=== id_ex_register ===
id_ex_register, where the registers sit:
Other sequential cells in the stronger gray, the rest of the logic in the fainter gray.
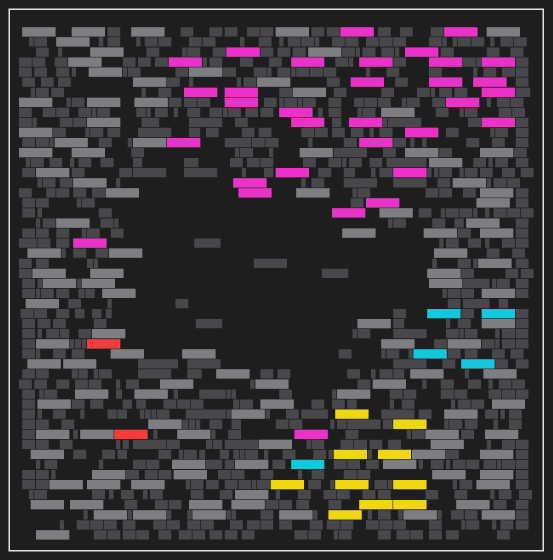
$ cat src/rtl/cpu_pkg.sv
// Shared CPU definitions used by the pipeline registers.
//   - Default datapath / register-address widths
//   - ALUOp encodings and base opcode constants
//   - ctrl_t: the 8-bit decoded control bundle produced by the Control unit
package cpu_pkg;

  localparam int XLEN_DEF   = 32;
  localparam int REG_AW_DEF = 5;

  // ALUOp encodings; 01 and 11 are reserved and carried through untouched.
  localparam logic [1:0] ALUOP_ADD   = 2'b00;
  localparam logic [1:0] ALUOP_FUNCT = 2'b10;

  // RV32 base opcodes recognised by the Control unit.
  localparam logic [6:0] OPC_LOAD   = 7'b0000011;
  localparam logic [6:0] OPC_STORE  = 7'b0100011;
  localparam logic [6:0] OPC_BRANCH = 7'b1100011;
  localparam logic [6:0] OPC_R      = 7'b0110011;
  localparam logic [6:0] OPC_I      = 7'b0010011;

  typedef struct packed {
    logic       reg_write;
    logic       mem_to_reg;
    logic       mem_read;
    logic       mem_write;
    logic       branch;
    logic       alu_src;
    logic [1:0] alu_op;
  } ctrl_t;

  // All-zero control bundle: a bubble that touches no architectural state.
  localparam ctrl_t CTRL_BUBBLE = '0;

endpackage

$ cat src/rtl/id_ex_register_pipe_sat_counter.sv
// pipe_sat_counter: saturating up-counter for pipeline performance statistics.
//   clk_i  in   clock, rising edge
//   rst_i  in   asynchronous active-low reset, clears the count
//   inc_i  in   count one event on this edge
//   cnt_o  out  current count; sticks at all-ones instead of wrapping
module pipe_sat_counter #(
  parameter int CNT_W = 16
) (
  input  logic             clk_i,
  input  logic             rst_i,
  input  logic             inc_i,
  output logic [CNT_W-1:0] cnt_o
);

  logic [CNT_W-1:0] cnt_q;

  always_ff @(posedge clk_i or negedge rst_i) begin
    if (!rst_i) begin
      cnt_q <= '0;
    end else if (inc_i && (cnt_q != '1)) begin
      cnt_q <= cnt_q + CNT_W'(1);
    end
  end

  assign cnt_o = cnt_q;

endmodule

$ cat src/rtl/id_ex_register.sv
// id_ex_register: ID/EX pipeline register downstream of the Control unit.
// Captures control, register data, immediate, funct and register addresses
// and presents them to EX one cycle later, with flush / stall / no-op control.
//   clk_i, rst_i              clock and asynchronous active-low reset
//   stall_i, flush_i, noop_i  hold / bubble (branch) / bubble (load-use);
//                             priority flush > stall > noop > capture
//   <ctrl>_i                  RegWrite, MemtoReg, MemRead, MemWrite, Branch,
//                             ALUSrc, ALUOp from Control
//   PC/RS1data/RS2data/imm_i  XLEN-bit data; funct_i {funct7,funct3}
//   RS1addr/RS2addr/RDaddr_i  register addresses
//   <same>_o                  registered copies; valid_o marks a real instruction
//   bubble_cnt_o, stall_cnt_o saturating statistics, present only when
//                             ID_EX_PERF_EN is defined
module id_ex_register
  import cpu_pkg::*;
#(
`ifdef ID_EX_PERF_EN
  parameter int CNT_W  = 16,
`endif
  parameter int XLEN   = XLEN_DEF,
  parameter int REG_AW = REG_AW_DEF
) (
  input  logic              clk_i,
  input  logic              rst_i,
  input  logic              stall_i,
  input  logic              flush_i,
  input  logic              noop_i,
  input  logic              RegWrite_i,
  input  logic              MemtoReg_i,
  input  logic              MemRead_i,
  input  logic              MemWrite_i,
  input  logic              Branch_i,
  input  logic              ALUSrc_i,
  input  logic [1:0]        ALUOp_i,
  input  logic [XLEN-1:0]   PC_i,
  input  logic [XLEN-1:0]   RS1data_i,
  input  logic [XLEN-1:0]   RS2data_i,
  input  logic [XLEN-1:0]   imm_i,
  input  logic [9:0]        funct_i,
  input  logic [REG_AW-1:0] RS1addr_i,
  input  logic [REG_AW-1:0] RS2addr_i,
  input  logic [REG_AW-1:0] RDaddr_i,
  output logic              RegWrite_o,
  output logic              MemtoReg_o,
  output logic              MemRead_o,
  output logic              MemWrite_o,
  output logic              Branch_o,
  output logic              ALUSrc_o,
  output logic [1:0]        ALUOp_o,
  output logic [XLEN-1:0]   PC_o,
  output logic [XLEN-1:0]   RS1data_o,
  output logic [XLEN-1:0]   RS2data_o,
  output logic [XLEN-1:0]   imm_o,
  output logic [9:0]        funct_o,
  output logic [REG_AW-1:0] RS1addr_o,
  output logic [REG_AW-1:0] RS2addr_o,
  output logic [REG_AW-1:0] RDaddr_o,
`ifdef ID_EX_PERF_EN
  output logic [CNT_W-1:0]  bubble_cnt_o,
  output logic [CNT_W-1:0]  stall_cnt_o,
`endif
  output logic              valid_o
);

  ctrl_t             ctrl_in;
  ctrl_t             ctrl_d,  ctrl_q;
  logic [XLEN-1:0]   pc_d,    pc_q;
  logic [XLEN-1:0]   rs1d_d,  rs1d_q;
  logic [XLEN-1:0]   rs2d_d,  rs2d_q;
  logic [XLEN-1:0]   imm_d,   imm_q;
  logic [9:0]        funct_d, funct_q;
  logic [REG_AW-1:0] rs1a_d,  rs1a_q;
  logic [REG_AW-1:0] rs2a_d,  rs2a_q;
  logic [REG_AW-1:0] rd_d,    rd_q;
  logic              valid_d, valid_q;

  always_comb begin
    ctrl_in = '{reg_write:  RegWrite_i,
                mem_to_reg: MemtoReg_i,
                mem_read:   MemRead_i,
                mem_write:  MemWrite_i,
                branch:     Branch_i,
                alu_src:    ALUSrc_i,
                alu_op:     ALUOp_i};
    // A write to x0 is dropped here so EX/MEM forwarding can never match x0.
    if (RDaddr_i == '0) ctrl_in.reg_write = 1'b0;
  end

  always_comb begin
    // NOTE: every _d gets its hold value first so no path leaves it
    // unassigned, which would otherwise infer a latch.
    ctrl_d  = ctrl_q;
    pc_d    = pc_q;
    rs1d_d  = rs1d_q;
    rs2d_d  = rs2d_q;
    imm_d   = imm_q;
    funct_d = funct_q;
    rs1a_d  = rs1a_q;
    rs2a_d  = rs2a_q;
    rd_d    = rd_q;
    valid_d = valid_q;

    if (flush_i) begin
      ctrl_d  = CTRL_BUBBLE;
      pc_d    = '0;
      rs1d_d  = '0;
      rs2d_d  = '0;
      imm_d   = '0;
      funct_d = '0;
      rs1a_d  = '0;
      rs2a_d  = '0;
      rd_d    = '0;
      valid_d = 1'b0;
    end else if (!stall_i) begin
      // Data and source addresses flow through for both capture and no-op;
      // a load-use bubble only kills control, destination and valid.
      pc_d    = PC_i;
      rs1d_d  = RS1data_i;
      rs2d_d  = RS2data_i;
      imm_d   = imm_i;
      funct_d = funct_i;
      rs1a_d  = RS1addr_i;
      rs2a_d  = RS2addr_i;
      if (noop_i) begin
        ctrl_d  = CTRL_BUBBLE;
        rd_d    = '0;
        valid_d = 1'b0;
      end else begin
        ctrl_d  = ctrl_in;
        rd_d    = RDaddr_i;
        valid_d = 1'b1;
      end
    end
  end

  always_ff @(posedge clk_i or negedge rst_i) begin
    if (!rst_i) begin
      ctrl_q  <= CTRL_BUBBLE;
      pc_q    <= '0;
      rs1d_q  <= '0;
      rs2d_q  <= '0;
      imm_q   <= '0;
      funct_q <= '0;
      rs1a_q  <= '0;
      rs2a_q  <= '0;
      rd_q    <= '0;
      valid_q <= 1'b0;
    end else begin
      // NOTE: non-blocking so every register samples the pre-edge values.
      ctrl_q  <= ctrl_d;
      pc_q    <= pc_d;
      rs1d_q  <= rs1d_d;
      rs2d_q  <= rs2d_d;
      imm_q   <= imm_d;
      funct_q <= funct_d;
      rs1a_q  <= rs1a_d;
      rs2a_q  <= rs2a_d;
      rd_q    <= rd_d;
      valid_q <= valid_d;
    end
  end

  assign RegWrite_o = ctrl_q.reg_write;
  assign MemtoReg_o = ctrl_q.mem_to_reg;
  assign MemRead_o  = ctrl_q.mem_read;
  assign MemWrite_o = ctrl_q.mem_write;
  assign Branch_o   = ctrl_q.branch;
  assign ALUSrc_o   = ctrl_q.alu_src;
  assign ALUOp_o    = ctrl_q.alu_op;
  assign PC_o       = pc_q;
  assign RS1data_o  = rs1d_q;
  assign RS2data_o  = rs2d_q;
  assign imm_o      = imm_q;
  assign funct_o    = funct_q;
  assign RS1addr_o  = rs1a_q;
  assign RS2addr_o  = rs2a_q;
  assign RDaddr_o   = rd_q;
  assign valid_o    = valid_q;

`ifdef ID_EX_PERF_EN
  // A noop during a stall is not honoured, so it does not count as a bubble.
  logic bubble_inc;
  logic stall_inc;

  assign bubble_inc = flush_i | (noop_i & ~stall_i);
  assign stall_inc  = stall_i & ~flush_i;

  pipe_sat_counter #(.CNT_W(CNT_W)) u_bubble_cnt (
    .clk_i (clk_i),
    .rst_i (rst_i),
    .inc_i (bubble_inc),
    .cnt_o (bubble_cnt_o)
  );

  pipe_sat_counter #(.CNT_W(CNT_W)) u_stall_cnt (
    .clk_i (clk_i),
    .rst_i (rst_i),
    .inc_i (stall_inc),
    .cnt_o (stall_cnt_o)
  );
`endif

endmodule
$ cat config.mk
export PLATFORM = sky130hd
export DESIGN_NAME = id_ex_register
export DESIGN_NICKNAME = d
export VERILOG_FILES = /design/src/rtl/cpu_pkg.sv /design/src/rtl/id_ex_register_pipe_sat_counter.sv /design/src/rtl/id_ex_register.sv
export SDC_FILE = /design/constraint.sdc
export NUM_CORES = 1
export LEC_CHECK = 0
export CAP_MARGIN = 40
export CORE_AREA = 2 2 142 144
export DETAILED_ROUTE_END_ITERATION = 8
export DIE_AREA = 0 0 144 146
export GPL_ROUTABILITY_DRIVEN = 0
export PLACE_DENSITY = 0.7
export SYNTH_ARGS = -nofsm -noshare
export SYNTH_HDL_FRONTEND = slang
export SYNTH_SLANG_ARGS = --single-unit
$ cat constraint.sdc
create_clock -name clk_i -period 2.3 [get_ports clk_i]
set_clock_uncertainty 0.2 [all_clocks]
set_input_delay 0.345 -clock clk_i [delete_from_list [all_inputs] [get_ports clk_i]]
set_output_delay 0.345 -clock clk_i [all_outputs]
set_load 0.005 [all_outputs]
==> out/metrics.cfg <==
[place]
port_buffers = 327
post-dp-hpwl_mm = 13.0

[finish]
signal_buffers = 344
clock_area_share_pct = 5.72
flop_area_um2 = 4050
layout_top_cell = clkdlybuf4s50_1
final_area_um2 = 10800
n_sequential_cell = 162
seq_area_share_pct = 37.6
comb_share_pct = 21.1

[flow_run]
openroad.warnings = 26

[routing]
wl_met2_mm = 8.72
met3_length_mm = 1.69
remaining_drc_errors = 0
viasPerCell = 4.50

[setup_path]
cp.depth = 1
r2r_start = RDaddr_o[4]
crit_end = MemRead_o
end_kind = primary output

[pwr]
total_power_mw = 7.18
seq-power_mw = 3.09

[synth]
synth_chip_area_um2 = 6710
syn-instance-count = 540
synth_cell_type_count = 15
synth_area_um2 = 6710
top_cells_by_area = dfrtp_1, mux2i_1, nor2_1

[clocking]
clk_pin_slew_ns = 0.07

[final_timing]
holdWs_ns = 0.229
max_slew_margin_pct = 63.4
final-setup-viol-count = 0
timing.fmax_ghz = 0.525

[floorplan]
fp-utilization_pct = 34.7
fp.coreArea_um2 = 19300

[global_routing]
use_met3_pct = 6.81
busiest_layer = met2

[status]
outcome = complete, no violations

[worst_hold_path]
hold_end = imm_o[18]

About 'where the registers sit' of id_ex_register:
[RS1addr_o] cyan | sequential cells: 5
[RS2data_o] magenta | sequential cells: 32
[funct_o] yellow | sequential cells: 10
[ALUOp_o] red | sequential cells: 2

-- Yosys cell counts --
master / count
buf_12: 11
dfrtp_1: 162
clkbuf_1: 15
nor3b_2: 1
or4_1: 1
buf_2: 5
o21ai_1: 1
buf_6: 5
a21oi_1: 13
nor2_1: 162
mux2i_1: 148
buf_4: 3
a22oi_1: 1
nand2_1: 1
nor3b_1: 11
-- registers in the layout (all words and copies together) (netlist names), 2 cells and up --
name,count
PC_o,32
RS1data_o,32
RS2data_o,32
imm_o,32
funct_o,10
RDaddr_o,5
RS1addr_o,5
RS2addr_o,5
ALUOp_o,2
-- cells by family after synthesis --
logic type | Yosys count | share of synthesized area, %
AND/OR/NAND/NOR | 176 | 10.7
flip-flops | 162 | 60.4
multiplexers | 148 | 22.1
buffers and inverters | 39 | 5.67
AND-OR/OR-AND | 15 | 1.16
-- stage by stage --
stage / util [%] / std cells
floorplan: - / 540
global placement: 52.5 / 1109
detailed placement: 52.5 / 1109
CTS: 55.8 / 1142
global route: 55.8 / 1142
finish: 55.8 / 1142
-- what timing repair did --
action,4_1_cts,5_1_grt
hold buffers,1,0
hold endpoints to repair,48,0
gates resized,0,0

=== direction_decoder ===
**src/rtl/direction_pkg.sv**
```systemverilog
// Shared definitions for the beam-break direction decoder: FSM state
// encoding and the debounced {a,b} sensor patterns the FSM reacts to.
package direction_pkg;

  localparam int STATE_W = 3;

  // Traversal states; A* follow an entry (outer sensor first), B* an exit.
  typedef enum logic [STATE_W-1:0] {
    IDLE       = 3'd0,
    A1         = 3'd1,
    A2         = 3'd2,
    A3         = 3'd3,
    B1         = 3'd4,
    B2         = 3'd5,
    B3         = 3'd6,
    WAIT_CLEAR = 3'd7
  } dir_state_t;

  // Debounced sensor pair, packed as {a, b}.
  localparam logic [1:0] PAT_NONE = 2'b00;
  localparam logic [1:0] PAT_B    = 2'b01;
  localparam logic [1:0] PAT_A    = 2'b10;
  localparam logic [1:0] PAT_AB   = 2'b11;

endpackage

```
**src/rtl/sensor_debounce.sv**
```systemverilog
// One sensor channel: two-flop synchronizer followed by a counter that
// only lets the level change after DEB_CYCLES consecutive differing samples.
module sensor_debounce #(
  parameter int DEB_CYCLES = 4
) (
  input  logic CLK,
  input  logic MR_N,
  input  logic RAW,
  output logic LEVEL
);

  localparam int CW = $clog2(DEB_CYCLES + 1);

  logic          syncStage1;
  logic          syncStage2;
  logic [CW-1:0] debCount;

  // Bring the asynchronous beam-break line into the CLK domain.
  always_ff @(posedge CLK or negedge MR_N) begin
    if (!MR_N) begin
      syncStage1 <= 1'b0;
      syncStage2 <= 1'b0;
    end else begin
      syncStage1 <= RAW;
      syncStage2 <= syncStage1;
    end
  end

  // Flip the level on the DEB_CYCLES-th consecutive differing sample; any agreement restarts the count.
  always_ff @(posedge CLK or negedge MR_N) begin
    if (!MR_N) begin
      debCount <= '0;
      LEVEL    <= 1'b0;
    end else if (syncStage2 == LEVEL) begin
      debCount <= '0;
    end else if (debCount == CW'(DEB_CYCLES - 1)) begin
      debCount <= '0;
      LEVEL    <= syncStage2;
    end else begin
      debCount <= debCount + 1'b1;
    end
  end

endmodule

```
**src/rtl/direction_decoder.sv**
```systemverilog
// Converts the two beam-break sensors into one-cycle UP/DOWN count
// commands, flagging aborted, illegal or stalled traversals with ERR.
module direction_decoder
  import direction_pkg::*;
#(
  parameter int DEB_CYCLES = 4,
  parameter int TIMEOUT    = 255
) (
  input  logic CLK,
  input  logic MR_N,
  input  logic SA,
  input  logic SB,
  output logic UP,
  output logic DOWN,
  output logic ERR,
  output logic BUSY
);

  localparam int DW = $clog2(TIMEOUT + 1);

  logic          levelA;
  logic          levelB;
  logic [1:0]    pattern;
  dir_state_t    state;
  dir_state_t    stateNext;
  logic [DW-1:0] dwell;
  logic          stalled;
  logic          upNext;
  logic          downNext;
  logic          errNext;

  sensor_debounce #(.DEB_CYCLES(DEB_CYCLES)) debA (
    .CLK   (CLK),
    .MR_N  (MR_N),
    .RAW   (SA),
    .LEVEL (levelA)
  );

  sensor_debounce #(.DEB_CYCLES(DEB_CYCLES)) debB (
    .CLK   (CLK),
    .MR_N  (MR_N),
    .RAW   (SB),
    .LEVEL (levelB)
  );

  assign pattern = {levelA, levelB};
  assign stalled = (dwell >= DW'(TIMEOUT - 1));

  // Next-state decode: legal steps and backtracks, otherwise ERR; timeout only when the state would hold.
  always_comb begin
    stateNext = state;
    upNext    = 1'b0;
    downNext  = 1'b0;
    errNext   = 1'b0;
    case (state)
      IDLE: begin
        case (pattern)
          PAT_A:   stateNext = A1;
          PAT_B:   stateNext = B1;
          PAT_AB:  begin errNext = 1'b1; stateNext = WAIT_CLEAR; end
          default: stateNext = IDLE;
        endcase
      end
      A1: begin
        case (pattern)
          PAT_AB:   stateNext = A2;
          PAT_NONE: stateNext = IDLE;
          PAT_B:    begin errNext = 1'b1; stateNext = WAIT_CLEAR; end
          default:  stateNext = A1;
        endcase
      end
      A2: begin
        case (pattern)
          PAT_B:    stateNext = A3;
          PAT_A:    stateNext = A1;
          PAT_NONE: begin errNext = 1'b1; stateNext = WAIT_CLEAR; end
          default:  stateNext = A2;
        endcase
      end
      A3: begin
        case (pattern)
          PAT_NONE: begin downNext = 1'b1; stateNext = IDLE; end
          PAT_AB:   stateNext = A2;
          PAT_A:    begin errNext = 1'b1; stateNext = WAIT_CLEAR; end
          default:  stateNext = A3;
        endcase
      end
      B1: begin
        case (pattern)
          PAT_AB:   stateNext = B2;
          PAT_NONE: stateNext = IDLE;
          PAT_A:    begin errNext = 1'b1; stateNext = WAIT_CLEAR; end
          default:  stateNext = B1;
        endcase
      end
      B2: begin
        case (pattern)
          PAT_A:    stateNext = B3;
          PAT_B:    stateNext = B1;
          PAT_NONE: begin errNext = 1'b1; stateNext = WAIT_CLEAR; end
          default:  stateNext = B2;
        endcase
      end
      B3: begin
        case (pattern)
          PAT_NONE: begin upNext = 1'b1; stateNext = IDLE; end
          PAT_AB:   stateNext = B2;
          PAT_B:    begin errNext = 1'b1; stateNext = WAIT_CLEAR; end
          default:  stateNext = B3;
        endcase
      end
      default: begin
        if (pattern == PAT_NONE) stateNext = IDLE;
      end
    endcase
    if (stateNext == state && state != IDLE && state != WAIT_CLEAR && stalled) begin
      errNext   = 1'b1;
      stateNext = WAIT_CLEAR;
    end
  end

  // State, dwell counter and registered outputs advance together on each clock.
  always_ff @(posedge CLK or negedge MR_N) begin
    if (!MR_N) begin
      state <= IDLE;
      dwell <= '0;
      UP    <= 1'b0;
      DOWN  <= 1'b0;
      ERR   <= 1'b0;
      BUSY  <= 1'b0;
    end else begin
      state <= stateNext;
      UP    <= upNext;
      DOWN  <= downNext;
      ERR   <= errNext;
      BUSY  <= (stateNext != IDLE);
      if (stateNext != state || state == IDLE || state == WAIT_CLEAR) begin
        dwell <= '0;
      end else if (dwell != DW'(TIMEOUT)) begin
        dwell <= dwell + 1'b1;
      end
    end
  end

endmodule

```
**config.mk**
```make
export PLATFORM = sky130hd
export DESIGN_NAME = direction_decoder
export DESIGN_NICKNAME = d
export VERILOG_FILES = /design/src/rtl/direction_pkg.sv /design/src/rtl/sensor_debounce.sv /design/src/rtl/direction_decoder.sv
export SDC_FILE = /design/constraint.sdc
export NUM_CORES = 1
export LEC_CHECK = 0
export CORE_MARGIN = 4
export CORE_UTILIZATION = 55
export CTS_CLUSTER_DIAMETER = 80
export DETAILED_ROUTE_END_ITERATION = 16
export PLACE_DENSITY = 0.82
export SYNTH_ARGS = -nofsm -noshare
export SYNTH_HDL_FRONTEND = slang
export SYNTH_SLANG_ARGS = --single-unit
```
**constraint.sdc**
```tcl
create_clock -name CLK -period 2.83 [get_ports CLK]
set_input_delay 0.566 -clock CLK [delete_from_list [all_inputs] [get_ports CLK]]
set_output_delay 0.566 -clock CLK [all_outputs]
set_load 0.05 [all_outputs]
```
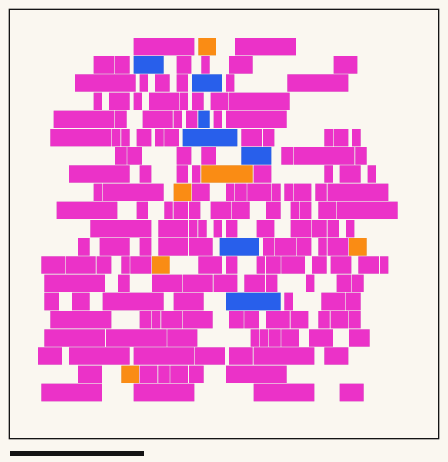
direction_decoder: drive-strength map
Scale bar: 20 um.
[x2] blue | cells: 7 | share: 3.9%
[x1 and smaller] magenta | cells: 168 | share: 93%
[x3 and x4] orange | cells: 6 | share: 3.3%

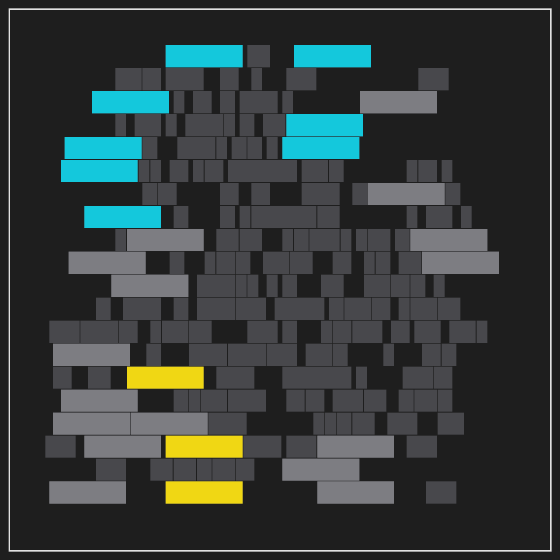
direction_decoder: where the registers sit
Other sequential cells in the stronger gray, the rest of the logic in the fainter gray.
[dwell] cyan | sequential cells: 8
[debA.debCount] yellow | sequential cells: 3
not colored: 16

==> out/metrics.cfg <==
[routing]
vias = 1349
remaining_drc_errors = 0
post_drt_wl_per_cell_um = 15.1
drt_iter0_drc = 87
drtAntennaViolNets = 0

[synth]
top_area_share_pct = 39.2
compound_area_share_pct = 18.2
mux_area_share_pct = 5.52
syn-instance-count = 178

[finish]
layout.nets = 198
syn_to_final_growth_pct = 6.76

[flow_run]
max-cap-violations = 0

[global_routing]
grt_pass1_wl_mm = 6.20

[place]
place.gp.congestion = 0.899
post-dp-hpwl_mm = 2.60

[status]
outcome = complete, no violations

[setup_path]
r2r-end = dwell[6]

[clocking]
cts_resized = 0

[floorplan]
fp-utilization_pct = 56.9

[pwr]
p_seq_share_pct = 32.7

[final_timing]
timing.fmax_ghz = 0.413

==> metal layers <==
layer	track usage (%)	part of all wire, %	up-vias
li1	-	-	644
met1	24.1	43	663
met2	32.1	51	34
met3	2.46	3.7	8
met4	8.09	1.8	0
met5	0	0	-
==> area by class of cell <==
| cell class | count | area [um2] |
|---|---|---|
| timing repair buffer | 9 | 85.1 |
| clock inverter | 1 | 5.00 |
| clock buffer | 3 | 22.5 |
| multi-input combinational | 132 | 961 |
| inverter | 9 | 33.8 |
| sequential | 27 | 676 |
| tap | 44 | 55.1 |
| fill | 255 | 1190 |
==> power groups by stage <==
stage / Sequential, mW / Combinational, mW / Clock, mW
after floorplan: 0.595 / 0.968 / 0
after global placement: 0.638 / 1.09 / 0
after detailed placement: 0.652 / 1.15 / 0
after CTS: 0.645 / 1.16 / 0.173
after global routing: 0.672 / 1.28 / 0.193
final: 0.645 / 1.17 / 0.164
==> metrics by stage <==
| stage | cells | instance area (um2) |
|---|---|---|
| floorplan | 178 | 1720 |
| global placement | 221 | 1810 |
| detailed placement | 221 | 1810 |
| CTS | 225 | 1840 |
| global route | 225 | 1840 |
| finish | 225 | 1840 |

=== route_allocator ===
route_allocator, drive-strength map:
Scale bar: 20 um.
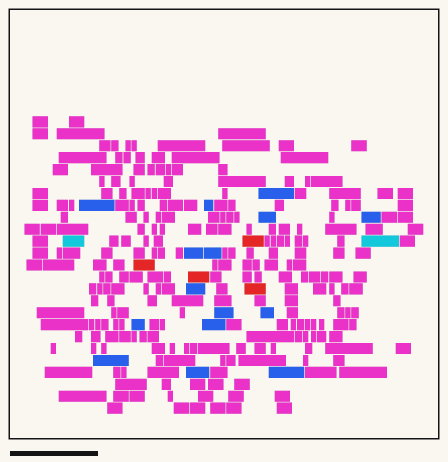
route_allocator, logic cells by family:
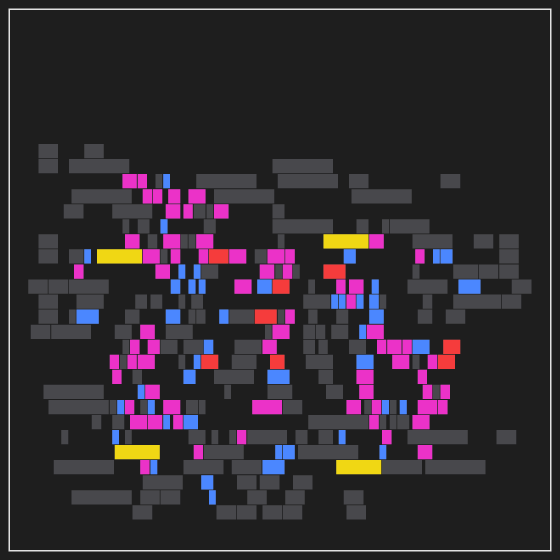
## config.mk

```make
export PLATFORM = sky130hd
export DESIGN_NAME = route_allocator
export DESIGN_NICKNAME = d
export VERILOG_FILES = /design/src/rtl/route_allocator.sv
export SDC_FILE = /design/constraint.sdc
export NUM_CORES = 1
export LEC_CHECK = 0
export CORE_MARGIN = 3
export CORE_UTILIZATION = 25
export DETAILED_ROUTE_END_ITERATION = 10
export GPL_TIMING_DRIVEN = 0
export PLACE_DENSITY_LB_ADDON = 0.3
export REMOVE_ABC_BUFFERS = 1
export SKIP_CTS_REPAIR_TIMING = 1
export SYNTH_ARGS = -nofsm -noshare
export SYNTH_HDL_FRONTEND = slang
export SYNTH_SLANG_ARGS = --single-unit
```

## constraint.sdc

```tcl
create_clock -name clk -period 2.58 [get_ports clk]
set_input_delay 0.258 -clock clk [delete_from_list [all_inputs] [get_ports clk]]
set_output_delay 0.258 -clock clk [all_outputs]
set_load 0.02 [all_outputs]
```

## src/rtl/route_allocator.sv

```systemverilog
// route_allocator: per-router output-port allocator for the mesh NoC.
// Each input presents a route-reserve request naming one output port; every
// free output picks a winner round-robin, pulses grant to it for one cycle
// and then holds the reservation (and the crossbar select) until the owning
// input reports its tail flit popped via relieve.
module route_allocator #(
  parameter int N             = 4,
  parameter int REQUEST_WIDTH = 2
) (
  input  logic                         clk,
  input  logic                         rst,
  input  logic [N-1:0]                 req_valid,
  input  logic [N*REQUEST_WIDTH-1:0]   req_port,
  input  logic [N-1:0]                 relieve,
  output logic [N-1:0]                 grant,
  output logic [N-1:0]                 in_routed,
  output logic [N-1:0]                 out_busy,
  output logic [N*REQUEST_WIDTH-1:0]   sel
);

  typedef logic [REQUEST_WIDTH-1:0] port_t;

  // Registered allocation state
  logic [N-1:0] busy;
  port_t        owner  [N];
  port_t        rr_ptr [N];

  // Combinational arbitration results
  logic [N-1:0] elig [N];       // elig[o][i]: input i may win output o this cycle
  logic [N-1:0] win_valid;
  port_t        win_idx  [N];
  port_t        win_next [N];
  logic [N-1:0] grant_next;
  logic [N-1:0] release_in;
  logic [N-1:0] release_out;

  // Eligibility matrix; a port index >= N matches no output, so such requests never win
  always_comb begin
    // NOTE: every combinational output gets a default before any conditional
    // assignment, so no path can leave it unassigned and infer a latch.
    for (int o = 0; o < N; o++) begin
      elig[o] = '0;
      for (int i = 0; i < N; i++) begin
        elig[o][i] = req_valid[i]
                   & (int'(req_port[i*REQUEST_WIDTH +: REQUEST_WIDTH]) == o)
                   & ~in_routed[i] & ~grant[i] & ~busy[o];
      end
    end
  end

  // Round-robin pick per output: first eligible input scanning from rr_ptr upward, mod N
  always_comb begin
    win_valid = '0;
    for (int o = 0; o < N; o++) begin
      win_idx[o]  = '0;
      win_next[o] = '0;
      for (int k = 0; k < N; k++) begin
        for (int i = 0; i < N; i++) begin
          if (!win_valid[o] && (i == (int'(rr_ptr[o]) + k) % N) && elig[o][i]) begin
            win_valid[o] = 1'b1;
            win_idx[o]   = port_t'(i);
            win_next[o]  = port_t'((i + 1) % N);
          end
        end
      end
    end
  end

  // Fold per-output winners into per-input grants, and map relieves onto the outputs they free
  always_comb begin
    grant_next  = '0;
    release_out = '0;
    release_in  = relieve & in_routed;  // a relieve from an unrouted input is ignored
    for (int o = 0; o < N; o++) begin
      for (int i = 0; i < N; i++) begin
        if (win_valid[o] && int'(win_idx[o]) == i) grant_next[i] = 1'b1;
        if (busy[o] && int'(owner[o]) == i && release_in[i]) release_out[o] = 1'b1;
      end
    end
  end

  // State update: reset drops every reservation; otherwise apply releases and new grants
  always_ff @(posedge clk) begin
    // NOTE: owner and rr_ptr are a handful of flops, not a RAM, so they are
    // reset with everything else; rr_ptr must restart at input 0.
    if (rst) begin
      grant     <= '0;
      in_routed <= '0;
      busy      <= '0;
      for (int o = 0; o < N; o++) begin
        owner[o]  <= '0;
        rr_ptr[o] <= '0;
      end
    end else begin
      // NOTE: all sequential state uses non-blocking assignment so every
      // flop sees the values from before this edge, regardless of order.
      grant     <= grant_next;
      // A granted input was unrouted, so it cannot also be releasing this edge
      in_routed <= (in_routed & ~release_in) | grant_next;
      for (int o = 0; o < N; o++) begin
        // Release needs busy=1 and a grant needs busy=0, so the two never collide
        if (release_out[o]) begin
          busy[o] <= 1'b0;
        end else if (win_valid[o]) begin
          busy[o]   <= 1'b1;
          owner[o]  <= win_idx[o];
          rr_ptr[o] <= win_next[o];
        end
      end
    end
  end

  // Outputs: busy flags and crossbar selects; sel keeps the last owner after release
  always_comb begin
    out_busy = busy;
    sel      = '0;
    for (int o = 0; o < N; o++) begin
      sel[o*REQUEST_WIDTH +: REQUEST_WIDTH] = owner[o];
    end
  end

endmodule
```

==> out/metrics.cfg <==
[status]
outcome = complete, no violations

[routing]
wl_met2_mm = 2.71
drt_iter0_drc = 181
met3_length_um = 643
routed_wl_mm = 6.48

[place]
dp_slack_ns = -0.260
place.gp.congestion = 0.860
place_inst = 370

[global_routing]
overflow = 0
grt_pass1_wl_mm = 10.4

[pwr]
comb_power_mw = 0.545

[synth]
synth_area_um2 = 2100
top_area_cell = edfxtp_1

[final_timing]
max_slew_margin_pct = 31.1
fin_skew_ns = 0.00412

[setup_path]
critPathSlowestCell = or3b_1

[worst_hold_path]
whs_path_depth = 2
hold_class = flop to flop

[floorplan]
fp-utilization_pct = 26.5

[finish]
syn_to_final_growth_pct = 24.6

About 'drive-strength map' of route_allocator:
[x1 and smaller] magenta | cells: 251 | share: 92%
[x2] blue | cells: 15 | share: 5.5%
[x3 and x4] cyan | cells: 2 | share: 0.74%
[x6 and larger] red | cells: 4 | share: 1.5%

About 'logic cells by family' of route_allocator:
[mux cells] yellow | cells: 4 | most used: mux4_2
[aoi and oai cells] magenta | cells: 67 | most used: a21oi_1
[non-inverting ao/oa cells] red | cells: 8 | where: center
[nand cells] blue | cells: 45 | most used: nand2_1

==> kinds of logic after synthesis <==
| kind of cell | after synthesis | share of synthesized area [%] |
|---|---|---|
| mux | 4 | 4.30 |
| compound gates | 75 | 25.0 |
| buf+inv | 21 | 4.18 |
| flops | 28 | 34.4 |
| simple gates | 117 | 32.2 |
==> worst min-delay path, delay by kind of cell, from the launching register on <==
| family | cells | cell delay (ns) |
|---|---|---|
| AND-OR/OR-AND | 1 | 0.05 |
| AND/OR/NAND/NOR | 1 | 0.09 |
| flip-flops | 1 | 0.37 |
==> cell type report <==
cell class,instances,area [um2],area share (%)
Inverter,7,26.3,1.01
Clock buffer,4,55.1,2.11
Multi-Input combinational cell,196,1310,50.2
Timing Repair Buffer,37,370,14.2
Sequential cell,28,721,27.6
Tap cell,102,128,4.89
==> path summary, 6_finish.rpt <==
| check | startpoint | end | slack, ns |
|---|---|---|---|
| hold / removal | in_routed[3] | in_routed[3] | 0.55 |
| setup / recovery | req_port[0] | in_routed[3] | 0.14 |
| hold reg to reg | in_routed[3] | in_routed[3] | 0.55 |
| setup reg to reg | in_routed[0] | in_routed[3] | 0.25 |

=== load_store_unit ===
load_store_unit, clock wiring as the flow saved it:
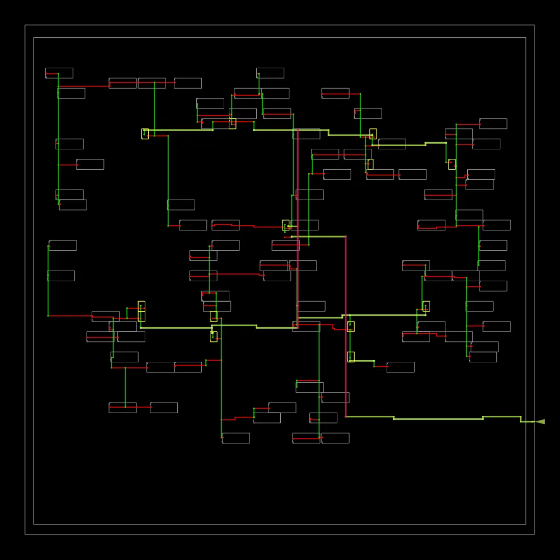
load_store_unit, routed clock nets over the placement:
Scale bar: 50 um.
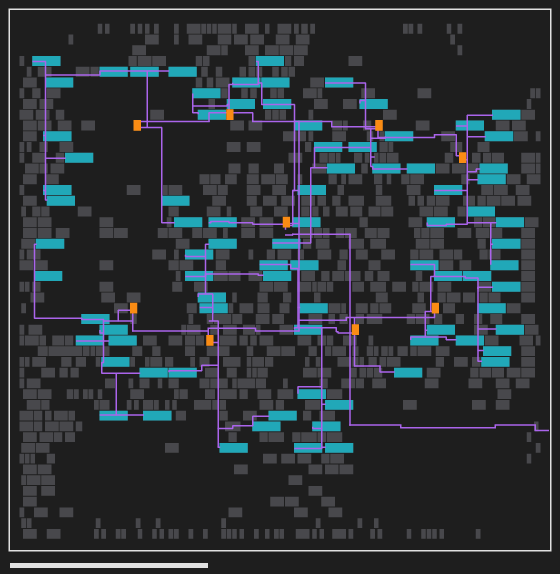
<file path="config.mk">
export PLATFORM = sky130hd
export DESIGN_NAME = load_store_unit
export DESIGN_NICKNAME = d
export VERILOG_FILES = /design/src/rtl/load_store_unit.sv
export SDC_FILE = /design/constraint.sdc
export NUM_CORES = 1
export LEC_CHECK = 0
export CORE_MARGIN = 2
export CORE_UTILIZATION = 30
export CTS_BUF_LIST = sky130_fd_sc_hd__clkbuf_2
export DETAILED_ROUTE_END_ITERATION = 16
export PLACE_DENSITY = 0.71
export SETUP_SLACK_MARGIN = 0.3
export SYNTH_ARGS = -nofsm -noshare
export SYNTH_HDL_FRONTEND = slang
export SYNTH_SLANG_ARGS = --single-unit
</file>
<file path="constraint.sdc">
create_clock -name clk -period 4.2 [get_ports clk]
set_clock_uncertainty 0.2 [all_clocks]
set_input_delay 0.84 -clock clk [delete_from_list [all_inputs] [get_ports clk]]
set_output_delay 0.84 -clock clk [all_outputs]
set_load 0.01 [all_outputs]
</file>
<file path="src/rtl/load_store_unit.sv">
// load_store_unit: RV32I load/store front-end for a word-only data_mem.
// Sub-word stores run as a read-modify-write pair because data_mem has no
// byte enables. Loads are lane-selected and sign/zero extended.
// Optional completion counters are built when LSU_STATS_EN is defined;
// otherwise stat_* are tied to zero.
module load_store_unit #(
    parameter int unsigned MEM_ADDR_W = 10,
    parameter int unsigned XLEN       = 32
) (
    input  logic                  clk,
    input  logic                  rst_n,
    input  logic                  req_valid,
    output logic                  req_ready,
    input  logic                  req_we,
    input  logic [1:0]            req_size,
    input  logic                  req_unsigned,
    input  logic [31:0]           req_addr,
    input  logic [XLEN-1:0]       req_wdata,
    output logic                  resp_valid,
    output logic [XLEN-1:0]       resp_rdata,
    output logic                  resp_err,
    output logic                  mem_wr_sel,
    output logic [MEM_ADDR_W-1:0] mem_addr,
    output logic [XLEN-1:0]       mem_wr_data,
    input  logic [XLEN-1:0]       mem_rd_data,
    output logic [31:0]           stat_loads,
    output logic [31:0]           stat_stores,
    output logic [31:0]           stat_errs
);

    localparam int unsigned DEPTH  = 2 ** MEM_ADDR_W;
    localparam logic [1:0]  SIZE_B = 2'b00;
    localparam logic [1:0]  SIZE_H = 2'b01;
    localparam logic [1:0]  SIZE_W = 2'b10;

    typedef enum logic [2:0] {
        IDLE     = 3'd0,
        LOAD     = 3'd1,
        RMW_READ = 3'd2,
        WRITE    = 3'd3,
        RESP     = 3'd4
    } state_e;

    // Request attributes kept for the whole transaction
    typedef struct packed {
        logic       we;
        logic [1:0] size;
        logic       unsgn;
        logic [1:0] lane;
    } req_t;

    state_e                state_q, state_d;
    req_t                  req_q, req_d;
    logic [MEM_ADDR_W-1:0] addr_q, addr_d;
    logic [XLEN-1:0]       wdata_q, wdata_d;
    logic [XLEN-1:0]       rdata_q, rdata_d;
    logic                  err_q, err_d;

    logic                  acc_err;
    logic [7:0]            ld_byte;
    logic [15:0]           ld_half;
    logic [XLEN-1:0]       ld_ext;
    logic [XLEN-1:0]       st_merge;

    // Classify the incoming request as misaligned, illegal or out of range
    always_comb begin
        acc_err = 1'b0;
        case (req_size)
            SIZE_H:  acc_err = req_addr[0];
            SIZE_W:  acc_err = |req_addr[1:0];
            SIZE_B:  acc_err = 1'b0;
            default: acc_err = 1'b1;
        endcase
        if (req_addr[31:2] >= 30'(DEPTH)) begin
            acc_err = 1'b1;
        end
    end

    // Load lane select/extend and sub-word store merge
    always_comb begin
        ld_byte  = mem_rd_data[{req_q.lane, 3'b000} +: 8];
        ld_half  = mem_rd_data[{req_q.lane[1], 4'b0000} +: 16];
        case (req_q.size)
            SIZE_B:  ld_ext = {{(XLEN-8){ld_byte[7] & ~req_q.unsgn}}, ld_byte};
            SIZE_H:  ld_ext = {{(XLEN-16){ld_half[15] & ~req_q.unsgn}}, ld_half};
            default: ld_ext = mem_rd_data;
        endcase
        st_merge = mem_rd_data;
        if (req_q.size == SIZE_B) begin
            st_merge[{req_q.lane, 3'b000} +: 8] = wdata_q[7:0];
        end else begin
            st_merge[{req_q.lane[1], 4'b0000} +: 16] = wdata_q[15:0];
        end
    end

    // Datapath register next-values
    always_comb begin
        req_d   = req_q;
        addr_d  = addr_q;
        wdata_d = wdata_q;
        rdata_d = rdata_q;
        err_d   = err_q;
        case (state_q)
            IDLE: begin
                if (req_valid) begin
                    req_d.we    = req_we;
                    req_d.size  = req_size;
                    req_d.unsgn = req_unsigned;
                    req_d.lane  = req_addr[1:0];
                    err_d       = acc_err;
                    rdata_d     = '0;
                    if (!acc_err) begin
                        addr_d = req_addr[MEM_ADDR_W+1:2];
                        if (req_we) begin
                            wdata_d = req_wdata;
                        end
                    end
                end
            end
            LOAD:     rdata_d = ld_ext;
            RMW_READ: wdata_d = st_merge;
            default:  ;
        endcase
    end

    // Datapath registers
    always_ff @(posedge clk) begin
        if (!rst_n) begin
            req_q   <= '0;
            addr_q  <= '0;
            wdata_q <= '0;
            rdata_q <= '0;
            err_q   <= 1'b0;
        end else begin
            req_q   <= req_d;
            addr_q  <= addr_d;
            wdata_q <= wdata_d;
            rdata_q <= rdata_d;
            err_q   <= err_d;
        end
    end

    // FSM state register
    always_ff @(posedge clk) begin
        if (!rst_n) begin
            state_q <= IDLE;
        end else begin
            state_q <= state_d;
        end
    end

    // FSM next-state: errors skip memory, sub-word stores read first
    always_comb begin
        state_d = state_q;
        case (state_q)
            IDLE: begin
                if (req_valid) begin
                    if (acc_err) begin
                        state_d = RESP;
                    end else if (!req_we) begin
                        state_d = LOAD;
                    end else if (req_size == SIZE_W) begin
                        state_d = WRITE;
                    end else begin
                        state_d = RMW_READ;
                    end
                end
            end
            LOAD:     state_d = RESP;
            RMW_READ: state_d = WRITE;
            WRITE:    state_d = RESP;
            RESP:     state_d = IDLE;
            default:  state_d = IDLE;
        endcase
    end

    // FSM outputs; the write strobe is gated by reset so an abort drops it
    always_comb begin
        req_ready   = (state_q == IDLE);
        resp_valid  = (state_q == RESP);
        mem_wr_sel  = (state_q == WRITE) && rst_n;
        mem_addr    = addr_q;
        mem_wr_data = wdata_q;
        resp_rdata  = rdata_q;
        resp_err    = err_q;
    end

`ifdef LSU_STATS_EN
    logic [31:0] loads_q, loads_d;
    logic [31:0] stores_q, stores_d;
    logic [31:0] errs_q, errs_d;

    // Count each completion by outcome during RESP
    always_comb begin
        loads_d  = loads_q;
        stores_d = stores_q;
        errs_d   = errs_q;
        if (state_q == RESP) begin
            if (err_q) begin
                errs_d = errs_q + 32'd1;
            end else if (req_q.we) begin
                stores_d = stores_q + 32'd1;
            end else begin
                loads_d = loads_q + 32'd1;
            end
        end
    end

    // Statistics counters
    always_ff @(posedge clk) begin
        if (!rst_n) begin
            loads_q  <= '0;
            stores_q <= '0;
            errs_q   <= '0;
        end else begin
            loads_q  <= loads_d;
            stores_q <= stores_d;
            errs_q   <= errs_d;
        end
    end

    assign stat_loads  = loads_q;
    assign stat_stores = stores_q;
    assign stat_errs   = errs_q;
`else
    assign stat_loads  = '0;
    assign stat_stores = '0;
    assign stat_errs   = '0;
`endif

endmodule

</file>
==> out/metrics.cfg <==
[setup_path]
critical_path_class = flop to primary output

[floorplan]
num_rows = 48
die_w_um = 137

[pwr]
power-top-group = registers
p_int_mw = 1.02

[global_routing]
grt_pass1_vias = 4517
grt_max_degree = 69

[clocking]
htreeDepth = 3
root_buffer = clkbuf_2
postCtsHoldBufs = 0
clk_pin_slew_ns = 0.19

[routing]
vias = 4946
viasPerCell = 5.03

[synth]
yosysCellCount = 596
compound_area_share_pct = 24.0

[finish]
comb_area_um2 = 3010
syn_to_final_growth_pct = 31.5

[final_timing]
worst_pin_slew_ns = 1.00

[status]
outcome = complete, no violations

[worst_hold_path]
whs_path_depth = 2

## Picture notes: 'clock wiring as the flow saved it' of load_store_unit
Latency at later pin: 0.57 ns
clock sink count: 83
CTS Buf Count: 9

## Picture notes: 'routed clock nets over the placement' of load_store_unit
[clock-net drivers] orange | count: 9
[clock wires] purple | length: 1210 um
[flip-flops] cyan | count: 83
routed clock nets: 10

cell type report:
type                    count  share of cell area, %
diodes                      1                 0.0361
clock buffers              12                  0.865
clock inverters             1                 0.0541
inverters                   8                  0.433
multi-input cells         461                   43.4
flip-flops and latches     83                   23.9
well taps                 225                   4.06
repair buffers            192                   27.2
metrics by stage:
stage / utilization (%) / cells / area (um2) / hold WS, ns / worst slack, ns
after detailed placement: 39.9 / 969 / 6870 / 0.254 / 0.961
after floorplan: - / 691 / 5640 / 0.256 / 1.63
after global routing: 40.3 / 983 / 6940 / 0.323 / 0.821
after CTS: 40.3 / 982 / 6940 / 0.292 / 0.930
final: 40.3 / 983 / 6940 / 0.287 / 0.966
after global placement: 39.9 / 969 / 6870 / 0.247 / 1.01
critical path: stages (launching register included):
cell,delay (ns)
dfxtp_1,0.51
nor2b_1,0.35
and3_1,0.21
clkdlybuf4s50_1,0.57
cell families after synthesis:
kind of cell             count (synthesis)
AND-OR/OR-AND                          161
AND/OR/NAND/NOR                        155
buffers and inverters                  147
flip-flops                              83
multiplexers                            44
adder cells (fa/ha/maj)                  5
other                                    1

=== pipeline_hazard_ctrl_flat ===
pipeline_hazard_ctrl_flat, clock wiring as the flow saved it:
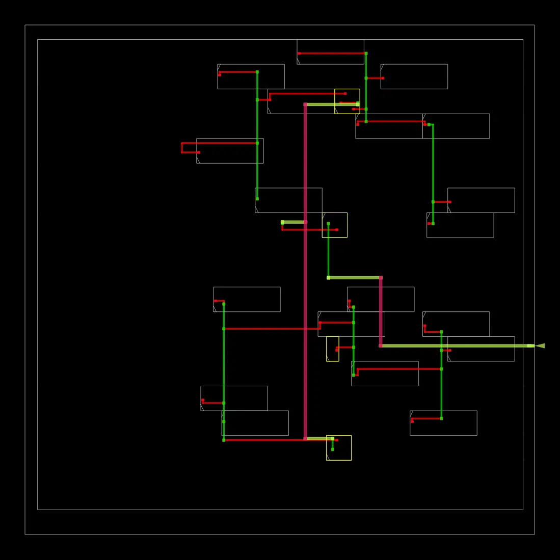
pipeline_hazard_ctrl_flat, logic cells by family:
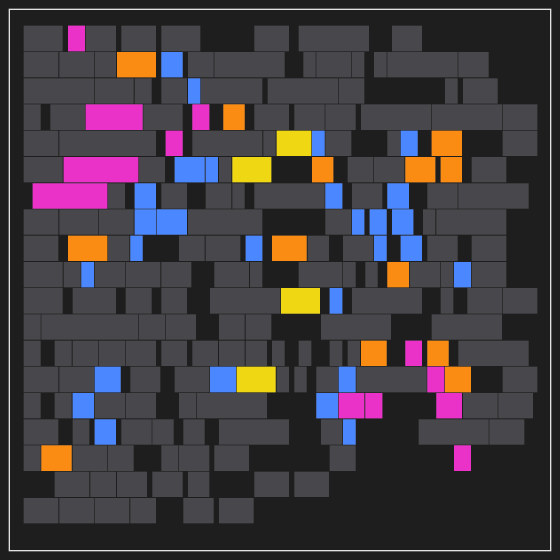
## config.mk

```make
export PLATFORM = sky130hd
export DESIGN_NAME = pipeline_hazard_ctrl_flat
export DESIGN_NICKNAME = d
export VERILOG_FILES = /design/src/rtl/pipeline_hazard_ctrl_if.sv /design/src/rtl/pipeline_hazard_ctrl.sv /design/src/flat_wrapper.sv
export SDC_FILE = /design/constraint.sdc
export NUM_CORES = 1
export LEC_CHECK = 0
export CORE_UTILIZATION = 40
export CTS_CLUSTER_DIAMETER = 200
export DETAILED_ROUTE_END_ITERATION = 6
export GPL_TIMING_DRIVEN = 1
export PLACE_DENSITY = 0.8
export SLEW_MARGIN = 20
export SYNTH_ARGS = -nofsm -noshare
export SYNTH_HDL_FRONTEND = slang
export SYNTH_SLANG_ARGS = --single-unit
```

## constraint.sdc

```tcl
create_clock -name Clk -period 2.6 [get_ports Clk]
set_clock_uncertainty 0.1 [all_clocks]
set_input_delay 0.52 -clock Clk [delete_from_list [all_inputs] [get_ports Clk]]
set_output_delay 0.52 -clock Clk [all_outputs]
set_load 0.02 [all_outputs]
```

## src/rtl/pipeline_hazard_ctrl_if.sv

```systemverilog
// Pipeline-stage status in, sequencing/forwarding controls out, for the hazard controller.
// master = datapath side, slave = controller side.
interface pipeline_hazard_ctrl_if #(
  parameter int WORD_SIZE  = 16,
  parameter int REG_ADDR_W = 2
);
  logic                  id_valid;
  logic [REG_ADDR_W-1:0] id_rs;
  logic [REG_ADDR_W-1:0] id_rt;
  logic                  id_uses_rs;
  logic                  id_uses_rt;
  logic                  id_is_jump;
  logic                  id_is_jreg;
  logic                  id_is_halt;
  logic                  ex_valid;
  logic                  ex_mem_read;
  logic                  ex_reg_write;
  logic [REG_ADDR_W-1:0] ex_rd;
  logic [REG_ADDR_W-1:0] ex_rs;
  logic [REG_ADDR_W-1:0] ex_rt;
  logic                  ex_branch_taken;
  logic                  mem_valid;
  logic                  mem_mem_read;
  logic                  mem_reg_write;
  logic [REG_ADDR_W-1:0] mem_rd;
  logic                  wb_valid;
  logic                  wb_reg_write;
  logic                  wb_is_halt;
  logic [REG_ADDR_W-1:0] wb_rd;

  logic                  pc_write;
  logic                  if_id_write;
  logic                  if_id_flush;
  logic                  id_ex_bubble;
  logic [1:0]            fwd_a;
  logic [1:0]            fwd_b;
  logic                  readM1;
  logic [WORD_SIZE-1:0]  num_inst;
  logic                  is_halted;

  modport master (
    output id_valid, id_rs, id_rt, id_uses_rs, id_uses_rt, id_is_jump, id_is_jreg,
           id_is_halt, ex_valid, ex_mem_read, ex_reg_write, ex_rd, ex_rs, ex_rt,
           ex_branch_taken, mem_valid, mem_mem_read, mem_reg_write, mem_rd,
           wb_valid, wb_reg_write, wb_is_halt, wb_rd,
    input  pc_write, if_id_write, if_id_flush, id_ex_bubble, fwd_a, fwd_b,
           readM1, num_inst, is_halted
  );

  modport slave (
    input  id_valid, id_rs, id_rt, id_uses_rs, id_uses_rt, id_is_jump, id_is_jreg,
           id_is_halt, ex_valid, ex_mem_read, ex_reg_write, ex_rd, ex_rs, ex_rt,
           ex_branch_taken, mem_valid, mem_mem_read, mem_reg_write, mem_rd,
           wb_valid, wb_reg_write, wb_is_halt, wb_rd,
    output pc_write, if_id_write, if_id_flush, id_ex_bubble, fwd_a, fwd_b,
           readM1, num_inst, is_halted
  );
endinterface

```

## src/rtl/pipeline_hazard_ctrl.sv

```systemverilog
// Hazard/flush/forwarding controller for the 5-stage 16-bit pipeline, with halt
// drain FSM and retired-instruction counter. Reset_N is active-high, synchronous.
module pipeline_hazard_ctrl #(
  parameter int WORD_SIZE  = 16,
  parameter int REG_ADDR_W = 2
) (
  input logic                    Clk,
  input logic                    Reset_N,
  pipeline_hazard_ctrl_if.slave  hz
);

  typedef enum logic [1:0] {
    S_RUN,
    S_DRAIN,
    S_HALTED
  } state_t;

  state_t                state_q, state_nx;
  logic [WORD_SIZE-1:0]  num_inst_q;
  logic                  is_halted_q;
  logic                  lu_hazard, jr_hazard;
  logic                  pc_write, if_id_write, if_id_flush, id_ex_bubble, read_m1;
  logic [1:0]            fwd_a, fwd_b;

  always_ff @(posedge Clk) begin
    if (Reset_N) begin
      state_q     <= S_RUN;
      num_inst_q  <= '0;
      is_halted_q <= 1'b0;
    end else begin
      state_q     <= state_nx;
      // HLT's own retirement counts, since is_halted only rises the cycle after
      if (hz.wb_valid && !is_halted_q)
        num_inst_q <= num_inst_q + WORD_SIZE'(1);
      is_halted_q <= (state_nx == S_HALTED);
    end
  end

  always_comb begin
    lu_hazard = hz.id_valid & hz.ex_valid & hz.ex_mem_read & hz.ex_reg_write &
                ((hz.id_uses_rs & (hz.id_rs == hz.ex_rd)) |
                 (hz.id_uses_rt & (hz.id_rt == hz.ex_rd)));
    // register jumps read rs in ID, where no forwarding path exists
    jr_hazard = hz.id_valid & hz.id_is_jreg &
                ((hz.ex_valid & hz.ex_reg_write & (hz.ex_rd == hz.id_rs)) |
                 (hz.mem_valid & hz.mem_mem_read & (hz.mem_rd == hz.id_rs)));
  end

  always_comb begin
    state_nx     = state_q;
    pc_write     = 1'b0;
    if_id_write  = 1'b0;
    if_id_flush  = 1'b0;
    id_ex_bubble = 1'b1;
    read_m1      = 1'b0;
    if (Reset_N) begin
      if_id_flush = 1'b1;
      state_nx    = S_RUN;
    end else begin
      unique case (state_q)
        S_RUN: begin
          if (hz.ex_branch_taken) begin
            pc_write     = 1'b1;
            if_id_write  = 1'b1;
            if_id_flush  = 1'b1;
            id_ex_bubble = 1'b1;
            read_m1      = 1'b1;
          end else if (lu_hazard || jr_hazard) begin
            pc_write     = 1'b0;
            if_id_write  = 1'b0;
            id_ex_bubble = 1'b1;
            read_m1      = 1'b1;
          end else if (hz.id_is_jump) begin
            pc_write     = 1'b1;
            if_id_write  = 1'b1;
            if_id_flush  = 1'b1;
            id_ex_bubble = 1'b0;
            read_m1      = 1'b1;
          end else if (hz.id_is_halt) begin
            if_id_write  = 1'b1;
            if_id_flush  = 1'b1;
            id_ex_bubble = 1'b0;
            state_nx     = S_DRAIN;
          end else begin
            pc_write     = 1'b1;
            if_id_write  = 1'b1;
            id_ex_bubble = 1'b0;
            read_m1      = 1'b1;
          end
        end
        S_DRAIN: begin
          if (hz.wb_valid && hz.wb_is_halt)
            state_nx = S_HALTED;
        end
        S_HALTED: state_nx = S_HALTED;
        default:  state_nx = S_RUN;
      endcase
    end
  end

  always_comb begin
    fwd_a = 2'b00;
    fwd_b = 2'b00;
    if (!Reset_N) begin
      if (hz.mem_valid && hz.mem_reg_write && !hz.mem_mem_read && (hz.mem_rd == hz.ex_rs))
        fwd_a = 2'b01;
      else if (hz.wb_valid && hz.wb_reg_write && (hz.wb_rd == hz.ex_rs))
        fwd_a = 2'b10;
      if (hz.mem_valid && hz.mem_reg_write && !hz.mem_mem_read && (hz.mem_rd == hz.ex_rt))
        fwd_b = 2'b01;
      else if (hz.wb_valid && hz.wb_reg_write && (hz.wb_rd == hz.ex_rt))
        fwd_b = 2'b10;
    end
  end

  assign hz.pc_write     = pc_write;
  assign hz.if_id_write  = if_id_write;
  assign hz.if_id_flush  = if_id_flush;
  assign hz.id_ex_bubble = id_ex_bubble;
  assign hz.fwd_a        = fwd_a;
  assign hz.fwd_b        = fwd_b;
  assign hz.readM1       = read_m1;
  assign hz.num_inst     = num_inst_q;
  assign hz.is_halted    = is_halted_q;

endmodule
```

## src/flat_wrapper.sv

```systemverilog
// flat-port wrapper written by rule: the top's interface ports become plain ports
module pipeline_hazard_ctrl_flat 
#(
  parameter int WORD_SIZE  = 16,
  parameter int REG_ADDR_W = 2
)
  (Clk, Reset_N, hz_id_valid, hz_id_rs, hz_id_rt, hz_id_uses_rs, hz_id_uses_rt, hz_id_is_jump, hz_id_is_jreg, hz_id_is_halt, hz_ex_valid, hz_ex_mem_read, hz_ex_reg_write, hz_ex_rd, hz_ex_rs, hz_ex_rt, hz_ex_branch_taken, hz_mem_valid, hz_mem_mem_read, hz_mem_reg_write, hz_mem_rd, hz_wb_valid, hz_wb_reg_write, hz_wb_is_halt, hz_wb_rd, hz_pc_write, hz_if_id_write, hz_if_id_flush, hz_id_ex_bubble, hz_fwd_a, hz_fwd_b, hz_readM1, hz_num_inst, hz_is_halted);
  pipeline_hazard_ctrl_if #(.WORD_SIZE(WORD_SIZE), .REG_ADDR_W(REG_ADDR_W)) hz_i ();
  input logic Clk;
  input logic Reset_N;
  input wire logic [$bits(hz_i.id_valid)-1:0] hz_id_valid;
  input wire logic [$bits(hz_i.id_rs)-1:0] hz_id_rs;
  input wire logic [$bits(hz_i.id_rt)-1:0] hz_id_rt;
  input wire logic [$bits(hz_i.id_uses_rs)-1:0] hz_id_uses_rs;
  input wire logic [$bits(hz_i.id_uses_rt)-1:0] hz_id_uses_rt;
  input wire logic [$bits(hz_i.id_is_jump)-1:0] hz_id_is_jump;
  input wire logic [$bits(hz_i.id_is_jreg)-1:0] hz_id_is_jreg;
  input wire logic [$bits(hz_i.id_is_halt)-1:0] hz_id_is_halt;
  input wire logic [$bits(hz_i.ex_valid)-1:0] hz_ex_valid;
  input wire logic [$bits(hz_i.ex_mem_read)-1:0] hz_ex_mem_read;
  input wire logic [$bits(hz_i.ex_reg_write)-1:0] hz_ex_reg_write;
  input wire logic [$bits(hz_i.ex_rd)-1:0] hz_ex_rd;
  input wire logic [$bits(hz_i.ex_rs)-1:0] hz_ex_rs;
  input wire logic [$bits(hz_i.ex_rt)-1:0] hz_ex_rt;
  input wire logic [$bits(hz_i.ex_branch_taken)-1:0] hz_ex_branch_taken;
  input wire logic [$bits(hz_i.mem_valid)-1:0] hz_mem_valid;
  input wire logic [$bits(hz_i.mem_mem_read)-1:0] hz_mem_mem_read;
  input wire logic [$bits(hz_i.mem_reg_write)-1:0] hz_mem_reg_write;
  input wire logic [$bits(hz_i.mem_rd)-1:0] hz_mem_rd;
  input wire logic [$bits(hz_i.wb_valid)-1:0] hz_wb_valid;
  input wire logic [$bits(hz_i.wb_reg_write)-1:0] hz_wb_reg_write;
  input wire logic [$bits(hz_i.wb_is_halt)-1:0] hz_wb_is_halt;
  input wire logic [$bits(hz_i.wb_rd)-1:0] hz_wb_rd;
  output wire logic [$bits(hz_i.pc_write)-1:0] hz_pc_write;
  output wire logic [$bits(hz_i.if_id_write)-1:0] hz_if_id_write;
  output wire logic [$bits(hz_i.if_id_flush)-1:0] hz_if_id_flush;
  output wire logic [$bits(hz_i.id_ex_bubble)-1:0] hz_id_ex_bubble;
  output wire logic [$bits(hz_i.fwd_a)-1:0] hz_fwd_a;
  output wire logic [$bits(hz_i.fwd_b)-1:0] hz_fwd_b;
  output wire logic [$bits(hz_i.readM1)-1:0] hz_readM1;
  output wire logic [$bits(hz_i.num_inst)-1:0] hz_num_inst;
  output wire logic [$bits(hz_i.is_halted)-1:0] hz_is_halted;
  assign hz_i.id_valid = hz_id_valid;
  assign hz_i.id_rs = hz_id_rs;
  assign hz_i.id_rt = hz_id_rt;
  assign hz_i.id_uses_rs = hz_id_uses_rs;
  assign hz_i.id_uses_rt = hz_id_uses_rt;
  assign hz_i.id_is_jump = hz_id_is_jump;
  assign hz_i.id_is_jreg = hz_id_is_jreg;
  assign hz_i.id_is_halt = hz_id_is_halt;
  assign hz_i.ex_valid = hz_ex_valid;
  assign hz_i.ex_mem_read = hz_ex_mem_read;
  assign hz_i.ex_reg_write = hz_ex_reg_write;
  assign hz_i.ex_rd = hz_ex_rd;
  assign hz_i.ex_rs = hz_ex_rs;
  assign hz_i.ex_rt = hz_ex_rt;
  assign hz_i.ex_branch_taken = hz_ex_branch_taken;
  assign hz_i.mem_valid = hz_mem_valid;
  assign hz_i.mem_mem_read = hz_mem_mem_read;
  assign hz_i.mem_reg_write = hz_mem_reg_write;
  assign hz_i.mem_rd = hz_mem_rd;
  assign hz_i.wb_valid = hz_wb_valid;
  assign hz_i.wb_reg_write = hz_wb_reg_write;
  assign hz_i.wb_is_halt = hz_wb_is_halt;
  assign hz_i.wb_rd = hz_wb_rd;
  assign hz_pc_write = hz_i.pc_write;
  assign hz_if_id_write = hz_i.if_id_write;
  assign hz_if_id_flush = hz_i.if_id_flush;
  assign hz_id_ex_bubble = hz_i.id_ex_bubble;
  assign hz_fwd_a = hz_i.fwd_a;
  assign hz_fwd_b = hz_i.fwd_b;
  assign hz_readM1 = hz_i.readM1;
  assign hz_num_inst = hz_i.num_inst;
  assign hz_is_halted = hz_i.is_halted;
  pipeline_hazard_ctrl #(.WORD_SIZE(WORD_SIZE), .REG_ADDR_W(REG_ADDR_W)) u_core (.Clk(Clk), .Reset_N(Reset_N), .hz(hz_i));
endmodule
```

==> out/metrics.cfg <==
[status]
outcome = finished, violations left
violations = setup timing

[final_timing]
worst_slack_ns = -0.128
final-setup-viol-count = 3
holdWs_ns = 0.405
worst_pin_slew_ns = 0.395

[finish]
post-route-util_pct = 73.5
layout_top_cell = clkdlybuf4s50_1
lay_top_cells = clkdlybuf4s50_1, buf_4, dfxtp_1, nor2_1, xor2_1
comb_share_pct = 43.5
seq_area_share_pct = 18.8

[synth]
synth_chip_area_um2 = 1170
mux_area_share_pct = 3.76

[place]
place_area_um2 = 1900

[floorplan]
die_w_um = 56.0
die_h_um = 56.0

[setup_path]
arrival_ns = 2.11
r2r_setup_slack_ns = 0.75
required_ns = 1.98
crit_end = hz_id_ex_bubble
r2r_start = u_core.hz.num_inst[5]
path_buffers = 2

[clocking]
htreeDepth = 1
postCtsHoldBufs = 0
clk_pin_slew_ns = 0.11

[routing]
vias = 1378

[worst_hold_path]
min_from = u_core.hz.num_inst[15]

[global_routing]
grt_max_degree = 23
globalRouteMet2Util_pct = 42.0
grtUsageTotal_pct = 21.6

[pwr]
power_leakage_nw = 0.777

## Picture notes: 'clock wiring as the flow saved it' of pipeline_hazard_ctrl_flat
clock sink count: 19
Clock group: 0.158 mW
clock buf count: 4
CTS Buf Count: 3
Latency at later pin: 0.32 ns

## Picture notes: 'logic cells by family' of pipeline_hazard_ctrl_flat
[nand cells] blue | cells: 28 | most used: nand2_1
[and/or cells] orange | cells: 13 | most used: and4_1
[mux cells] yellow | cells: 4 | most used: mux2_2
[aoi and oai cells] magenta | cells: 12 | most used: a21oi_1

report_power, final:
group / total (mW) / switching (mW) / internal (mW)
Combinational: 0.198 / 0.0907 / 0.107
Clock: 0.158 / 0.0981 / 0.0602
Sequential: 0.303 / 0.00659 / 0.296
cell usage after synthesis:
cell      count  area [um2]
or4_1         3        22.5
and3_1        1        6.26
nand4_1       7        43.8
nor3_1        5        25.0
clkbuf_1      4        15.0
nor2b_1       3        18.8
nand2_1      10        37.5
o31ai_1       4        30.0
xor2_1       18         158
and4b_1       1        10.0
nor3b_1       1        7.51
o21ai_0       3        15.0
or3_1         2        12.5
nand3_1       6        30.0
xnor2_1       5        43.8
o31a_2        1        10.0
dfxtp_1      19         380
and2_1        1        6.26
o41ai_1       1        8.76
and2_0        1        6.26
nand3b_1      2        15.0
nand2b_1      1        6.26
and4_1        3        26.3
nor2_1       17        63.8
or4_4         1        11.3
inv_1         2        7.51
mux2i_1       1        10.0
mux2_2        3        33.8
ha_1          1        12.5
buf_2         1        5.00
nand4b_1      2        17.5
a21oi_1       4        20.0
nor4_1        8        50.1
registers in the layout, indices dropped and copies added, names as in the netlist:
register / flops
u_core.hz.num_inst: 16
u_core.state_q: 2
u_core.hz.is_halted: 1

=== mem_port_arbiter ===
mem_port_arbiter, clock wiring as the flow saved it:
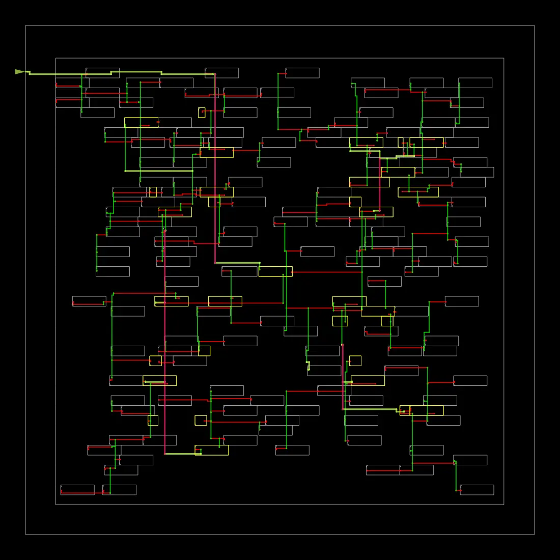
mem_port_arbiter, logic cells by family:
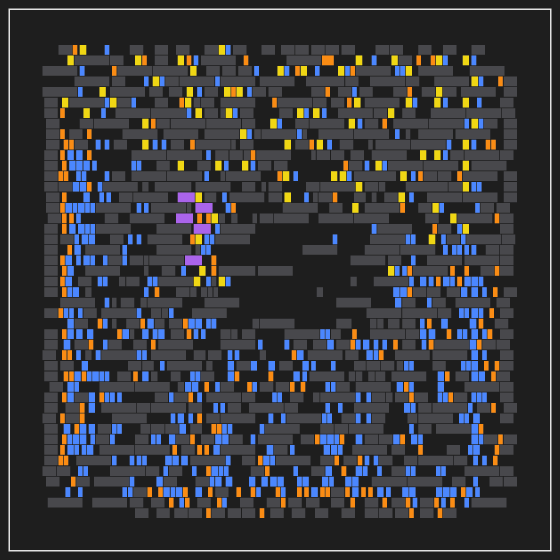
mem_port_arbiter, drive-strength map:
Scale bar: 50 um.
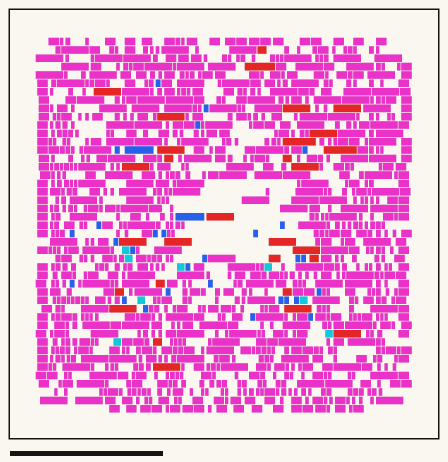
==> src/rtl/mem_port_arbiter.sv <==
// Two-requester memory port arbiter for the multicycle CPU subsystem.
// Serialises CPU and DMA/debug accesses onto one synchronous memory port.
module mem_port_arbiter #(
    parameter int AW       = 32,
    parameter int DW       = 32,
    parameter int RD_LAT   = 1,
    parameter int CPU_PRIO = 0
) (
    input  logic          clk,
    input  logic          rst,
    input  logic          c_req,
    input  logic          c_we,
    input  logic [AW-1:0] c_adr,
    input  logic [DW-1:0] c_wdata,
    output logic [DW-1:0] c_rdata,
    output logic          c_ack,
    output logic          cpu_stall,
    input  logic          d_req,
    input  logic          d_we,
    input  logic [AW-1:0] d_adr,
    input  logic [DW-1:0] d_wdata,
    output logic [DW-1:0] d_rdata,
    output logic          d_ack,
    output logic          m_en,
    output logic          m_we,
    output logic [AW-1:0] m_adr,
    output logic [DW-1:0] m_wdata,
    input  logic [DW-1:0] m_rdata,
    output logic          owner
);

    localparam int CW = (RD_LAT > 1) ? $clog2(RD_LAT) : 1;
    localparam logic [CW-1:0] CNT_LOAD = CW'(RD_LAT - 1);

    typedef enum logic [1:0] {
        S_IDLE,
        S_ISSUE,
        S_WAIT,
        S_DONE
    } state_t;

    state_t        state_q;
    logic [CW-1:0] cnt_q;
    logic          we_q;
    logic          m_en_q;
    logic          m_we_q;
    logic [AW-1:0] m_adr_q;
    logic [DW-1:0] m_wdata_q;
    logic [DW-1:0] c_rdata_q;
    logic [DW-1:0] d_rdata_q;
    logic          c_ack_q;
    logic          d_ack_q;
    logic          owner_q;
    logic          last_q;

    logic          gnt_dma_d;
    logic          sel_we_d;
    logic [AW-1:0] sel_adr_d;
    logic [DW-1:0] sel_wdata_d;

    // Grant decision: DMA wins alone, or on a tie when round-robin says so
    always_comb begin
        gnt_dma_d = 1'b0;
        if (d_req) begin
            if (!c_req) begin
                gnt_dma_d = 1'b1;
            end else if (CPU_PRIO == 0) begin
                gnt_dma_d = ~last_q;
            end
        end
        sel_we_d    = gnt_dma_d ? d_we    : c_we;
        sel_adr_d   = gnt_dma_d ? d_adr   : c_adr;
        sel_wdata_d = gnt_dma_d ? d_wdata : c_wdata;
    end

    // Transaction sequencer with registered memory strobes and acks
    always_ff @(posedge clk or posedge rst) begin
        if (rst) begin
            state_q   <= S_IDLE;
            cnt_q     <= '0;
            we_q      <= 1'b0;
            m_en_q    <= 1'b0;
            m_we_q    <= 1'b0;
            m_adr_q   <= '0;
            m_wdata_q <= '0;
            c_rdata_q <= '0;
            d_rdata_q <= '0;
            c_ack_q   <= 1'b0;
            d_ack_q   <= 1'b0;
            owner_q   <= 1'b1;
            last_q    <= 1'b1;
        end else begin
            c_ack_q <= 1'b0;
            d_ack_q <= 1'b0;
            m_en_q  <= 1'b0;
            m_we_q  <= 1'b0;
            unique case (state_q)
                S_IDLE: begin
                    if (c_req || d_req) begin
                        owner_q   <= gnt_dma_d;
                        we_q      <= sel_we_d;
                        m_adr_q   <= sel_adr_d;
                        m_wdata_q <= sel_wdata_d;
                        m_en_q    <= 1'b1;
                        m_we_q    <= sel_we_d;
                        state_q   <= S_ISSUE;
                    end
                end
                S_ISSUE: begin
                    if (we_q) begin
                        c_ack_q <= ~owner_q;
                        d_ack_q <= owner_q;
                        state_q <= S_DONE;
                    end else begin
                        cnt_q   <= CNT_LOAD;
                        state_q <= S_WAIT;
                    end
                end
                S_WAIT: begin
                    if (cnt_q == '0) begin
                        if (owner_q) begin
                            d_rdata_q <= m_rdata;
                        end else begin
                            c_rdata_q <= m_rdata;
                        end
                        c_ack_q <= ~owner_q;
                        d_ack_q <= owner_q;
                        state_q <= S_DONE;
                    end else begin
                        cnt_q <= cnt_q - 1'b1;
                    end
                end
                S_DONE: begin
                    last_q  <= owner_q;
                    state_q <= S_IDLE;
                end
                default: begin
                    state_q <= S_IDLE;
                end
            endcase
        end
    end

    assign m_en      = m_en_q;
    assign m_we      = m_we_q;
    assign m_adr     = m_adr_q;
    assign m_wdata   = m_wdata_q;
    assign c_rdata   = c_rdata_q;
    assign d_rdata   = d_rdata_q;
    assign c_ack     = c_ack_q;
    assign d_ack     = d_ack_q;
    assign owner     = owner_q;
    assign cpu_stall = c_req & ~c_ack_q;

endmodule

==> config.mk <==
export PLATFORM = sky130hd
export DESIGN_NAME = mem_port_arbiter
export DESIGN_NICKNAME = d
export VERILOG_FILES = /design/src/rtl/mem_port_arbiter.sv
export SDC_FILE = /design/constraint.sdc
export NUM_CORES = 1
export LEC_CHECK = 0
export ABC_AREA = 1
export CORE_MARGIN = 8
export CORE_UTILIZATION = 42
export DETAILED_ROUTE_END_ITERATION = 6
export GPL_TIMING_DRIVEN = 0
export PLACE_DENSITY_LB_ADDON = 0.15
export SYNTH_ARGS = -nofsm -noshare
export SYNTH_HDL_FRONTEND = slang
export SYNTH_SLANG_ARGS = --single-unit
==> constraint.sdc <==
create_clock -name clk -period 6.4 [get_ports clk]
set_input_delay 1.28 -clock clk [delete_from_list [all_inputs] [get_ports clk]]
set_output_delay 1.28 -clock clk [all_outputs]
set_load 0.05 [all_outputs]
==> out/metrics.cfg <==
[worst_hold_path]
hold_class = flop to flop

[synth]
top_cells_by_count = nand2_1, inv_1, dfrtp_1, nand3_1, o21ai_0
postSynthSeqShare_pct = 53.6
flop_cell = dfrtp_1
xor_share_pct = 0
synth.logic.top_family = simple AND/OR/NAND/NOR gates
mux_area_share_pct = 0

[setup_path]
required_ns = 5.12
crit_end = cpu_stall

[status]
outcome = complete, no violations

[global_routing]
use_met3_pct = 7.56

[finish]
seq_area_share_pct = 33.5
syn_to_final_growth_pct = 60.1
final_area_um2 = 10300
layout.nets = 1326

[clocking]
clk_pin_slew_ns = 0.06
cts_setup_buffers = 0

[routing]
routed_wl_mm = 21.3
vias = 6355

[floorplan]
fp.coreArea_um2 = 15000

Notes on 'clock wiring as the flow saved it' of mem_port_arbiter above:
CTS Buf Count: 17
clock sink count: 137

Notes on 'logic cells by family' of mem_port_arbiter above:
[fa/ha/maj cells] purple | cells: 5 | most used: ha_1
[nand cells] blue | cells: 400 | most used: nand2_1 | where: spread over the die
[inv cells] orange | cells: 170 | most used: inv_1 | where: spread over the die
[aoi and oai cells] yellow | cells: 70 | most used: o21ai_0

Notes on 'drive-strength map' of mem_port_arbiter above:
[x6 and larger] red | cells: 29 | share: 2.5%
[x1 and smaller] magenta | cells: 1101 | share: 94%
[x3 and x4] cyan | cells: 8 | share: 0.68%
[x2] blue | cells: 30 | share: 2.6%

==> power breakdown <==
| part | leakage (nW) | switching [mW] | total, mW | internal (mW) |
|---|---|---|---|---|
| Clock | 0.285 | 0.401 | 0.985 | 0.583 |
| Sequential | 1.67 | 0.230 | 1.54 | 1.31 |
| Combinational | 3.38 | 2.38 | 3.48 | 1.10 |
| Total | 5.34 | 3.01 | 6.00 | 2.99 |
==> cells in the final DEF, fill, tap and decap left out <==
cell type and instances:
bufinv_16 2, nand3_1 130, o21ai_1 1, nor2_1 5, ha_1 5, clkinv_2 2, inv_1 169, dfrtp_1 135
o21ai_0 67, buf_4 6, inv_6 8, clkinvlp_4 2, dfstp_2 2, clkbuf_1 16, clkdlybuf4s50_1 299, a21oi_1 2
buf_2 26, clkbuf_16 17, nand2_1 270, inv_8 1, nor3_1 2, buf_16 1
==> registers in the layout, summed over array words and instances (netlist names) <==
name,flops
last_q,1
d_ack,1
state_q,2
d_rdata,32
m_en,1
c_ack,1
m_we,1
owner,1
m_adr,32
m_wdata,32
we_q,1
c_rdata,32
==> critical path, stage by stage <==
cell and delay [ns]:
clkdlybuf4s50_1 0.53, inv_1 0.07, nor2_1 0.08, clkdlybuf4s50_1 0.85

=== bus_arb2 ===
<file path="config.mk">
export PLATFORM = sky130hd
export DESIGN_NAME = bus_arb2
export DESIGN_NICKNAME = d
export VERILOG_FILES = /design/src/rtl/bus_pkg.sv /design/src/rtl/mux2_16bit.sv /design/src/rtl/bus_arb2.sv
export SDC_FILE = /design/constraint.sdc
export NUM_CORES = 1
export LEC_CHECK = 0
export CAP_MARGIN = 20
export CORE_MARGIN = 2
export CORE_UTILIZATION = 25
export CTS_CLUSTER_SIZE = 14
export DETAILED_ROUTE_END_ITERATION = 8
export DONT_BUFFER_PORTS = 1
export HOLD_SLACK_MARGIN = 0.02
export SETUP_SLACK_MARGIN = 0.4
export SYNTH_ARGS = -nofsm -noshare
export SYNTH_HDL_FRONTEND = slang
export SYNTH_HIERARCHICAL = 1
export SYNTH_SLANG_ARGS = --single-unit
</file>
<file path="constraint.sdc">
create_clock -name clk -period 4.4 [get_ports clk]
set_input_delay 0.88 -clock clk [delete_from_list [all_inputs] [get_ports clk]]
set_output_delay 0.88 -clock clk [all_outputs]
set_load 0.005 [all_outputs]
</file>
<file path="src/rtl/bus_pkg.sv">
// Shared definitions for the two-requester bus arbiter.
// State encodings, default data width and a saturating counter helper.
package bus_pkg;

   localparam int DATA_W_DEF = 16;

   typedef enum logic [1:0] {
      ARB_IDLE = 2'b00,
      ARB_OWN0 = 2'b01,
      ARB_OWN1 = 2'b10
   } arb_state_e;

   function automatic logic [7:0] sat_inc(
      input logic [7:0] v,
      input logic [7:0] lim
   );
      return (v >= lim) ? lim : v + 8'd1;
   endfunction

endpackage

</file>
<file path="src/rtl/mux2_16bit.sv">
// Team 16-bit 2:1 data mux.
// sel=0 passes a, sel=1 passes b.
module mux2_16bit #(
   parameter int W = 16
) (
   input  logic         sel,
   input  logic [W-1:0] a,
   input  logic [W-1:0] b,
   output logic [W-1:0] y
);

   // pure select, no storage
   always_comb begin
      y = sel ? b : a;
   end

endmodule

</file>
<file path="src/rtl/bus_arb2.sv">
// Two-requester round-robin bus arbiter driving the shared 2:1 data mux.
// Define ARB_TIMEOUT_EN to enable forced hand-over after MAX_HOLD contended cycles.
module bus_arb2
   import bus_pkg::*;
#(
   parameter int DATA_W   = DATA_W_DEF,
   parameter int MAX_HOLD = 8
) (
   input  logic              clk,
   input  logic              rst,
   input  logic              req0,
   input  logic              req1,
   input  logic [DATA_W-1:0] d0,
   input  logic [DATA_W-1:0] d1,
   output logic              gnt0,
   output logic              gnt1,
   output logic              s1,
   output logic [DATA_W-1:0] o1,
   output logic              ovalid
);

   if (MAX_HOLD < 1 || MAX_HOLD > 255) begin : g_bad_hold
      $error("bus_arb2: MAX_HOLD out of range 1..255");
   end

   arb_state_e state_q, state_d;
   logic       prio_q, prio_d;
   logic       s1_q, s1_d;
   logic       gnt0_q, gnt0_d;
   logic       gnt1_q, gnt1_d;

`ifdef ARB_TIMEOUT_EN
   localparam logic [7:0] MAX_C = 8'(MAX_HOLD);
   logic [7:0] cnt_q, cnt_d;
   logic       exp0, exp1;

   // owner has used up its contended budget
   always_comb begin
      exp0 = req1 && (cnt_q == MAX_C);
      exp1 = req0 && (cnt_q == MAX_C);
   end
`endif

   // next-state, priority pointer and registered output values
   always_comb begin
      state_d = state_q;
      prio_d  = prio_q;
      s1_d    = s1_q;
      case (state_q)
         ARB_IDLE: begin
            if (req0 && req1)
               state_d = prio_q ? ARB_OWN1 : ARB_OWN0;
            else if (req0)
               state_d = ARB_OWN0;
            else if (req1)
               state_d = ARB_OWN1;
         end
         ARB_OWN0: begin
            if (!req0)
               state_d = req1 ? ARB_OWN1 : ARB_IDLE;
`ifdef ARB_TIMEOUT_EN
            else if (exp0)
               state_d = ARB_OWN1;
`endif
         end
         ARB_OWN1: begin
            if (!req1)
               state_d = req0 ? ARB_OWN0 : ARB_IDLE;
`ifdef ARB_TIMEOUT_EN
            else if (exp1)
               state_d = ARB_OWN0;
`endif
         end
         default: state_d = ARB_IDLE;
      endcase
      // entering an owner state hands the next tie to the other side
      if (state_d != state_q) begin
         if (state_d == ARB_OWN0) begin
            prio_d = 1'b1;
            s1_d   = 1'b0;
         end else if (state_d == ARB_OWN1) begin
            prio_d = 1'b0;
            s1_d   = 1'b1;
         end
      end
      gnt0_d = (state_d == ARB_OWN0);
      gnt1_d = (state_d == ARB_OWN1);
   end

`ifdef ARB_TIMEOUT_EN
   // hold counter only advances while the other side is waiting
   always_comb begin
      cnt_d = cnt_q;
      if (state_d != state_q)
         cnt_d = 8'd0;
      else if ((state_q == ARB_OWN0 && req1) ||
               (state_q == ARB_OWN1 && req0))
         cnt_d = sat_inc(cnt_q, MAX_C);
   end

   // hold counter register
   always_ff @(posedge clk or posedge rst) begin
      if (rst) cnt_q <= 8'd0;
      else     cnt_q <= cnt_d;
   end
`endif

   // arbiter state and registered outputs
   always_ff @(posedge clk or posedge rst) begin
      if (rst) begin
         state_q <= ARB_IDLE;
         prio_q  <= 1'b0;
         s1_q    <= 1'b0;
         gnt0_q  <= 1'b0;
         gnt1_q  <= 1'b0;
      end else begin
         state_q <= state_d;
         prio_q  <= prio_d;
         s1_q    <= s1_d;
         gnt0_q  <= gnt0_d;
         gnt1_q  <= gnt1_d;
      end
   end

   // a beat is live only while the owner still requests
   always_comb begin
      gnt0   = gnt0_q;
      gnt1   = gnt1_q;
      s1     = s1_q;
      ovalid = (gnt0_q & req0) | (gnt1_q & req1);
   end

   mux2_16bit #(.W(DATA_W)) u_mux (
      .sel (s1_q),
      .a   (d0),
      .b   (d1),
      .y   (o1)
   );

endmodule

</file>
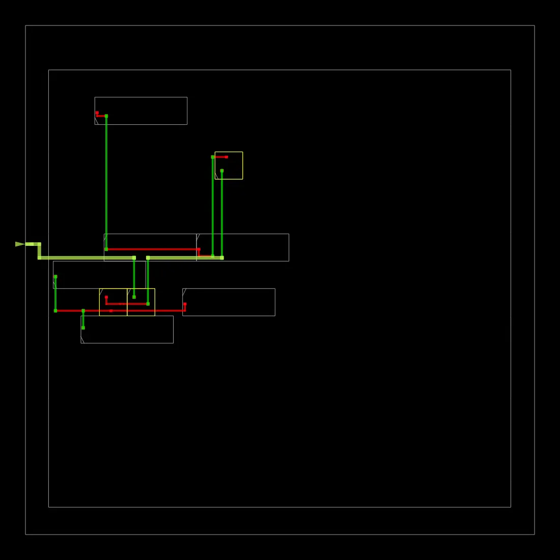
bus_arb2: clock wiring as the flow saved it
clock sink count: 6
Clock group: 0.0510 mW
Setup Skew: 0.00623 ns
CTS Buf Count: 3
clock buf count: 3

-- routing by layer --
layer / vias up / part of all wire [%] / track usage (%) / wire length, um
li1: 162 / - / - / -
met4: 0 / 0 / 4.05 / 0
met3: 0 / 16 / 4.46 / 217
met1: 168 / 32 / 9.12 / 428
met2: 41 / 51 / 18.6 / 679
met5: - / 0 / 0 / 0
-- worst max path at each step --
stage | startpoint | end | cells past startpoint
6_report | s1 | o1[15] | 1
5_1_grt | s1 | o1[3] | 1
4_1_cts | s1 | o1[3] | 1
3_5_place_dp | req0 | prio_q | 5
3_3_place_gp | req0 | prio_q | 5
2_1_floorplan | req0 | prio_q | 5
-- area by class of cell --
class	count	share of cell area [%]
Sequential cell	6	26.4
Inverter	3	1.98
Clock buffer	3	3.96
Tap cell	27	5.93
Multi-Input combinational cell	33	61.8
-- per-stage QoR --
stage / hold slack, ns / worst slack (ns) / std cells
final: 0.435 / 1.97 / 72
after global routing: 0.456 / 1.87 / 72
after CTS: 0.436 / 1.92 / 72
after detailed placement: 0.540 / 2.07 / 69
after global placement: 0.539 / 2.12 / 69
after floorplan: 0.504 / 2.16 / 44
==> out/metrics.cfg <==
[synth]
synth_area_um2 = 544
top_area_cell = dfrtp_1
flop_cell = dfrtp_1
syn-instance-count = 44
ys_ff = 6

[pwr]
p_seq_share_pct = 37.2

[status]
outcome = complete, no violations

[finish]
lay_top_cells = mux2_4, mux2_2, dfrtp_1, inv_1, clkbuf_4
flop_area_um2 = 150
final_area_um2 = 569
largest_reg_flops = 2

[global_routing]
grt_pass1_vias = 380
grt_max_degree = 19

[setup_path]
crit_family = flip-flops

[final_timing]
slew_violations = 0


=== sar_adc_multi_flat ===
--- src/rtl/adc_pkg.sv ---
// rtl/adc_pkg.sv - shared types and defaults for the SAR conversion controller
// Ports: none (package).
package adc_pkg;

  typedef enum logic [1:0] {
    IDLE    = 2'd0,
    SAMPLE  = 2'd1,
    CONVERT = 2'd2,
    DONE    = 2'd3
  } adc_state_e;

  localparam int DEF_WIDTH    = 7;
  localparam int DEF_CHANNELS = 4;

  // Channel-select width; a single-channel build still carries a 1-bit select.
  function automatic int chan_width(input int n);
    return (n > 1) ? $clog2(n) : 1;
  endfunction

endpackage

--- src/rtl/sar_adc_multi_if.sv ---
// rtl/sar_adc_multi_if.sv - request/result handshake bundle of the SAR controller
// Signals:
//   start, abort, chan_sel         requester -> converter
//   busy, valid, dout, trustbit,   converter -> requester
//   chan_out
// Modports: master (requester side), slave (converter side).
interface sar_adc_multi_if #(
  parameter int WIDTH = adc_pkg::DEF_WIDTH,
  parameter int CW    = adc_pkg::chan_width(adc_pkg::DEF_CHANNELS)
);

  logic             start;
  logic             abort;
  logic [CW-1:0]    chan_sel;
  logic             busy;
  logic             valid;
  logic [WIDTH-1:0] dout;
  logic             trustbit;
  logic [CW-1:0]    chan_out;

  modport master (
    output start, abort, chan_sel,
    input  busy, valid, dout, trustbit, chan_out
  );

  modport slave (
    input  start, abort, chan_sel,
    output busy, valid, dout, trustbit, chan_out
  );

endinterface

--- src/rtl/adc_chan_mux.sv ---
// rtl/adc_chan_mux.sv - combinational channel selector over the packed analog bus
// Ports:
//   analog_in  in   CHANNELS*WIDTH  channel c at [c*WIDTH +: WIDTH]
//   chan       in   CW              channel to select
//   word       out  WIDTH           selected word, 0 when chan is out of range
//   legal      out  1               chan < CHANNELS
module adc_chan_mux #(
  parameter int WIDTH    = 7,
  parameter int CHANNELS = 4,
  parameter int CW       = 2
) (
  input  logic [CHANNELS*WIDTH-1:0] analog_in,
  input  logic [CW-1:0]             chan,
  output logic [WIDTH-1:0]          word,
  output logic                      legal
);

  always_comb begin
    word  = '0;
    legal = 1'b0;
    for (int c = 0; c < CHANNELS; c++) begin
      if (chan == CW'(c)) begin
        word  = analog_in[c*WIDTH +: WIDTH];
        legal = 1'b1;
      end
    end
  end

endmodule

--- src/rtl/sar_adc_multi.sv ---
// rtl/sar_adc_multi.sv - multi-channel successive-approximation conversion controller
// Ports:
//   clk        in   1               rising-edge clock
//   rst_n      in   1               asynchronous active-low reset
//   ctrl       slave modport        start/abort/chan_sel in; busy/valid/dout/trustbit/chan_out out
//   analog_in  in   CHANNELS*WIDTH  digitised analog words, channel c at [c*WIDTH +: WIDTH]
//   dac_out    out  WIDTH           current trial word
module sar_adc_multi import adc_pkg::*; #(
  parameter  int WIDTH    = DEF_WIDTH,
  parameter  int CHANNELS = DEF_CHANNELS,
  localparam int CW       = chan_width(CHANNELS)
) (
  input  logic                      clk,
  input  logic                      rst_n,
  sar_adc_multi_if.slave            ctrl,
  input  logic [CHANNELS*WIDTH-1:0] analog_in,
  output logic [WIDTH-1:0]          dac_out
);

  localparam int               IW      = (WIDTH > 1) ? $clog2(WIDTH) : 1;
  localparam logic [WIDTH-1:0] MSB_BIT = {1'b1, {(WIDTH-1){1'b0}}};
  localparam logic [WIDTH-1:0] ONE_W   = {{(WIDTH-1){1'b0}}, 1'b1};
  localparam logic [IW-1:0]    TOP_IDX = IW'(WIDTH - 1);

  adc_state_e       state_q, state_d;
  logic [CW-1:0]    chan_q, chan_d;
  logic [WIDTH-1:0] sample_q, sample_d;
  logic [WIDTH-1:0] trial_q, trial_d;
  logic [IW-1:0]    idx_q, idx_d;
  logic [WIDTH-1:0] dout_q, dout_d;
  logic             trust_q, trust_d;
  logic [CW-1:0]    chan_out_q, chan_out_d;
  logic             valid_q, valid_d;
  logic             busy_q, busy_d;

  logic [WIDTH-1:0] mux_word;
  logic             mux_legal;
  logic [WIDTH-1:0] bit_mask;
  logic [WIDTH-1:0] resolved;

  // One selector serves both the sample capture and the end-of-conversion
  // stability recheck, since both look at the channel latched at start.
  adc_chan_mux #(
    .WIDTH    (WIDTH),
    .CHANNELS (CHANNELS),
    .CW       (CW)
  ) u_mux (
    .analog_in (analog_in),
    .chan      (chan_q),
    .word      (mux_word),
    .legal     (mux_legal)
  );

  // bit_mask marks the bit under test; the trial keeps it only if the
  // sampled word is at or above the trial value.
  assign bit_mask = ONE_W << idx_q;
  assign resolved = (sample_q >= trial_q) ? trial_q : (trial_q & ~bit_mask);

  always_comb begin
    state_d    = state_q;
    chan_d     = chan_q;
    sample_d   = sample_q;
    trial_d    = trial_q;
    idx_d      = idx_q;
    dout_d     = dout_q;
    trust_d    = trust_q;
    chan_out_d = chan_out_q;
    valid_d    = 1'b0;
    busy_d     = busy_q;

    unique case (state_q)
      IDLE: begin
        if (ctrl.start) begin
          chan_d  = ctrl.chan_sel;
          busy_d  = 1'b1;
          state_d = SAMPLE;
        end
      end

      SAMPLE: begin
        if (ctrl.abort) begin
          busy_d  = 1'b0;
          trial_d = '0;
          state_d = IDLE;
        end else begin
          sample_d = mux_word;
          trial_d  = MSB_BIT;
          idx_d    = TOP_IDX;
          state_d  = CONVERT;
        end
      end

      CONVERT: begin
        if (ctrl.abort) begin
          busy_d  = 1'b0;
          trial_d = '0;
          state_d = IDLE;
        end else if (idx_q != '0) begin
          trial_d = resolved | (bit_mask >> 1);
          idx_d   = idx_q - IW'(1);
        end else begin
          trial_d    = resolved;
          dout_d     = resolved;
          chan_out_d = chan_q;
          valid_d    = 1'b1;
          // Trust only if the selected input still matches what was sampled.
          trust_d    = (mux_word == sample_q) && mux_legal;
          state_d    = DONE;
        end
      end

      DONE: begin
        busy_d  = 1'b0;
        trial_d = '0;
        state_d = IDLE;
      end

      default: begin
        busy_d  = 1'b0;
        trial_d = '0;
        state_d = IDLE;
      end
    endcase
  end

  always_ff @(posedge clk or negedge rst_n) begin
    if (!rst_n) begin
      state_q    <= IDLE;
      chan_q     <= '0;
      sample_q   <= '0;
      trial_q    <= '0;
      idx_q      <= '0;
      dout_q     <= '0;
      trust_q    <= 1'b0;
      chan_out_q <= '0;
      valid_q    <= 1'b0;
      busy_q     <= 1'b0;
    end else begin
      state_q    <= state_d;
      chan_q     <= chan_d;
      sample_q   <= sample_d;
      trial_q    <= trial_d;
      idx_q      <= idx_d;
      dout_q     <= dout_d;
      trust_q    <= trust_d;
      chan_out_q <= chan_out_d;
      valid_q    <= valid_d;
      busy_q     <= busy_d;
    end
  end

  assign dac_out       = trial_q;
  assign ctrl.busy     = busy_q;
  assign ctrl.valid    = valid_q;
  assign ctrl.dout     = dout_q;
  assign ctrl.trustbit = trust_q;
  assign ctrl.chan_out = chan_out_q;

endmodule

--- src/flat_wrapper.sv ---
// flat-port wrapper written by rule: the top's interface ports become plain ports
module sar_adc_multi_flat import adc_pkg::*;
#(
  parameter  int WIDTH    = DEF_WIDTH,
  parameter  int CHANNELS = DEF_CHANNELS,
  localparam int CW       = chan_width(CHANNELS)
)
  (clk, rst_n, analog_in, dac_out, ctrl_start, ctrl_abort, ctrl_chan_sel, ctrl_busy, ctrl_valid, ctrl_dout, ctrl_trustbit, ctrl_chan_out);
  sar_adc_multi_if #(.WIDTH(WIDTH), .CW((2))) ctrl_i ();
  input  logic clk;
  input  logic rst_n;
  input  logic [CHANNELS*WIDTH-1:0] analog_in;
  output logic [WIDTH-1:0] dac_out;
  input wire logic [$bits(ctrl_i.start)-1:0] ctrl_start;
  input wire logic [$bits(ctrl_i.abort)-1:0] ctrl_abort;
  input wire logic [$bits(ctrl_i.chan_sel)-1:0] ctrl_chan_sel;
  output wire logic [$bits(ctrl_i.busy)-1:0] ctrl_busy;
  output wire logic [$bits(ctrl_i.valid)-1:0] ctrl_valid;
  output wire logic [$bits(ctrl_i.dout)-1:0] ctrl_dout;
  output wire logic [$bits(ctrl_i.trustbit)-1:0] ctrl_trustbit;
  output wire logic [$bits(ctrl_i.chan_out)-1:0] ctrl_chan_out;
  assign ctrl_i.start = ctrl_start;
  assign ctrl_i.abort = ctrl_abort;
  assign ctrl_i.chan_sel = ctrl_chan_sel;
  assign ctrl_busy = ctrl_i.busy;
  assign ctrl_valid = ctrl_i.valid;
  assign ctrl_dout = ctrl_i.dout;
  assign ctrl_trustbit = ctrl_i.trustbit;
  assign ctrl_chan_out = ctrl_i.chan_out;
  sar_adc_multi #(.WIDTH(WIDTH), .CHANNELS(CHANNELS)) u_core (.clk(clk), .rst_n(rst_n), .ctrl(ctrl_i), .analog_in(analog_in), .dac_out(dac_out));
endmodule
--- config.mk ---
export PLATFORM = sky130hd
export DESIGN_NAME = sar_adc_multi_flat
export DESIGN_NICKNAME = d
export VERILOG_FILES = /design/src/rtl/adc_pkg.sv /design/src/rtl/sar_adc_multi_if.sv /design/src/rtl/adc_chan_mux.sv /design/src/rtl/sar_adc_multi.sv /design/src/flat_wrapper.sv
export SDC_FILE = /design/constraint.sdc
export NUM_CORES = 1
export LEC_CHECK = 0
export CAP_MARGIN = 20
export CORE_AREA = 3 3 76 63
export DETAILED_ROUTE_END_ITERATION = 8
export DIE_AREA = 0 0 79 66
export GPL_ROUTABILITY_DRIVEN = 0
export PLACE_DENSITY = 0.8
export SLEW_MARGIN = 30
export SYNTH_ARGS = -nofsm -noshare
export SYNTH_HDL_FRONTEND = slang
export SYNTH_SLANG_ARGS = --single-unit
export TNS_END_PERCENT = 50
--- constraint.sdc ---
create_clock -name clk -period 3.76 [get_ports clk]
set_input_delay 0.564 -clock clk [delete_from_list [all_inputs] [get_ports clk]]
set_output_delay 0.564 -clock clk [all_outputs]
set_load 0.02 [all_outputs]
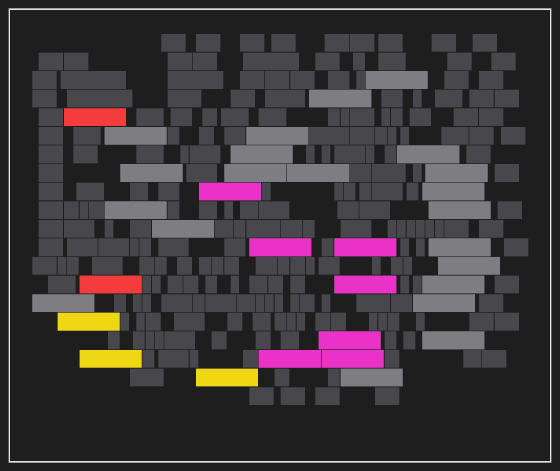
sar_adc_multi_flat: where the registers sit
Other sequential cells in the stronger gray, the rest of the logic in the fainter gray.
[u_core.chan_q] red | sequential cells: 2
[u_core.idx_q] yellow | sequential cells: 3
[u_core.dac_out] magenta | sequential cells: 7

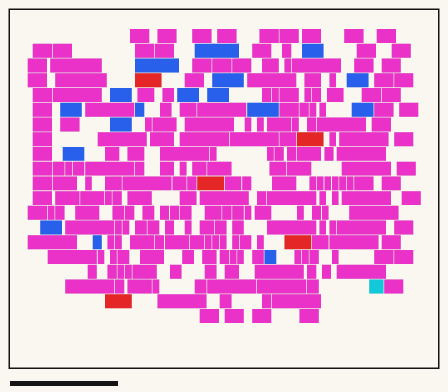
sar_adc_multi_flat: drive-strength map
Scale bar: 20 um.
[x1 and smaller] magenta | cells: 232 | share: 91%
[x2] blue | cells: 17 | share: 6.7%
[x6 and larger] red | cells: 5 | share: 2.0%
[x3 and x4] cyan | cells: 1 | share: 0.39%

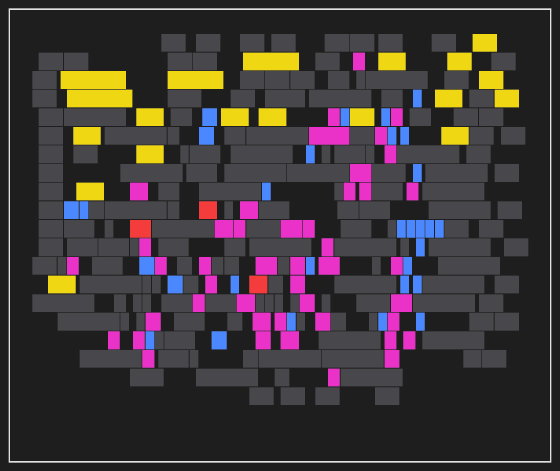
sar_adc_multi_flat: logic cells by family
[aoi and oai cells] magenta | cells: 45 | most used: o21ai_0
[mux cells] yellow | cells: 19 | most used: mux2_2
[nand cells] blue | cells: 30 | most used: nand2_1
[non-inverting ao/oa cells] red | cells: 3 | most used: a21o_1

==> out/metrics.cfg <==
[place]
post-dp-hpwl_mm = 3.46
place_area_um2 = 2580

[final_timing]
fin_skew_ns = 0.00570

[synth]
simple_gate_area_share_pct = 12.4
adder_share_pct = 10.5
synth_chip_area_um2 = 2020
edf_count = 0

[finish]
comb_share_pct = 41.1
syn_to_final_growth_pct = 32.1
nFillCells = 380
layout-drive-gt1-share_pct = 9.02
num-nonclk-inverters = 17
comb_area_um2 = 1090
final_area_um2 = 2670
comb.multi_input.count = 144

[setup_path]
critPathLaunchType = flop
rr_worst_depth = 9

[clocking]
cts_resized = 0

[status]
outcome = complete, no violations

[global_routing]
overflow = 0

[routing]
drtAntennaViolNets = 0
met3_length_um = 343

==> cells in the final DEF, fill, tap and decap left out, types with 9 or more instances in the layout <==
cell,count
ha_1,17
mux2_2,10
o21ai_0,15
nand2_1,24
a21oi_1,11
dfrtp_1,33
nor2_1,9
inv_1,16
clkdlybuf4s50_1,52
==> state kept, by name, indices dropped and copies added, names as in the netlist, 2 cells and up <==
register / flops
u_core.ctrl.dout: 7
u_core.dac_out: 7
u_core.sample_q: 7
u_core.idx_q: 3
u_core.chan_q: 2
u_core.ctrl.chan_out: 2
u_core.state_q: 2
==> how the worst min path moves through the flow <==
| stage | start | to | depth (start not counted) |
|---|---|---|---|
| global placement | u_core.ctrl.chan_out[1] | u_core.ctrl.chan_out[1] | 2 |
| detailed placement | u_core.ctrl.chan_out[1] | u_core.ctrl.chan_out[1] | 2 |
| CTS | u_core.ctrl.chan_out[1] | u_core.ctrl.chan_out[1] | 2 |
| floorplan | rst_n | u_core.chan_q[0] | 0 |
| finish | u_core.ctrl.chan_out[1] | u_core.ctrl.chan_out[1] | 2 |
| global route | u_core.ctrl.chan_out[1] | u_core.ctrl.chan_out[1] | 2 |

=== wfifo_ingress_flat ===
`src/rtl/wfifo_ingress_if.sv`:
```
// Stream, pointer and status signals between the upstream source / pointer block
// and the wfifo_ingress write-side stage.
interface wfifo_ingress_if #(
    parameter int unsigned DSIZE = 8,
    parameter int unsigned ASIZE = 4
);
    logic             s_valid;
    logic             s_ready;
    logic [DSIZE-1:0] s_data;
    logic             wfull;
    logic [ASIZE:0]   wptr;
    logic [ASIZE:0]   wq2_rptr;
    logic             winc;
    logic [DSIZE-1:0] wdata;
    logic [ASIZE:0]   wlevel;
    logic             walmost_full;
    logic [15:0]      wstall_cnt;

    modport master (
        output s_valid, s_data, wfull, wptr, wq2_rptr,
        input  s_ready, winc, wdata, wlevel, walmost_full, wstall_cnt
    );

    modport slave (
        input  s_valid, s_data, wfull, wptr, wq2_rptr,
        output s_ready, winc, wdata, wlevel, walmost_full, wstall_cnt
    );
endinterface

```
`src/rtl/wfifo_ingress.sv`:
```
// Write-side ingress of the async FIFO: 2-entry skid buffer feeding winc/wdata plus
// gray-pointer fill level. Define WFIFO_STALL_CNT_EN to build the saturating stall counter.
module wfifo_ingress #(
    parameter int unsigned DSIZE     = 8,
    parameter int unsigned ASIZE     = 4,
    parameter int unsigned AF_THRESH = 12
) (
    input  logic           wclk,
    input  logic           wrst,
    wfifo_ingress_if.slave bus
);

    localparam logic [ASIZE:0] AF_LVL = (ASIZE+1)'(AF_THRESH);

    logic [1:0]            cnt_q, cnt_d;
    logic [1:0][DSIZE-1:0] buf_q, buf_d;
    logic                  s_ready_q;
    logic                  push, pop;

    logic [ASIZE:0]        wbin, rbin;
    logic [ASIZE:0]        level_q, level_d;
    logic                  af_q, af_d;

    assign push = bus.s_valid && s_ready_q;
    assign pop  = (cnt_q != 2'd0) && !bus.wfull;

    // Entry 0 is always the head; it is left untouched on the last pop so wdata holds.
    always_comb begin
        cnt_d = cnt_q;
        buf_d = buf_q;
        case (cnt_q)
            2'd0: begin
                if (push) begin
                    buf_d[0] = bus.s_data;
                    cnt_d    = 2'd1;
                end
            end
            2'd1: begin
                if (push && pop) begin
                    buf_d[0] = bus.s_data;
                end else if (push) begin
                    buf_d[1] = bus.s_data;
                    cnt_d    = 2'd2;
                end else if (pop) begin
                    cnt_d = 2'd0;
                end
            end
            default: begin
                if (pop) begin
                    buf_d[0] = buf_q[1];
                    cnt_d    = 2'd1;
                end
            end
        endcase
    end

    always_ff @(posedge wclk) begin
        if (wrst) begin
            cnt_q     <= '0;
            buf_q     <= '0;
            s_ready_q <= 1'b1;
        end else begin
            cnt_q     <= cnt_d;
            buf_q     <= buf_d;
            s_ready_q <= (cnt_d != 2'd2);
        end
    end

    assign bus.s_ready = s_ready_q;
    assign bus.winc    = pop;
    assign bus.wdata   = buf_q[0];

    function automatic logic [ASIZE:0] gray2bin(input logic [ASIZE:0] g);
        logic [ASIZE:0] b;
        b = '0;
        for (int unsigned i = 0; i <= ASIZE; i++) begin
            b[i] = ^(g >> i);
        end
        return b;
    endfunction

    assign wbin = gray2bin(bus.wptr);
    assign rbin = gray2bin(bus.wq2_rptr);

    // Modular subtraction absorbs pointer wrap; stale rptr only ever overstates the level.
    assign level_d = wbin - rbin;
    assign af_d    = (level_d >= AF_LVL);

    always_ff @(posedge wclk) begin
        if (wrst) begin
            level_q <= '0;
            af_q    <= 1'b0;
        end else begin
            level_q <= level_d;
            af_q    <= af_d;
        end
    end

    assign bus.wlevel       = level_q;
    assign bus.walmost_full = af_q;

`ifdef WFIFO_STALL_CNT_EN
    logic [15:0] stall_q;

    always_ff @(posedge wclk) begin
        if (wrst) begin
            stall_q <= '0;
        end else if ((cnt_q != 2'd0) && bus.wfull && (stall_q != '1)) begin
            stall_q <= stall_q + 16'd1;
        end
    end

    assign bus.wstall_cnt = stall_q;
`else
    assign bus.wstall_cnt = '0;
`endif

endmodule

```
`src/flat_wrapper.sv`:
```
// flat-port wrapper written by rule: the top's interface ports become plain ports
module wfifo_ingress_flat 
#(
    parameter int unsigned DSIZE     = 8,
    parameter int unsigned ASIZE     = 4,
    parameter int unsigned AF_THRESH = 12
)
  (wclk, wrst, bus_s_valid, bus_s_data, bus_wfull, bus_wptr, bus_wq2_rptr, bus_s_ready, bus_winc, bus_wdata, bus_wlevel, bus_walmost_full, bus_wstall_cnt);
  wfifo_ingress_if #(.DSIZE(DSIZE), .ASIZE(ASIZE)) bus_i ();
  input  logic wclk;
  input  logic wrst;
  input wire logic [$bits(bus_i.s_valid)-1:0] bus_s_valid;
  input wire logic [$bits(bus_i.s_data)-1:0] bus_s_data;
  input wire logic [$bits(bus_i.wfull)-1:0] bus_wfull;
  input wire logic [$bits(bus_i.wptr)-1:0] bus_wptr;
  input wire logic [$bits(bus_i.wq2_rptr)-1:0] bus_wq2_rptr;
  output wire logic [$bits(bus_i.s_ready)-1:0] bus_s_ready;
  output wire logic [$bits(bus_i.winc)-1:0] bus_winc;
  output wire logic [$bits(bus_i.wdata)-1:0] bus_wdata;
  output wire logic [$bits(bus_i.wlevel)-1:0] bus_wlevel;
  output wire logic [$bits(bus_i.walmost_full)-1:0] bus_walmost_full;
  output wire logic [$bits(bus_i.wstall_cnt)-1:0] bus_wstall_cnt;
  assign bus_i.s_valid = bus_s_valid;
  assign bus_i.s_data = bus_s_data;
  assign bus_i.wfull = bus_wfull;
  assign bus_i.wptr = bus_wptr;
  assign bus_i.wq2_rptr = bus_wq2_rptr;
  assign bus_s_ready = bus_i.s_ready;
  assign bus_winc = bus_i.winc;
  assign bus_wdata = bus_i.wdata;
  assign bus_wlevel = bus_i.wlevel;
  assign bus_walmost_full = bus_i.walmost_full;
  assign bus_wstall_cnt = bus_i.wstall_cnt;
  wfifo_ingress #(.DSIZE(DSIZE), .ASIZE(ASIZE), .AF_THRESH(AF_THRESH)) u_core (.wclk(wclk), .wrst(wrst), .bus(bus_i));
endmodule
```
`config.mk`:
```
export PLATFORM = sky130hd
export DESIGN_NAME = wfifo_ingress_flat
export DESIGN_NICKNAME = d
export VERILOG_FILES = /design/src/rtl/wfifo_ingress_if.sv /design/src/rtl/wfifo_ingress.sv /design/src/flat_wrapper.sv
export SDC_FILE = /design/constraint.sdc
export NUM_CORES = 1
export LEC_CHECK = 0
export CAP_MARGIN = 15
export CORE_ASPECT_RATIO = 0.6
export CORE_MARGIN = 3
export CORE_UTILIZATION = 43
export DETAILED_ROUTE_END_ITERATION = 16
export PLACE_DENSITY_LB_ADDON = 0.15
export SYNTH_ARGS = -nofsm -noshare
export SYNTH_HDL_FRONTEND = slang
export SYNTH_SLANG_ARGS = --single-unit
```
`constraint.sdc`:
```
create_clock -name wclk -period 3.32 [get_ports wclk]
set_clock_uncertainty 0.15 [all_clocks]
set_input_delay 0.83 -clock wclk [delete_from_list [all_inputs] [get_ports wclk]]
set_output_delay 0.83 -clock wclk [all_outputs]
set_load 0.05 [all_outputs]
```
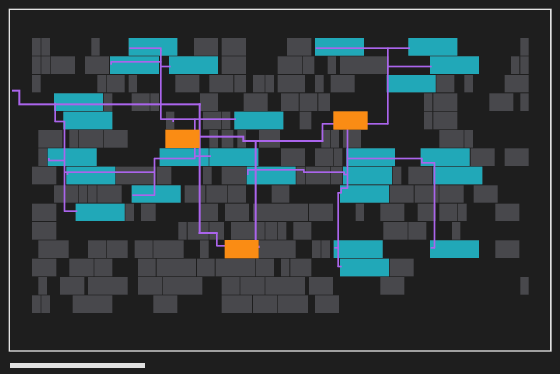
wfifo_ingress_flat: routed clock nets over the placement
Scale bar: 20 um.
[flip-flops] cyan | count: 25
[clock-net drivers] orange | count: 3
[clock wires] purple | length: 297 um
routed clock nets: 4

==> out/metrics.cfg <==
[setup_path]
critPathSlowestCell = clkdlybuf4s50_1
required_ns = 3.32
end_kind = flop

[pwr]
p_switching_mw = 0.395
power_clock_mw = 0.178
comb_power_mw = 0.465
p_per_area_nw_per_um2 = 549
p_sw_share_pct = 39.5

[routing]
first_pass_iters = 4
drt_iter0_drc = 46
remaining_drc_errors = 0

[synth]
yosysWarnings = 0
edf_count = 0
top_cells_by_area = dfxtp_1, buf_4, mux2i_1
syn-instance-count = 150
compound_area_share_pct = 7.90

[final_timing]
period_needed_ns = 3.16
holdWs_ns = 0.350
max_slew_margin_pct = 48.3
final-setup-viol-count = 0

[place]
place_inst = 223

[global_routing]
antenna_found_initial = 0
globalRouteMet2Util_pct = 26.2
use_met1_pct = 17.9

[finish]
diodes = 0
comb_area_um2 = 741
final_area_um2 = 1820

[status]
outcome = complete, no violations

[clocking]
clock_sinks = 25
tritoncts = done

[floorplan]
die_area_um2 = 4020
die_w_um = 79.9

sequential cells by signal, indices dropped and copies added (netlist names):
name                     count
u_core.buf_q                 8
u_core.bus.s_ready           1
u_core.bus.walmost_full      1
u_core.bus.wdata             8
u_core.bus.wlevel            5
u_core.cnt_q                 2
final cells by class:
type | count | share of cell area [%]
Inverter | 4 | 0.825
Clock buffer | 4 | 2.48
Tap cell | 42 | 2.89
Sequential cell | 25 | 27.5
Multi-Input combinational cell | 104 | 40.7
Timing Repair Buffer | 48 | 25.6
path summary, 6_finish.rpt:
check	from	cells after the start	endpoint	slack (ns)
max reg2reg	u_core.cnt_q[1]	4	u_core.bus.wdata[3]	1.36
min	u_core.bus.wdata[1]	2	u_core.bus.wdata[1]	0.35
max	bus_wptr[3]	11	u_core.bus.walmost_full	0.16
min reg2reg	u_core.bus.wdata[1]	2	u_core.bus.wdata[1]	0.35
per-layer routing:
metal / up-vias / share of wire (%) / wire, um
li1: 521 / - / -
met1: 470 / 44 / 1230
met2: 38 / 47 / 1310
met3: 4 / 7.0 / 195
met4: 0 / 1.2 / 34
met5: - / 0 / 0

=== swap_ctrl_flat ===
swap_ctrl_flat, where the registers sit:
Other sequential cells in the stronger gray, the rest of the logic in the fainter gray.
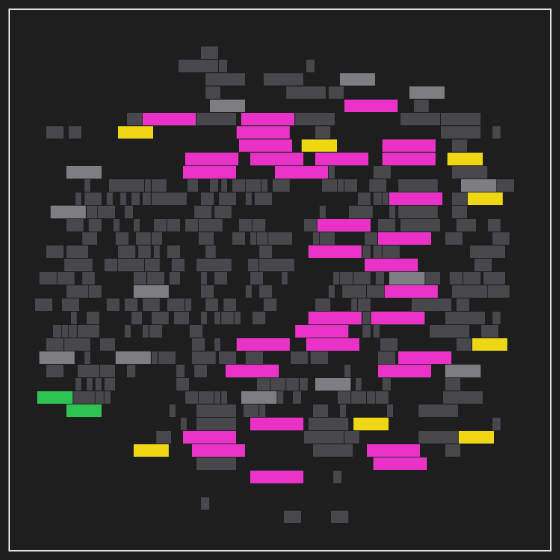
swap_ctrl_flat, routed clock nets over the placement:
Scale bar: 20 um.
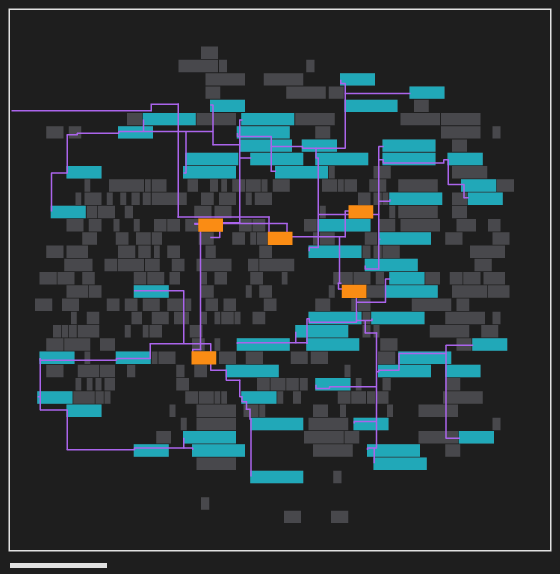
swap_ctrl_flat, drive-strength map:
Scale bar: 20 um.
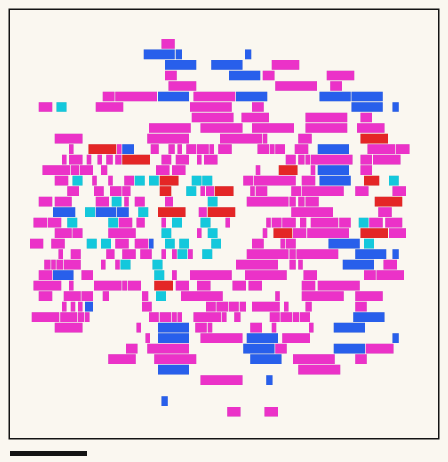
[config.mk]
export PLATFORM = sky130hd
export DESIGN_NAME = swap_ctrl_flat
export DESIGN_NICKNAME = d
export VERILOG_FILES = /design/src/rtl/swap_ctrl_if.sv /design/src/rtl/swap_ctrl.sv /design/src/flat_wrapper.sv
export SDC_FILE = /design/constraint.sdc
export NUM_CORES = 1
export LEC_CHECK = 0
export ABC_AREA = 0
export CORE_MARGIN = 5
export CORE_UTILIZATION = 31
export DETAILED_ROUTE_END_ITERATION = 6
export PLACE_DENSITY_LB_ADDON = 0.2
export RECOVER_POWER = 50
export SKIP_CTS_REPAIR_TIMING = 1
export SLEW_MARGIN = 20
export SYNTH_ARGS = -nofsm -noshare
export SYNTH_HDL_FRONTEND = slang
export SYNTH_SLANG_ARGS = --single-unit
[constraint.sdc]
create_clock -name clk -period 2.15 [get_ports clk]
set_input_delay 0.5375 -clock clk [delete_from_list [all_inputs] [get_ports clk]]
set_output_delay 0.5375 -clock clk [all_outputs]
set_load 0.02 [all_outputs]
[src/rtl/swap_ctrl_if.sv]
// Bus bundle for swap_ctrl: load port, swap handshake, read port and optional swap counter.
// The swap_cnt signal only exists when SWAP_COUNT_EN is defined.
interface swap_ctrl_if #(
  parameter int WIDTH = 8,
  parameter int AW    = 2
);
  logic             ld_en;
  logic [AW-1:0]    ld_addr;
  logic [WIDTH-1:0] ld_data;
  logic             sw_req;
  logic [AW-1:0]    sw_a;
  logic [AW-1:0]    sw_b;
  logic             sw_ack;
  logic             busy;
  logic [AW-1:0]    rd_addr;
  logic [WIDTH-1:0] rd_data;
`ifdef SWAP_COUNT_EN
  logic [15:0]      swap_cnt;

  modport master (
    output ld_en, ld_addr, ld_data, sw_req, sw_a, sw_b, rd_addr,
    input  sw_ack, busy, rd_data, swap_cnt
  );

  modport slave (
    input  ld_en, ld_addr, ld_data, sw_req, sw_a, sw_b, rd_addr,
    output sw_ack, busy, rd_data, swap_cnt
  );
`else
  modport master (
    output ld_en, ld_addr, ld_data, sw_req, sw_a, sw_b, rd_addr,
    input  sw_ack, busy, rd_data
  );

  modport slave (
    input  ld_en, ld_addr, ld_data, sw_req, sw_a, sw_b, rd_addr,
    output sw_ack, busy, rd_data
  );
`endif
endinterface

[src/rtl/swap_ctrl.sv]
// Register-bank swap sequencer: captures two entries, writes them back crossed, then
// completes a four-phase req/ack handshake. Optional completed-swap counter under SWAP_COUNT_EN.
module swap_ctrl #(
  parameter int WIDTH = 8,
  parameter int AW    = 2
) (
  input  logic         clk,
  input  logic         rst_n,
  swap_ctrl_if.slave   bus
);
  localparam int DEPTH = 2 ** AW;

  typedef enum logic [1:0] {
    IDLE = 2'b00,
    XCHG = 2'b01,
    ACK  = 2'b10
  } state_t;

  state_t           state_r;
  logic [WIDTH-1:0] regs_r [DEPTH];
  logic [AW-1:0]    a_r;
  logic [AW-1:0]    b_r;
  logic [WIDTH-1:0] ta_r;
  logic [WIDTH-1:0] tb_r;
  logic             ack_r;
`ifdef SWAP_COUNT_EN
  logic [15:0]      cnt_r;
`endif

  // Sequencer, register bank and handshake; the bank is written only in IDLE (load) or XCHG (swap)
  always_ff @(posedge clk) begin
    if (!rst_n) begin
      for (int i = 0; i < DEPTH; i++) begin
        regs_r[i] <= '0;
      end
      state_r <= IDLE;
      a_r     <= '0;
      b_r     <= '0;
      ta_r    <= '0;
      tb_r    <= '0;
      ack_r   <= 1'b0;
`ifdef SWAP_COUNT_EN
      cnt_r   <= 16'h0000;
`endif
    end else begin
      case (state_r)
        IDLE: begin
          if (bus.ld_en) begin
            regs_r[bus.ld_addr] <= bus.ld_data;
          end else if (bus.sw_req) begin
            a_r     <= bus.sw_a;
            b_r     <= bus.sw_b;
            ta_r    <= regs_r[bus.sw_a];
            tb_r    <= regs_r[bus.sw_b];
            state_r <= XCHG;
          end else begin
            state_r <= IDLE;
          end
        end
        XCHG: begin
          // With a == b both writes hit one entry; ta == tb so the contents are unchanged
          regs_r[a_r] <= tb_r;
          regs_r[b_r] <= ta_r;
          ack_r       <= 1'b1;
`ifdef SWAP_COUNT_EN
          cnt_r       <= cnt_r + 16'd1;
`endif
          state_r     <= ACK;
        end
        ACK: begin
          if (!bus.sw_req) begin
            ack_r   <= 1'b0;
            state_r <= IDLE;
          end else begin
            ack_r   <= 1'b1;
          end
        end
        default: begin
          ack_r   <= 1'b0;
          state_r <= IDLE;
        end
      endcase
    end
  end

  assign bus.sw_ack  = ack_r;
  assign bus.busy    = (state_r != IDLE);
  assign bus.rd_data = regs_r[bus.rd_addr];
`ifdef SWAP_COUNT_EN
  assign bus.swap_cnt = cnt_r;
`endif

endmodule

[src/flat_wrapper.sv]
// flat-port wrapper written by rule: the top's interface ports become plain ports
module swap_ctrl_flat 
#(
  parameter int WIDTH = 8,
  parameter int AW    = 2
)
  (clk, rst_n, bus_ld_en, bus_ld_addr, bus_ld_data, bus_sw_req, bus_sw_a, bus_sw_b, bus_rd_addr, bus_sw_ack, bus_busy, bus_rd_data);
  swap_ctrl_if #(.WIDTH(WIDTH), .AW(AW)) bus_i ();
  input  logic clk;
  input  logic rst_n;
  input wire logic [$bits(bus_i.ld_en)-1:0] bus_ld_en;
  input wire logic [$bits(bus_i.ld_addr)-1:0] bus_ld_addr;
  input wire logic [$bits(bus_i.ld_data)-1:0] bus_ld_data;
  input wire logic [$bits(bus_i.sw_req)-1:0] bus_sw_req;
  input wire logic [$bits(bus_i.sw_a)-1:0] bus_sw_a;
  input wire logic [$bits(bus_i.sw_b)-1:0] bus_sw_b;
  input wire logic [$bits(bus_i.rd_addr)-1:0] bus_rd_addr;
  output wire logic [$bits(bus_i.sw_ack)-1:0] bus_sw_ack;
  output wire logic [$bits(bus_i.busy)-1:0] bus_busy;
  output wire logic [$bits(bus_i.rd_data)-1:0] bus_rd_data;
  assign bus_i.ld_en = bus_ld_en;
  assign bus_i.ld_addr = bus_ld_addr;
  assign bus_i.ld_data = bus_ld_data;
  assign bus_i.sw_req = bus_sw_req;
  assign bus_i.sw_a = bus_sw_a;
  assign bus_i.sw_b = bus_sw_b;
  assign bus_i.rd_addr = bus_rd_addr;
  assign bus_sw_ack = bus_i.sw_ack;
  assign bus_busy = bus_i.busy;
  assign bus_rd_data = bus_i.rd_data;
  swap_ctrl #(.WIDTH(WIDTH), .AW(AW)) u_core (.clk(clk), .rst_n(rst_n), .bus(bus_i));
endmodule
==> out/metrics.cfg <==
[flow_run]
max-cap-violations = 0

[setup_path]
critical_path_class = input port to primary output
path_max_fanout = 8

[global_routing]
antenna_found_initial = 0
grt_pass1_wl_mm = 14.8

[routing]
drt_iter0_drc = 206
drt-met1-wl_mm = 4.18

[finish]
comb_area_um2 = 1580

[synth]
fp_nets = 275

[final_timing]
holdWs_ns = 0.459
worst_slack_ns = 0.107
fin_crit_sh_pct = 95.0
worst_pin_slew_ns = 0.445

[floorplan]
fp.coreArea_um2 = 9820

[status]
outcome = complete, no violations

[clocking]
cts_buffer_depth = 2

About 'where the registers sit' of swap_ctrl_flat:
[u_core.state_r] green | sequential cells: 2
[u_core.tb_r] yellow | sequential cells: 8
[u_core.regs_r] magenta | sequential cells: 32

About 'routed clock nets over the placement' of swap_ctrl_flat:
[flip-flops] cyan | count: 55
[clock wires] purple | length: 727 um
[clock-net drivers] orange | count: 5
routed clock nets: 6

About 'drive-strength map' of swap_ctrl_flat:
[x2] blue | cells: 38 | share: 12%
[x3 and x4] cyan | cells: 31 | share: 10%
[x1 and smaller] magenta | cells: 228 | share: 73%
[x6 and larger] red | cells: 14 | share: 4.5%

## routing by layer
layer	vias up	global-route usage, %
met5	-	0
met4	0	2.79
met3	6	3.28
met2	114	23.5
li1	1139	-
met1	1278	22.5
## registers in the layout (all words and copies together) (netlist names)
signal             count
u_core.b_r             2
u_core.a_r             2
u_core.state_r         2
u_core.bus.sw_ack      1
u_core.tb_r            8
u_core.ta_r            8
u_core.regs_r         32
## critical path, cell delays in order
cell and delay (ns):
dlymetal6s2s_1 0.13, buf_12 0.16, mux4_2 0.50, buf_4 0.17
## report_power, final
part | leakage, nW | internal (mW) | total, mW | switching, mW
Combinational | 0.894 | 0.265 | 0.522 | 0.258
Sequential | 0.524 | 1.19 | 1.24 | 0.0535
Clock | 0.0418 | 0.235 | 0.601 | 0.365
Total | 1.46 | 1.69 | 2.37 | 0.676
## cells by family after synthesis
group	Yosys count	synth area share [%]
fa+ha+maj	4	1.59
compound gates	74	20.0
mux	28	18.4
buf+inv	28	4.13
simple gates	62	10.7
flops	55	45.1
## final cells by class
class	count	area share, %
clock buffer	6	1.84
clock inverter	2	0.413
inverter	5	0.477
multi-input combinational	168	40.0
sequential	55	36.1
tap	133	4.23
timing repair buffer	75	16.9


==> layout pictures side by side <==
Where the registers sit.
Other sequential cells in the stronger gray, the rest of the logic in the fainter gray.
(a)
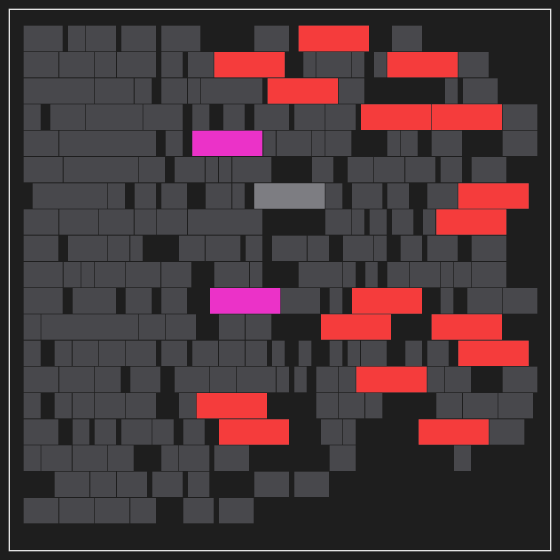
(b)
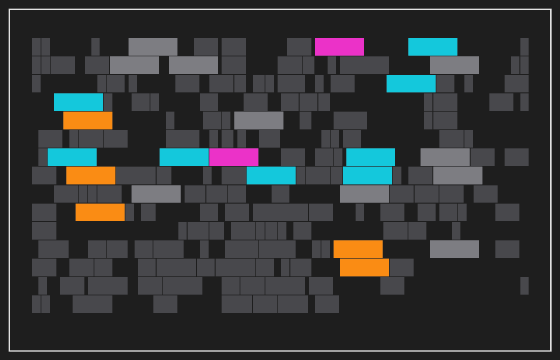
(c)
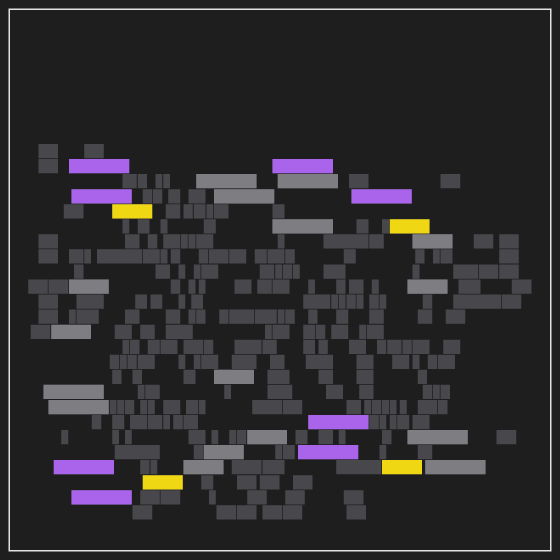
(d)
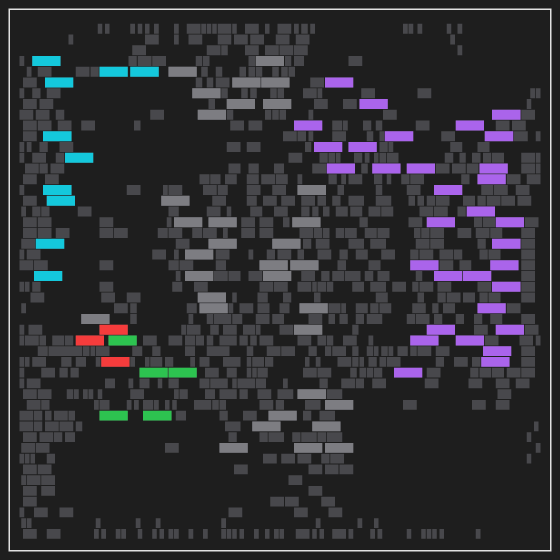
(c): route_allocator
(b): wfifo_ingress_flat
(a): pipeline_hazard_ctrl_flat
(d): load_store_unit

Key to (a):
[u_core.state_q] magenta | sequential cells: 2
[u_core.hz.num_inst] red | sequential cells: 16
not colored: 1


==> gallery <==
Logic cells by family.
image #1
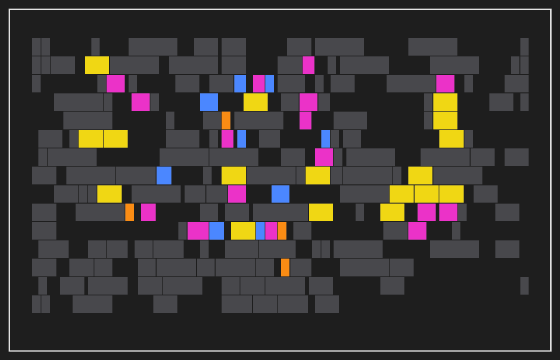
image #2
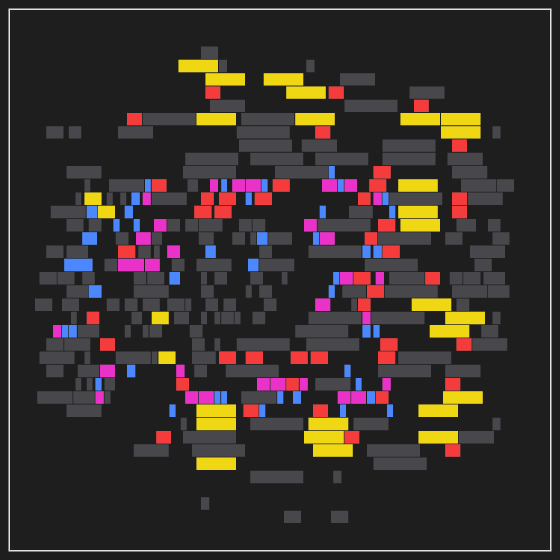
image #3
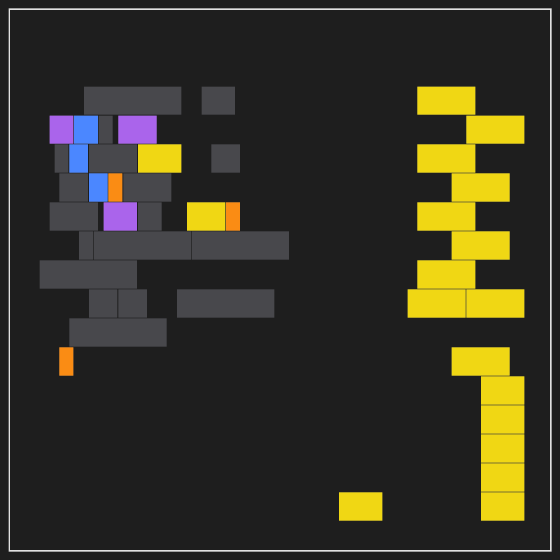
image #4
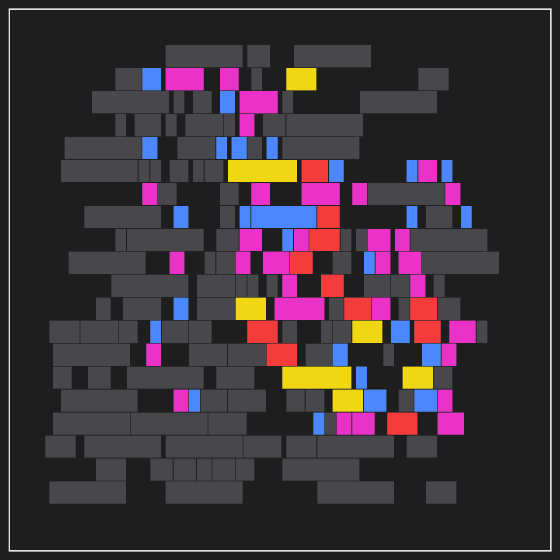
wfifo_ingress_flat: image #1
direction_decoder: image #4
swap_ctrl_flat: image #2
bus_arb2: image #3
Of these, most cells: image #2
Of these, fewest cells: image #3

Key to image #1:
[aoi and oai cells] magenta | cells: 16 | most used: a211oi_1
[mux cells] yellow | cells: 17 | most used: mux2i_1
[nand cells] blue | cells: 9 | most used: nand2_1
[inv cells] orange | cells: 4 | most used: inv_1

No activity file was given, so power comes from the tool's default toggle rates.
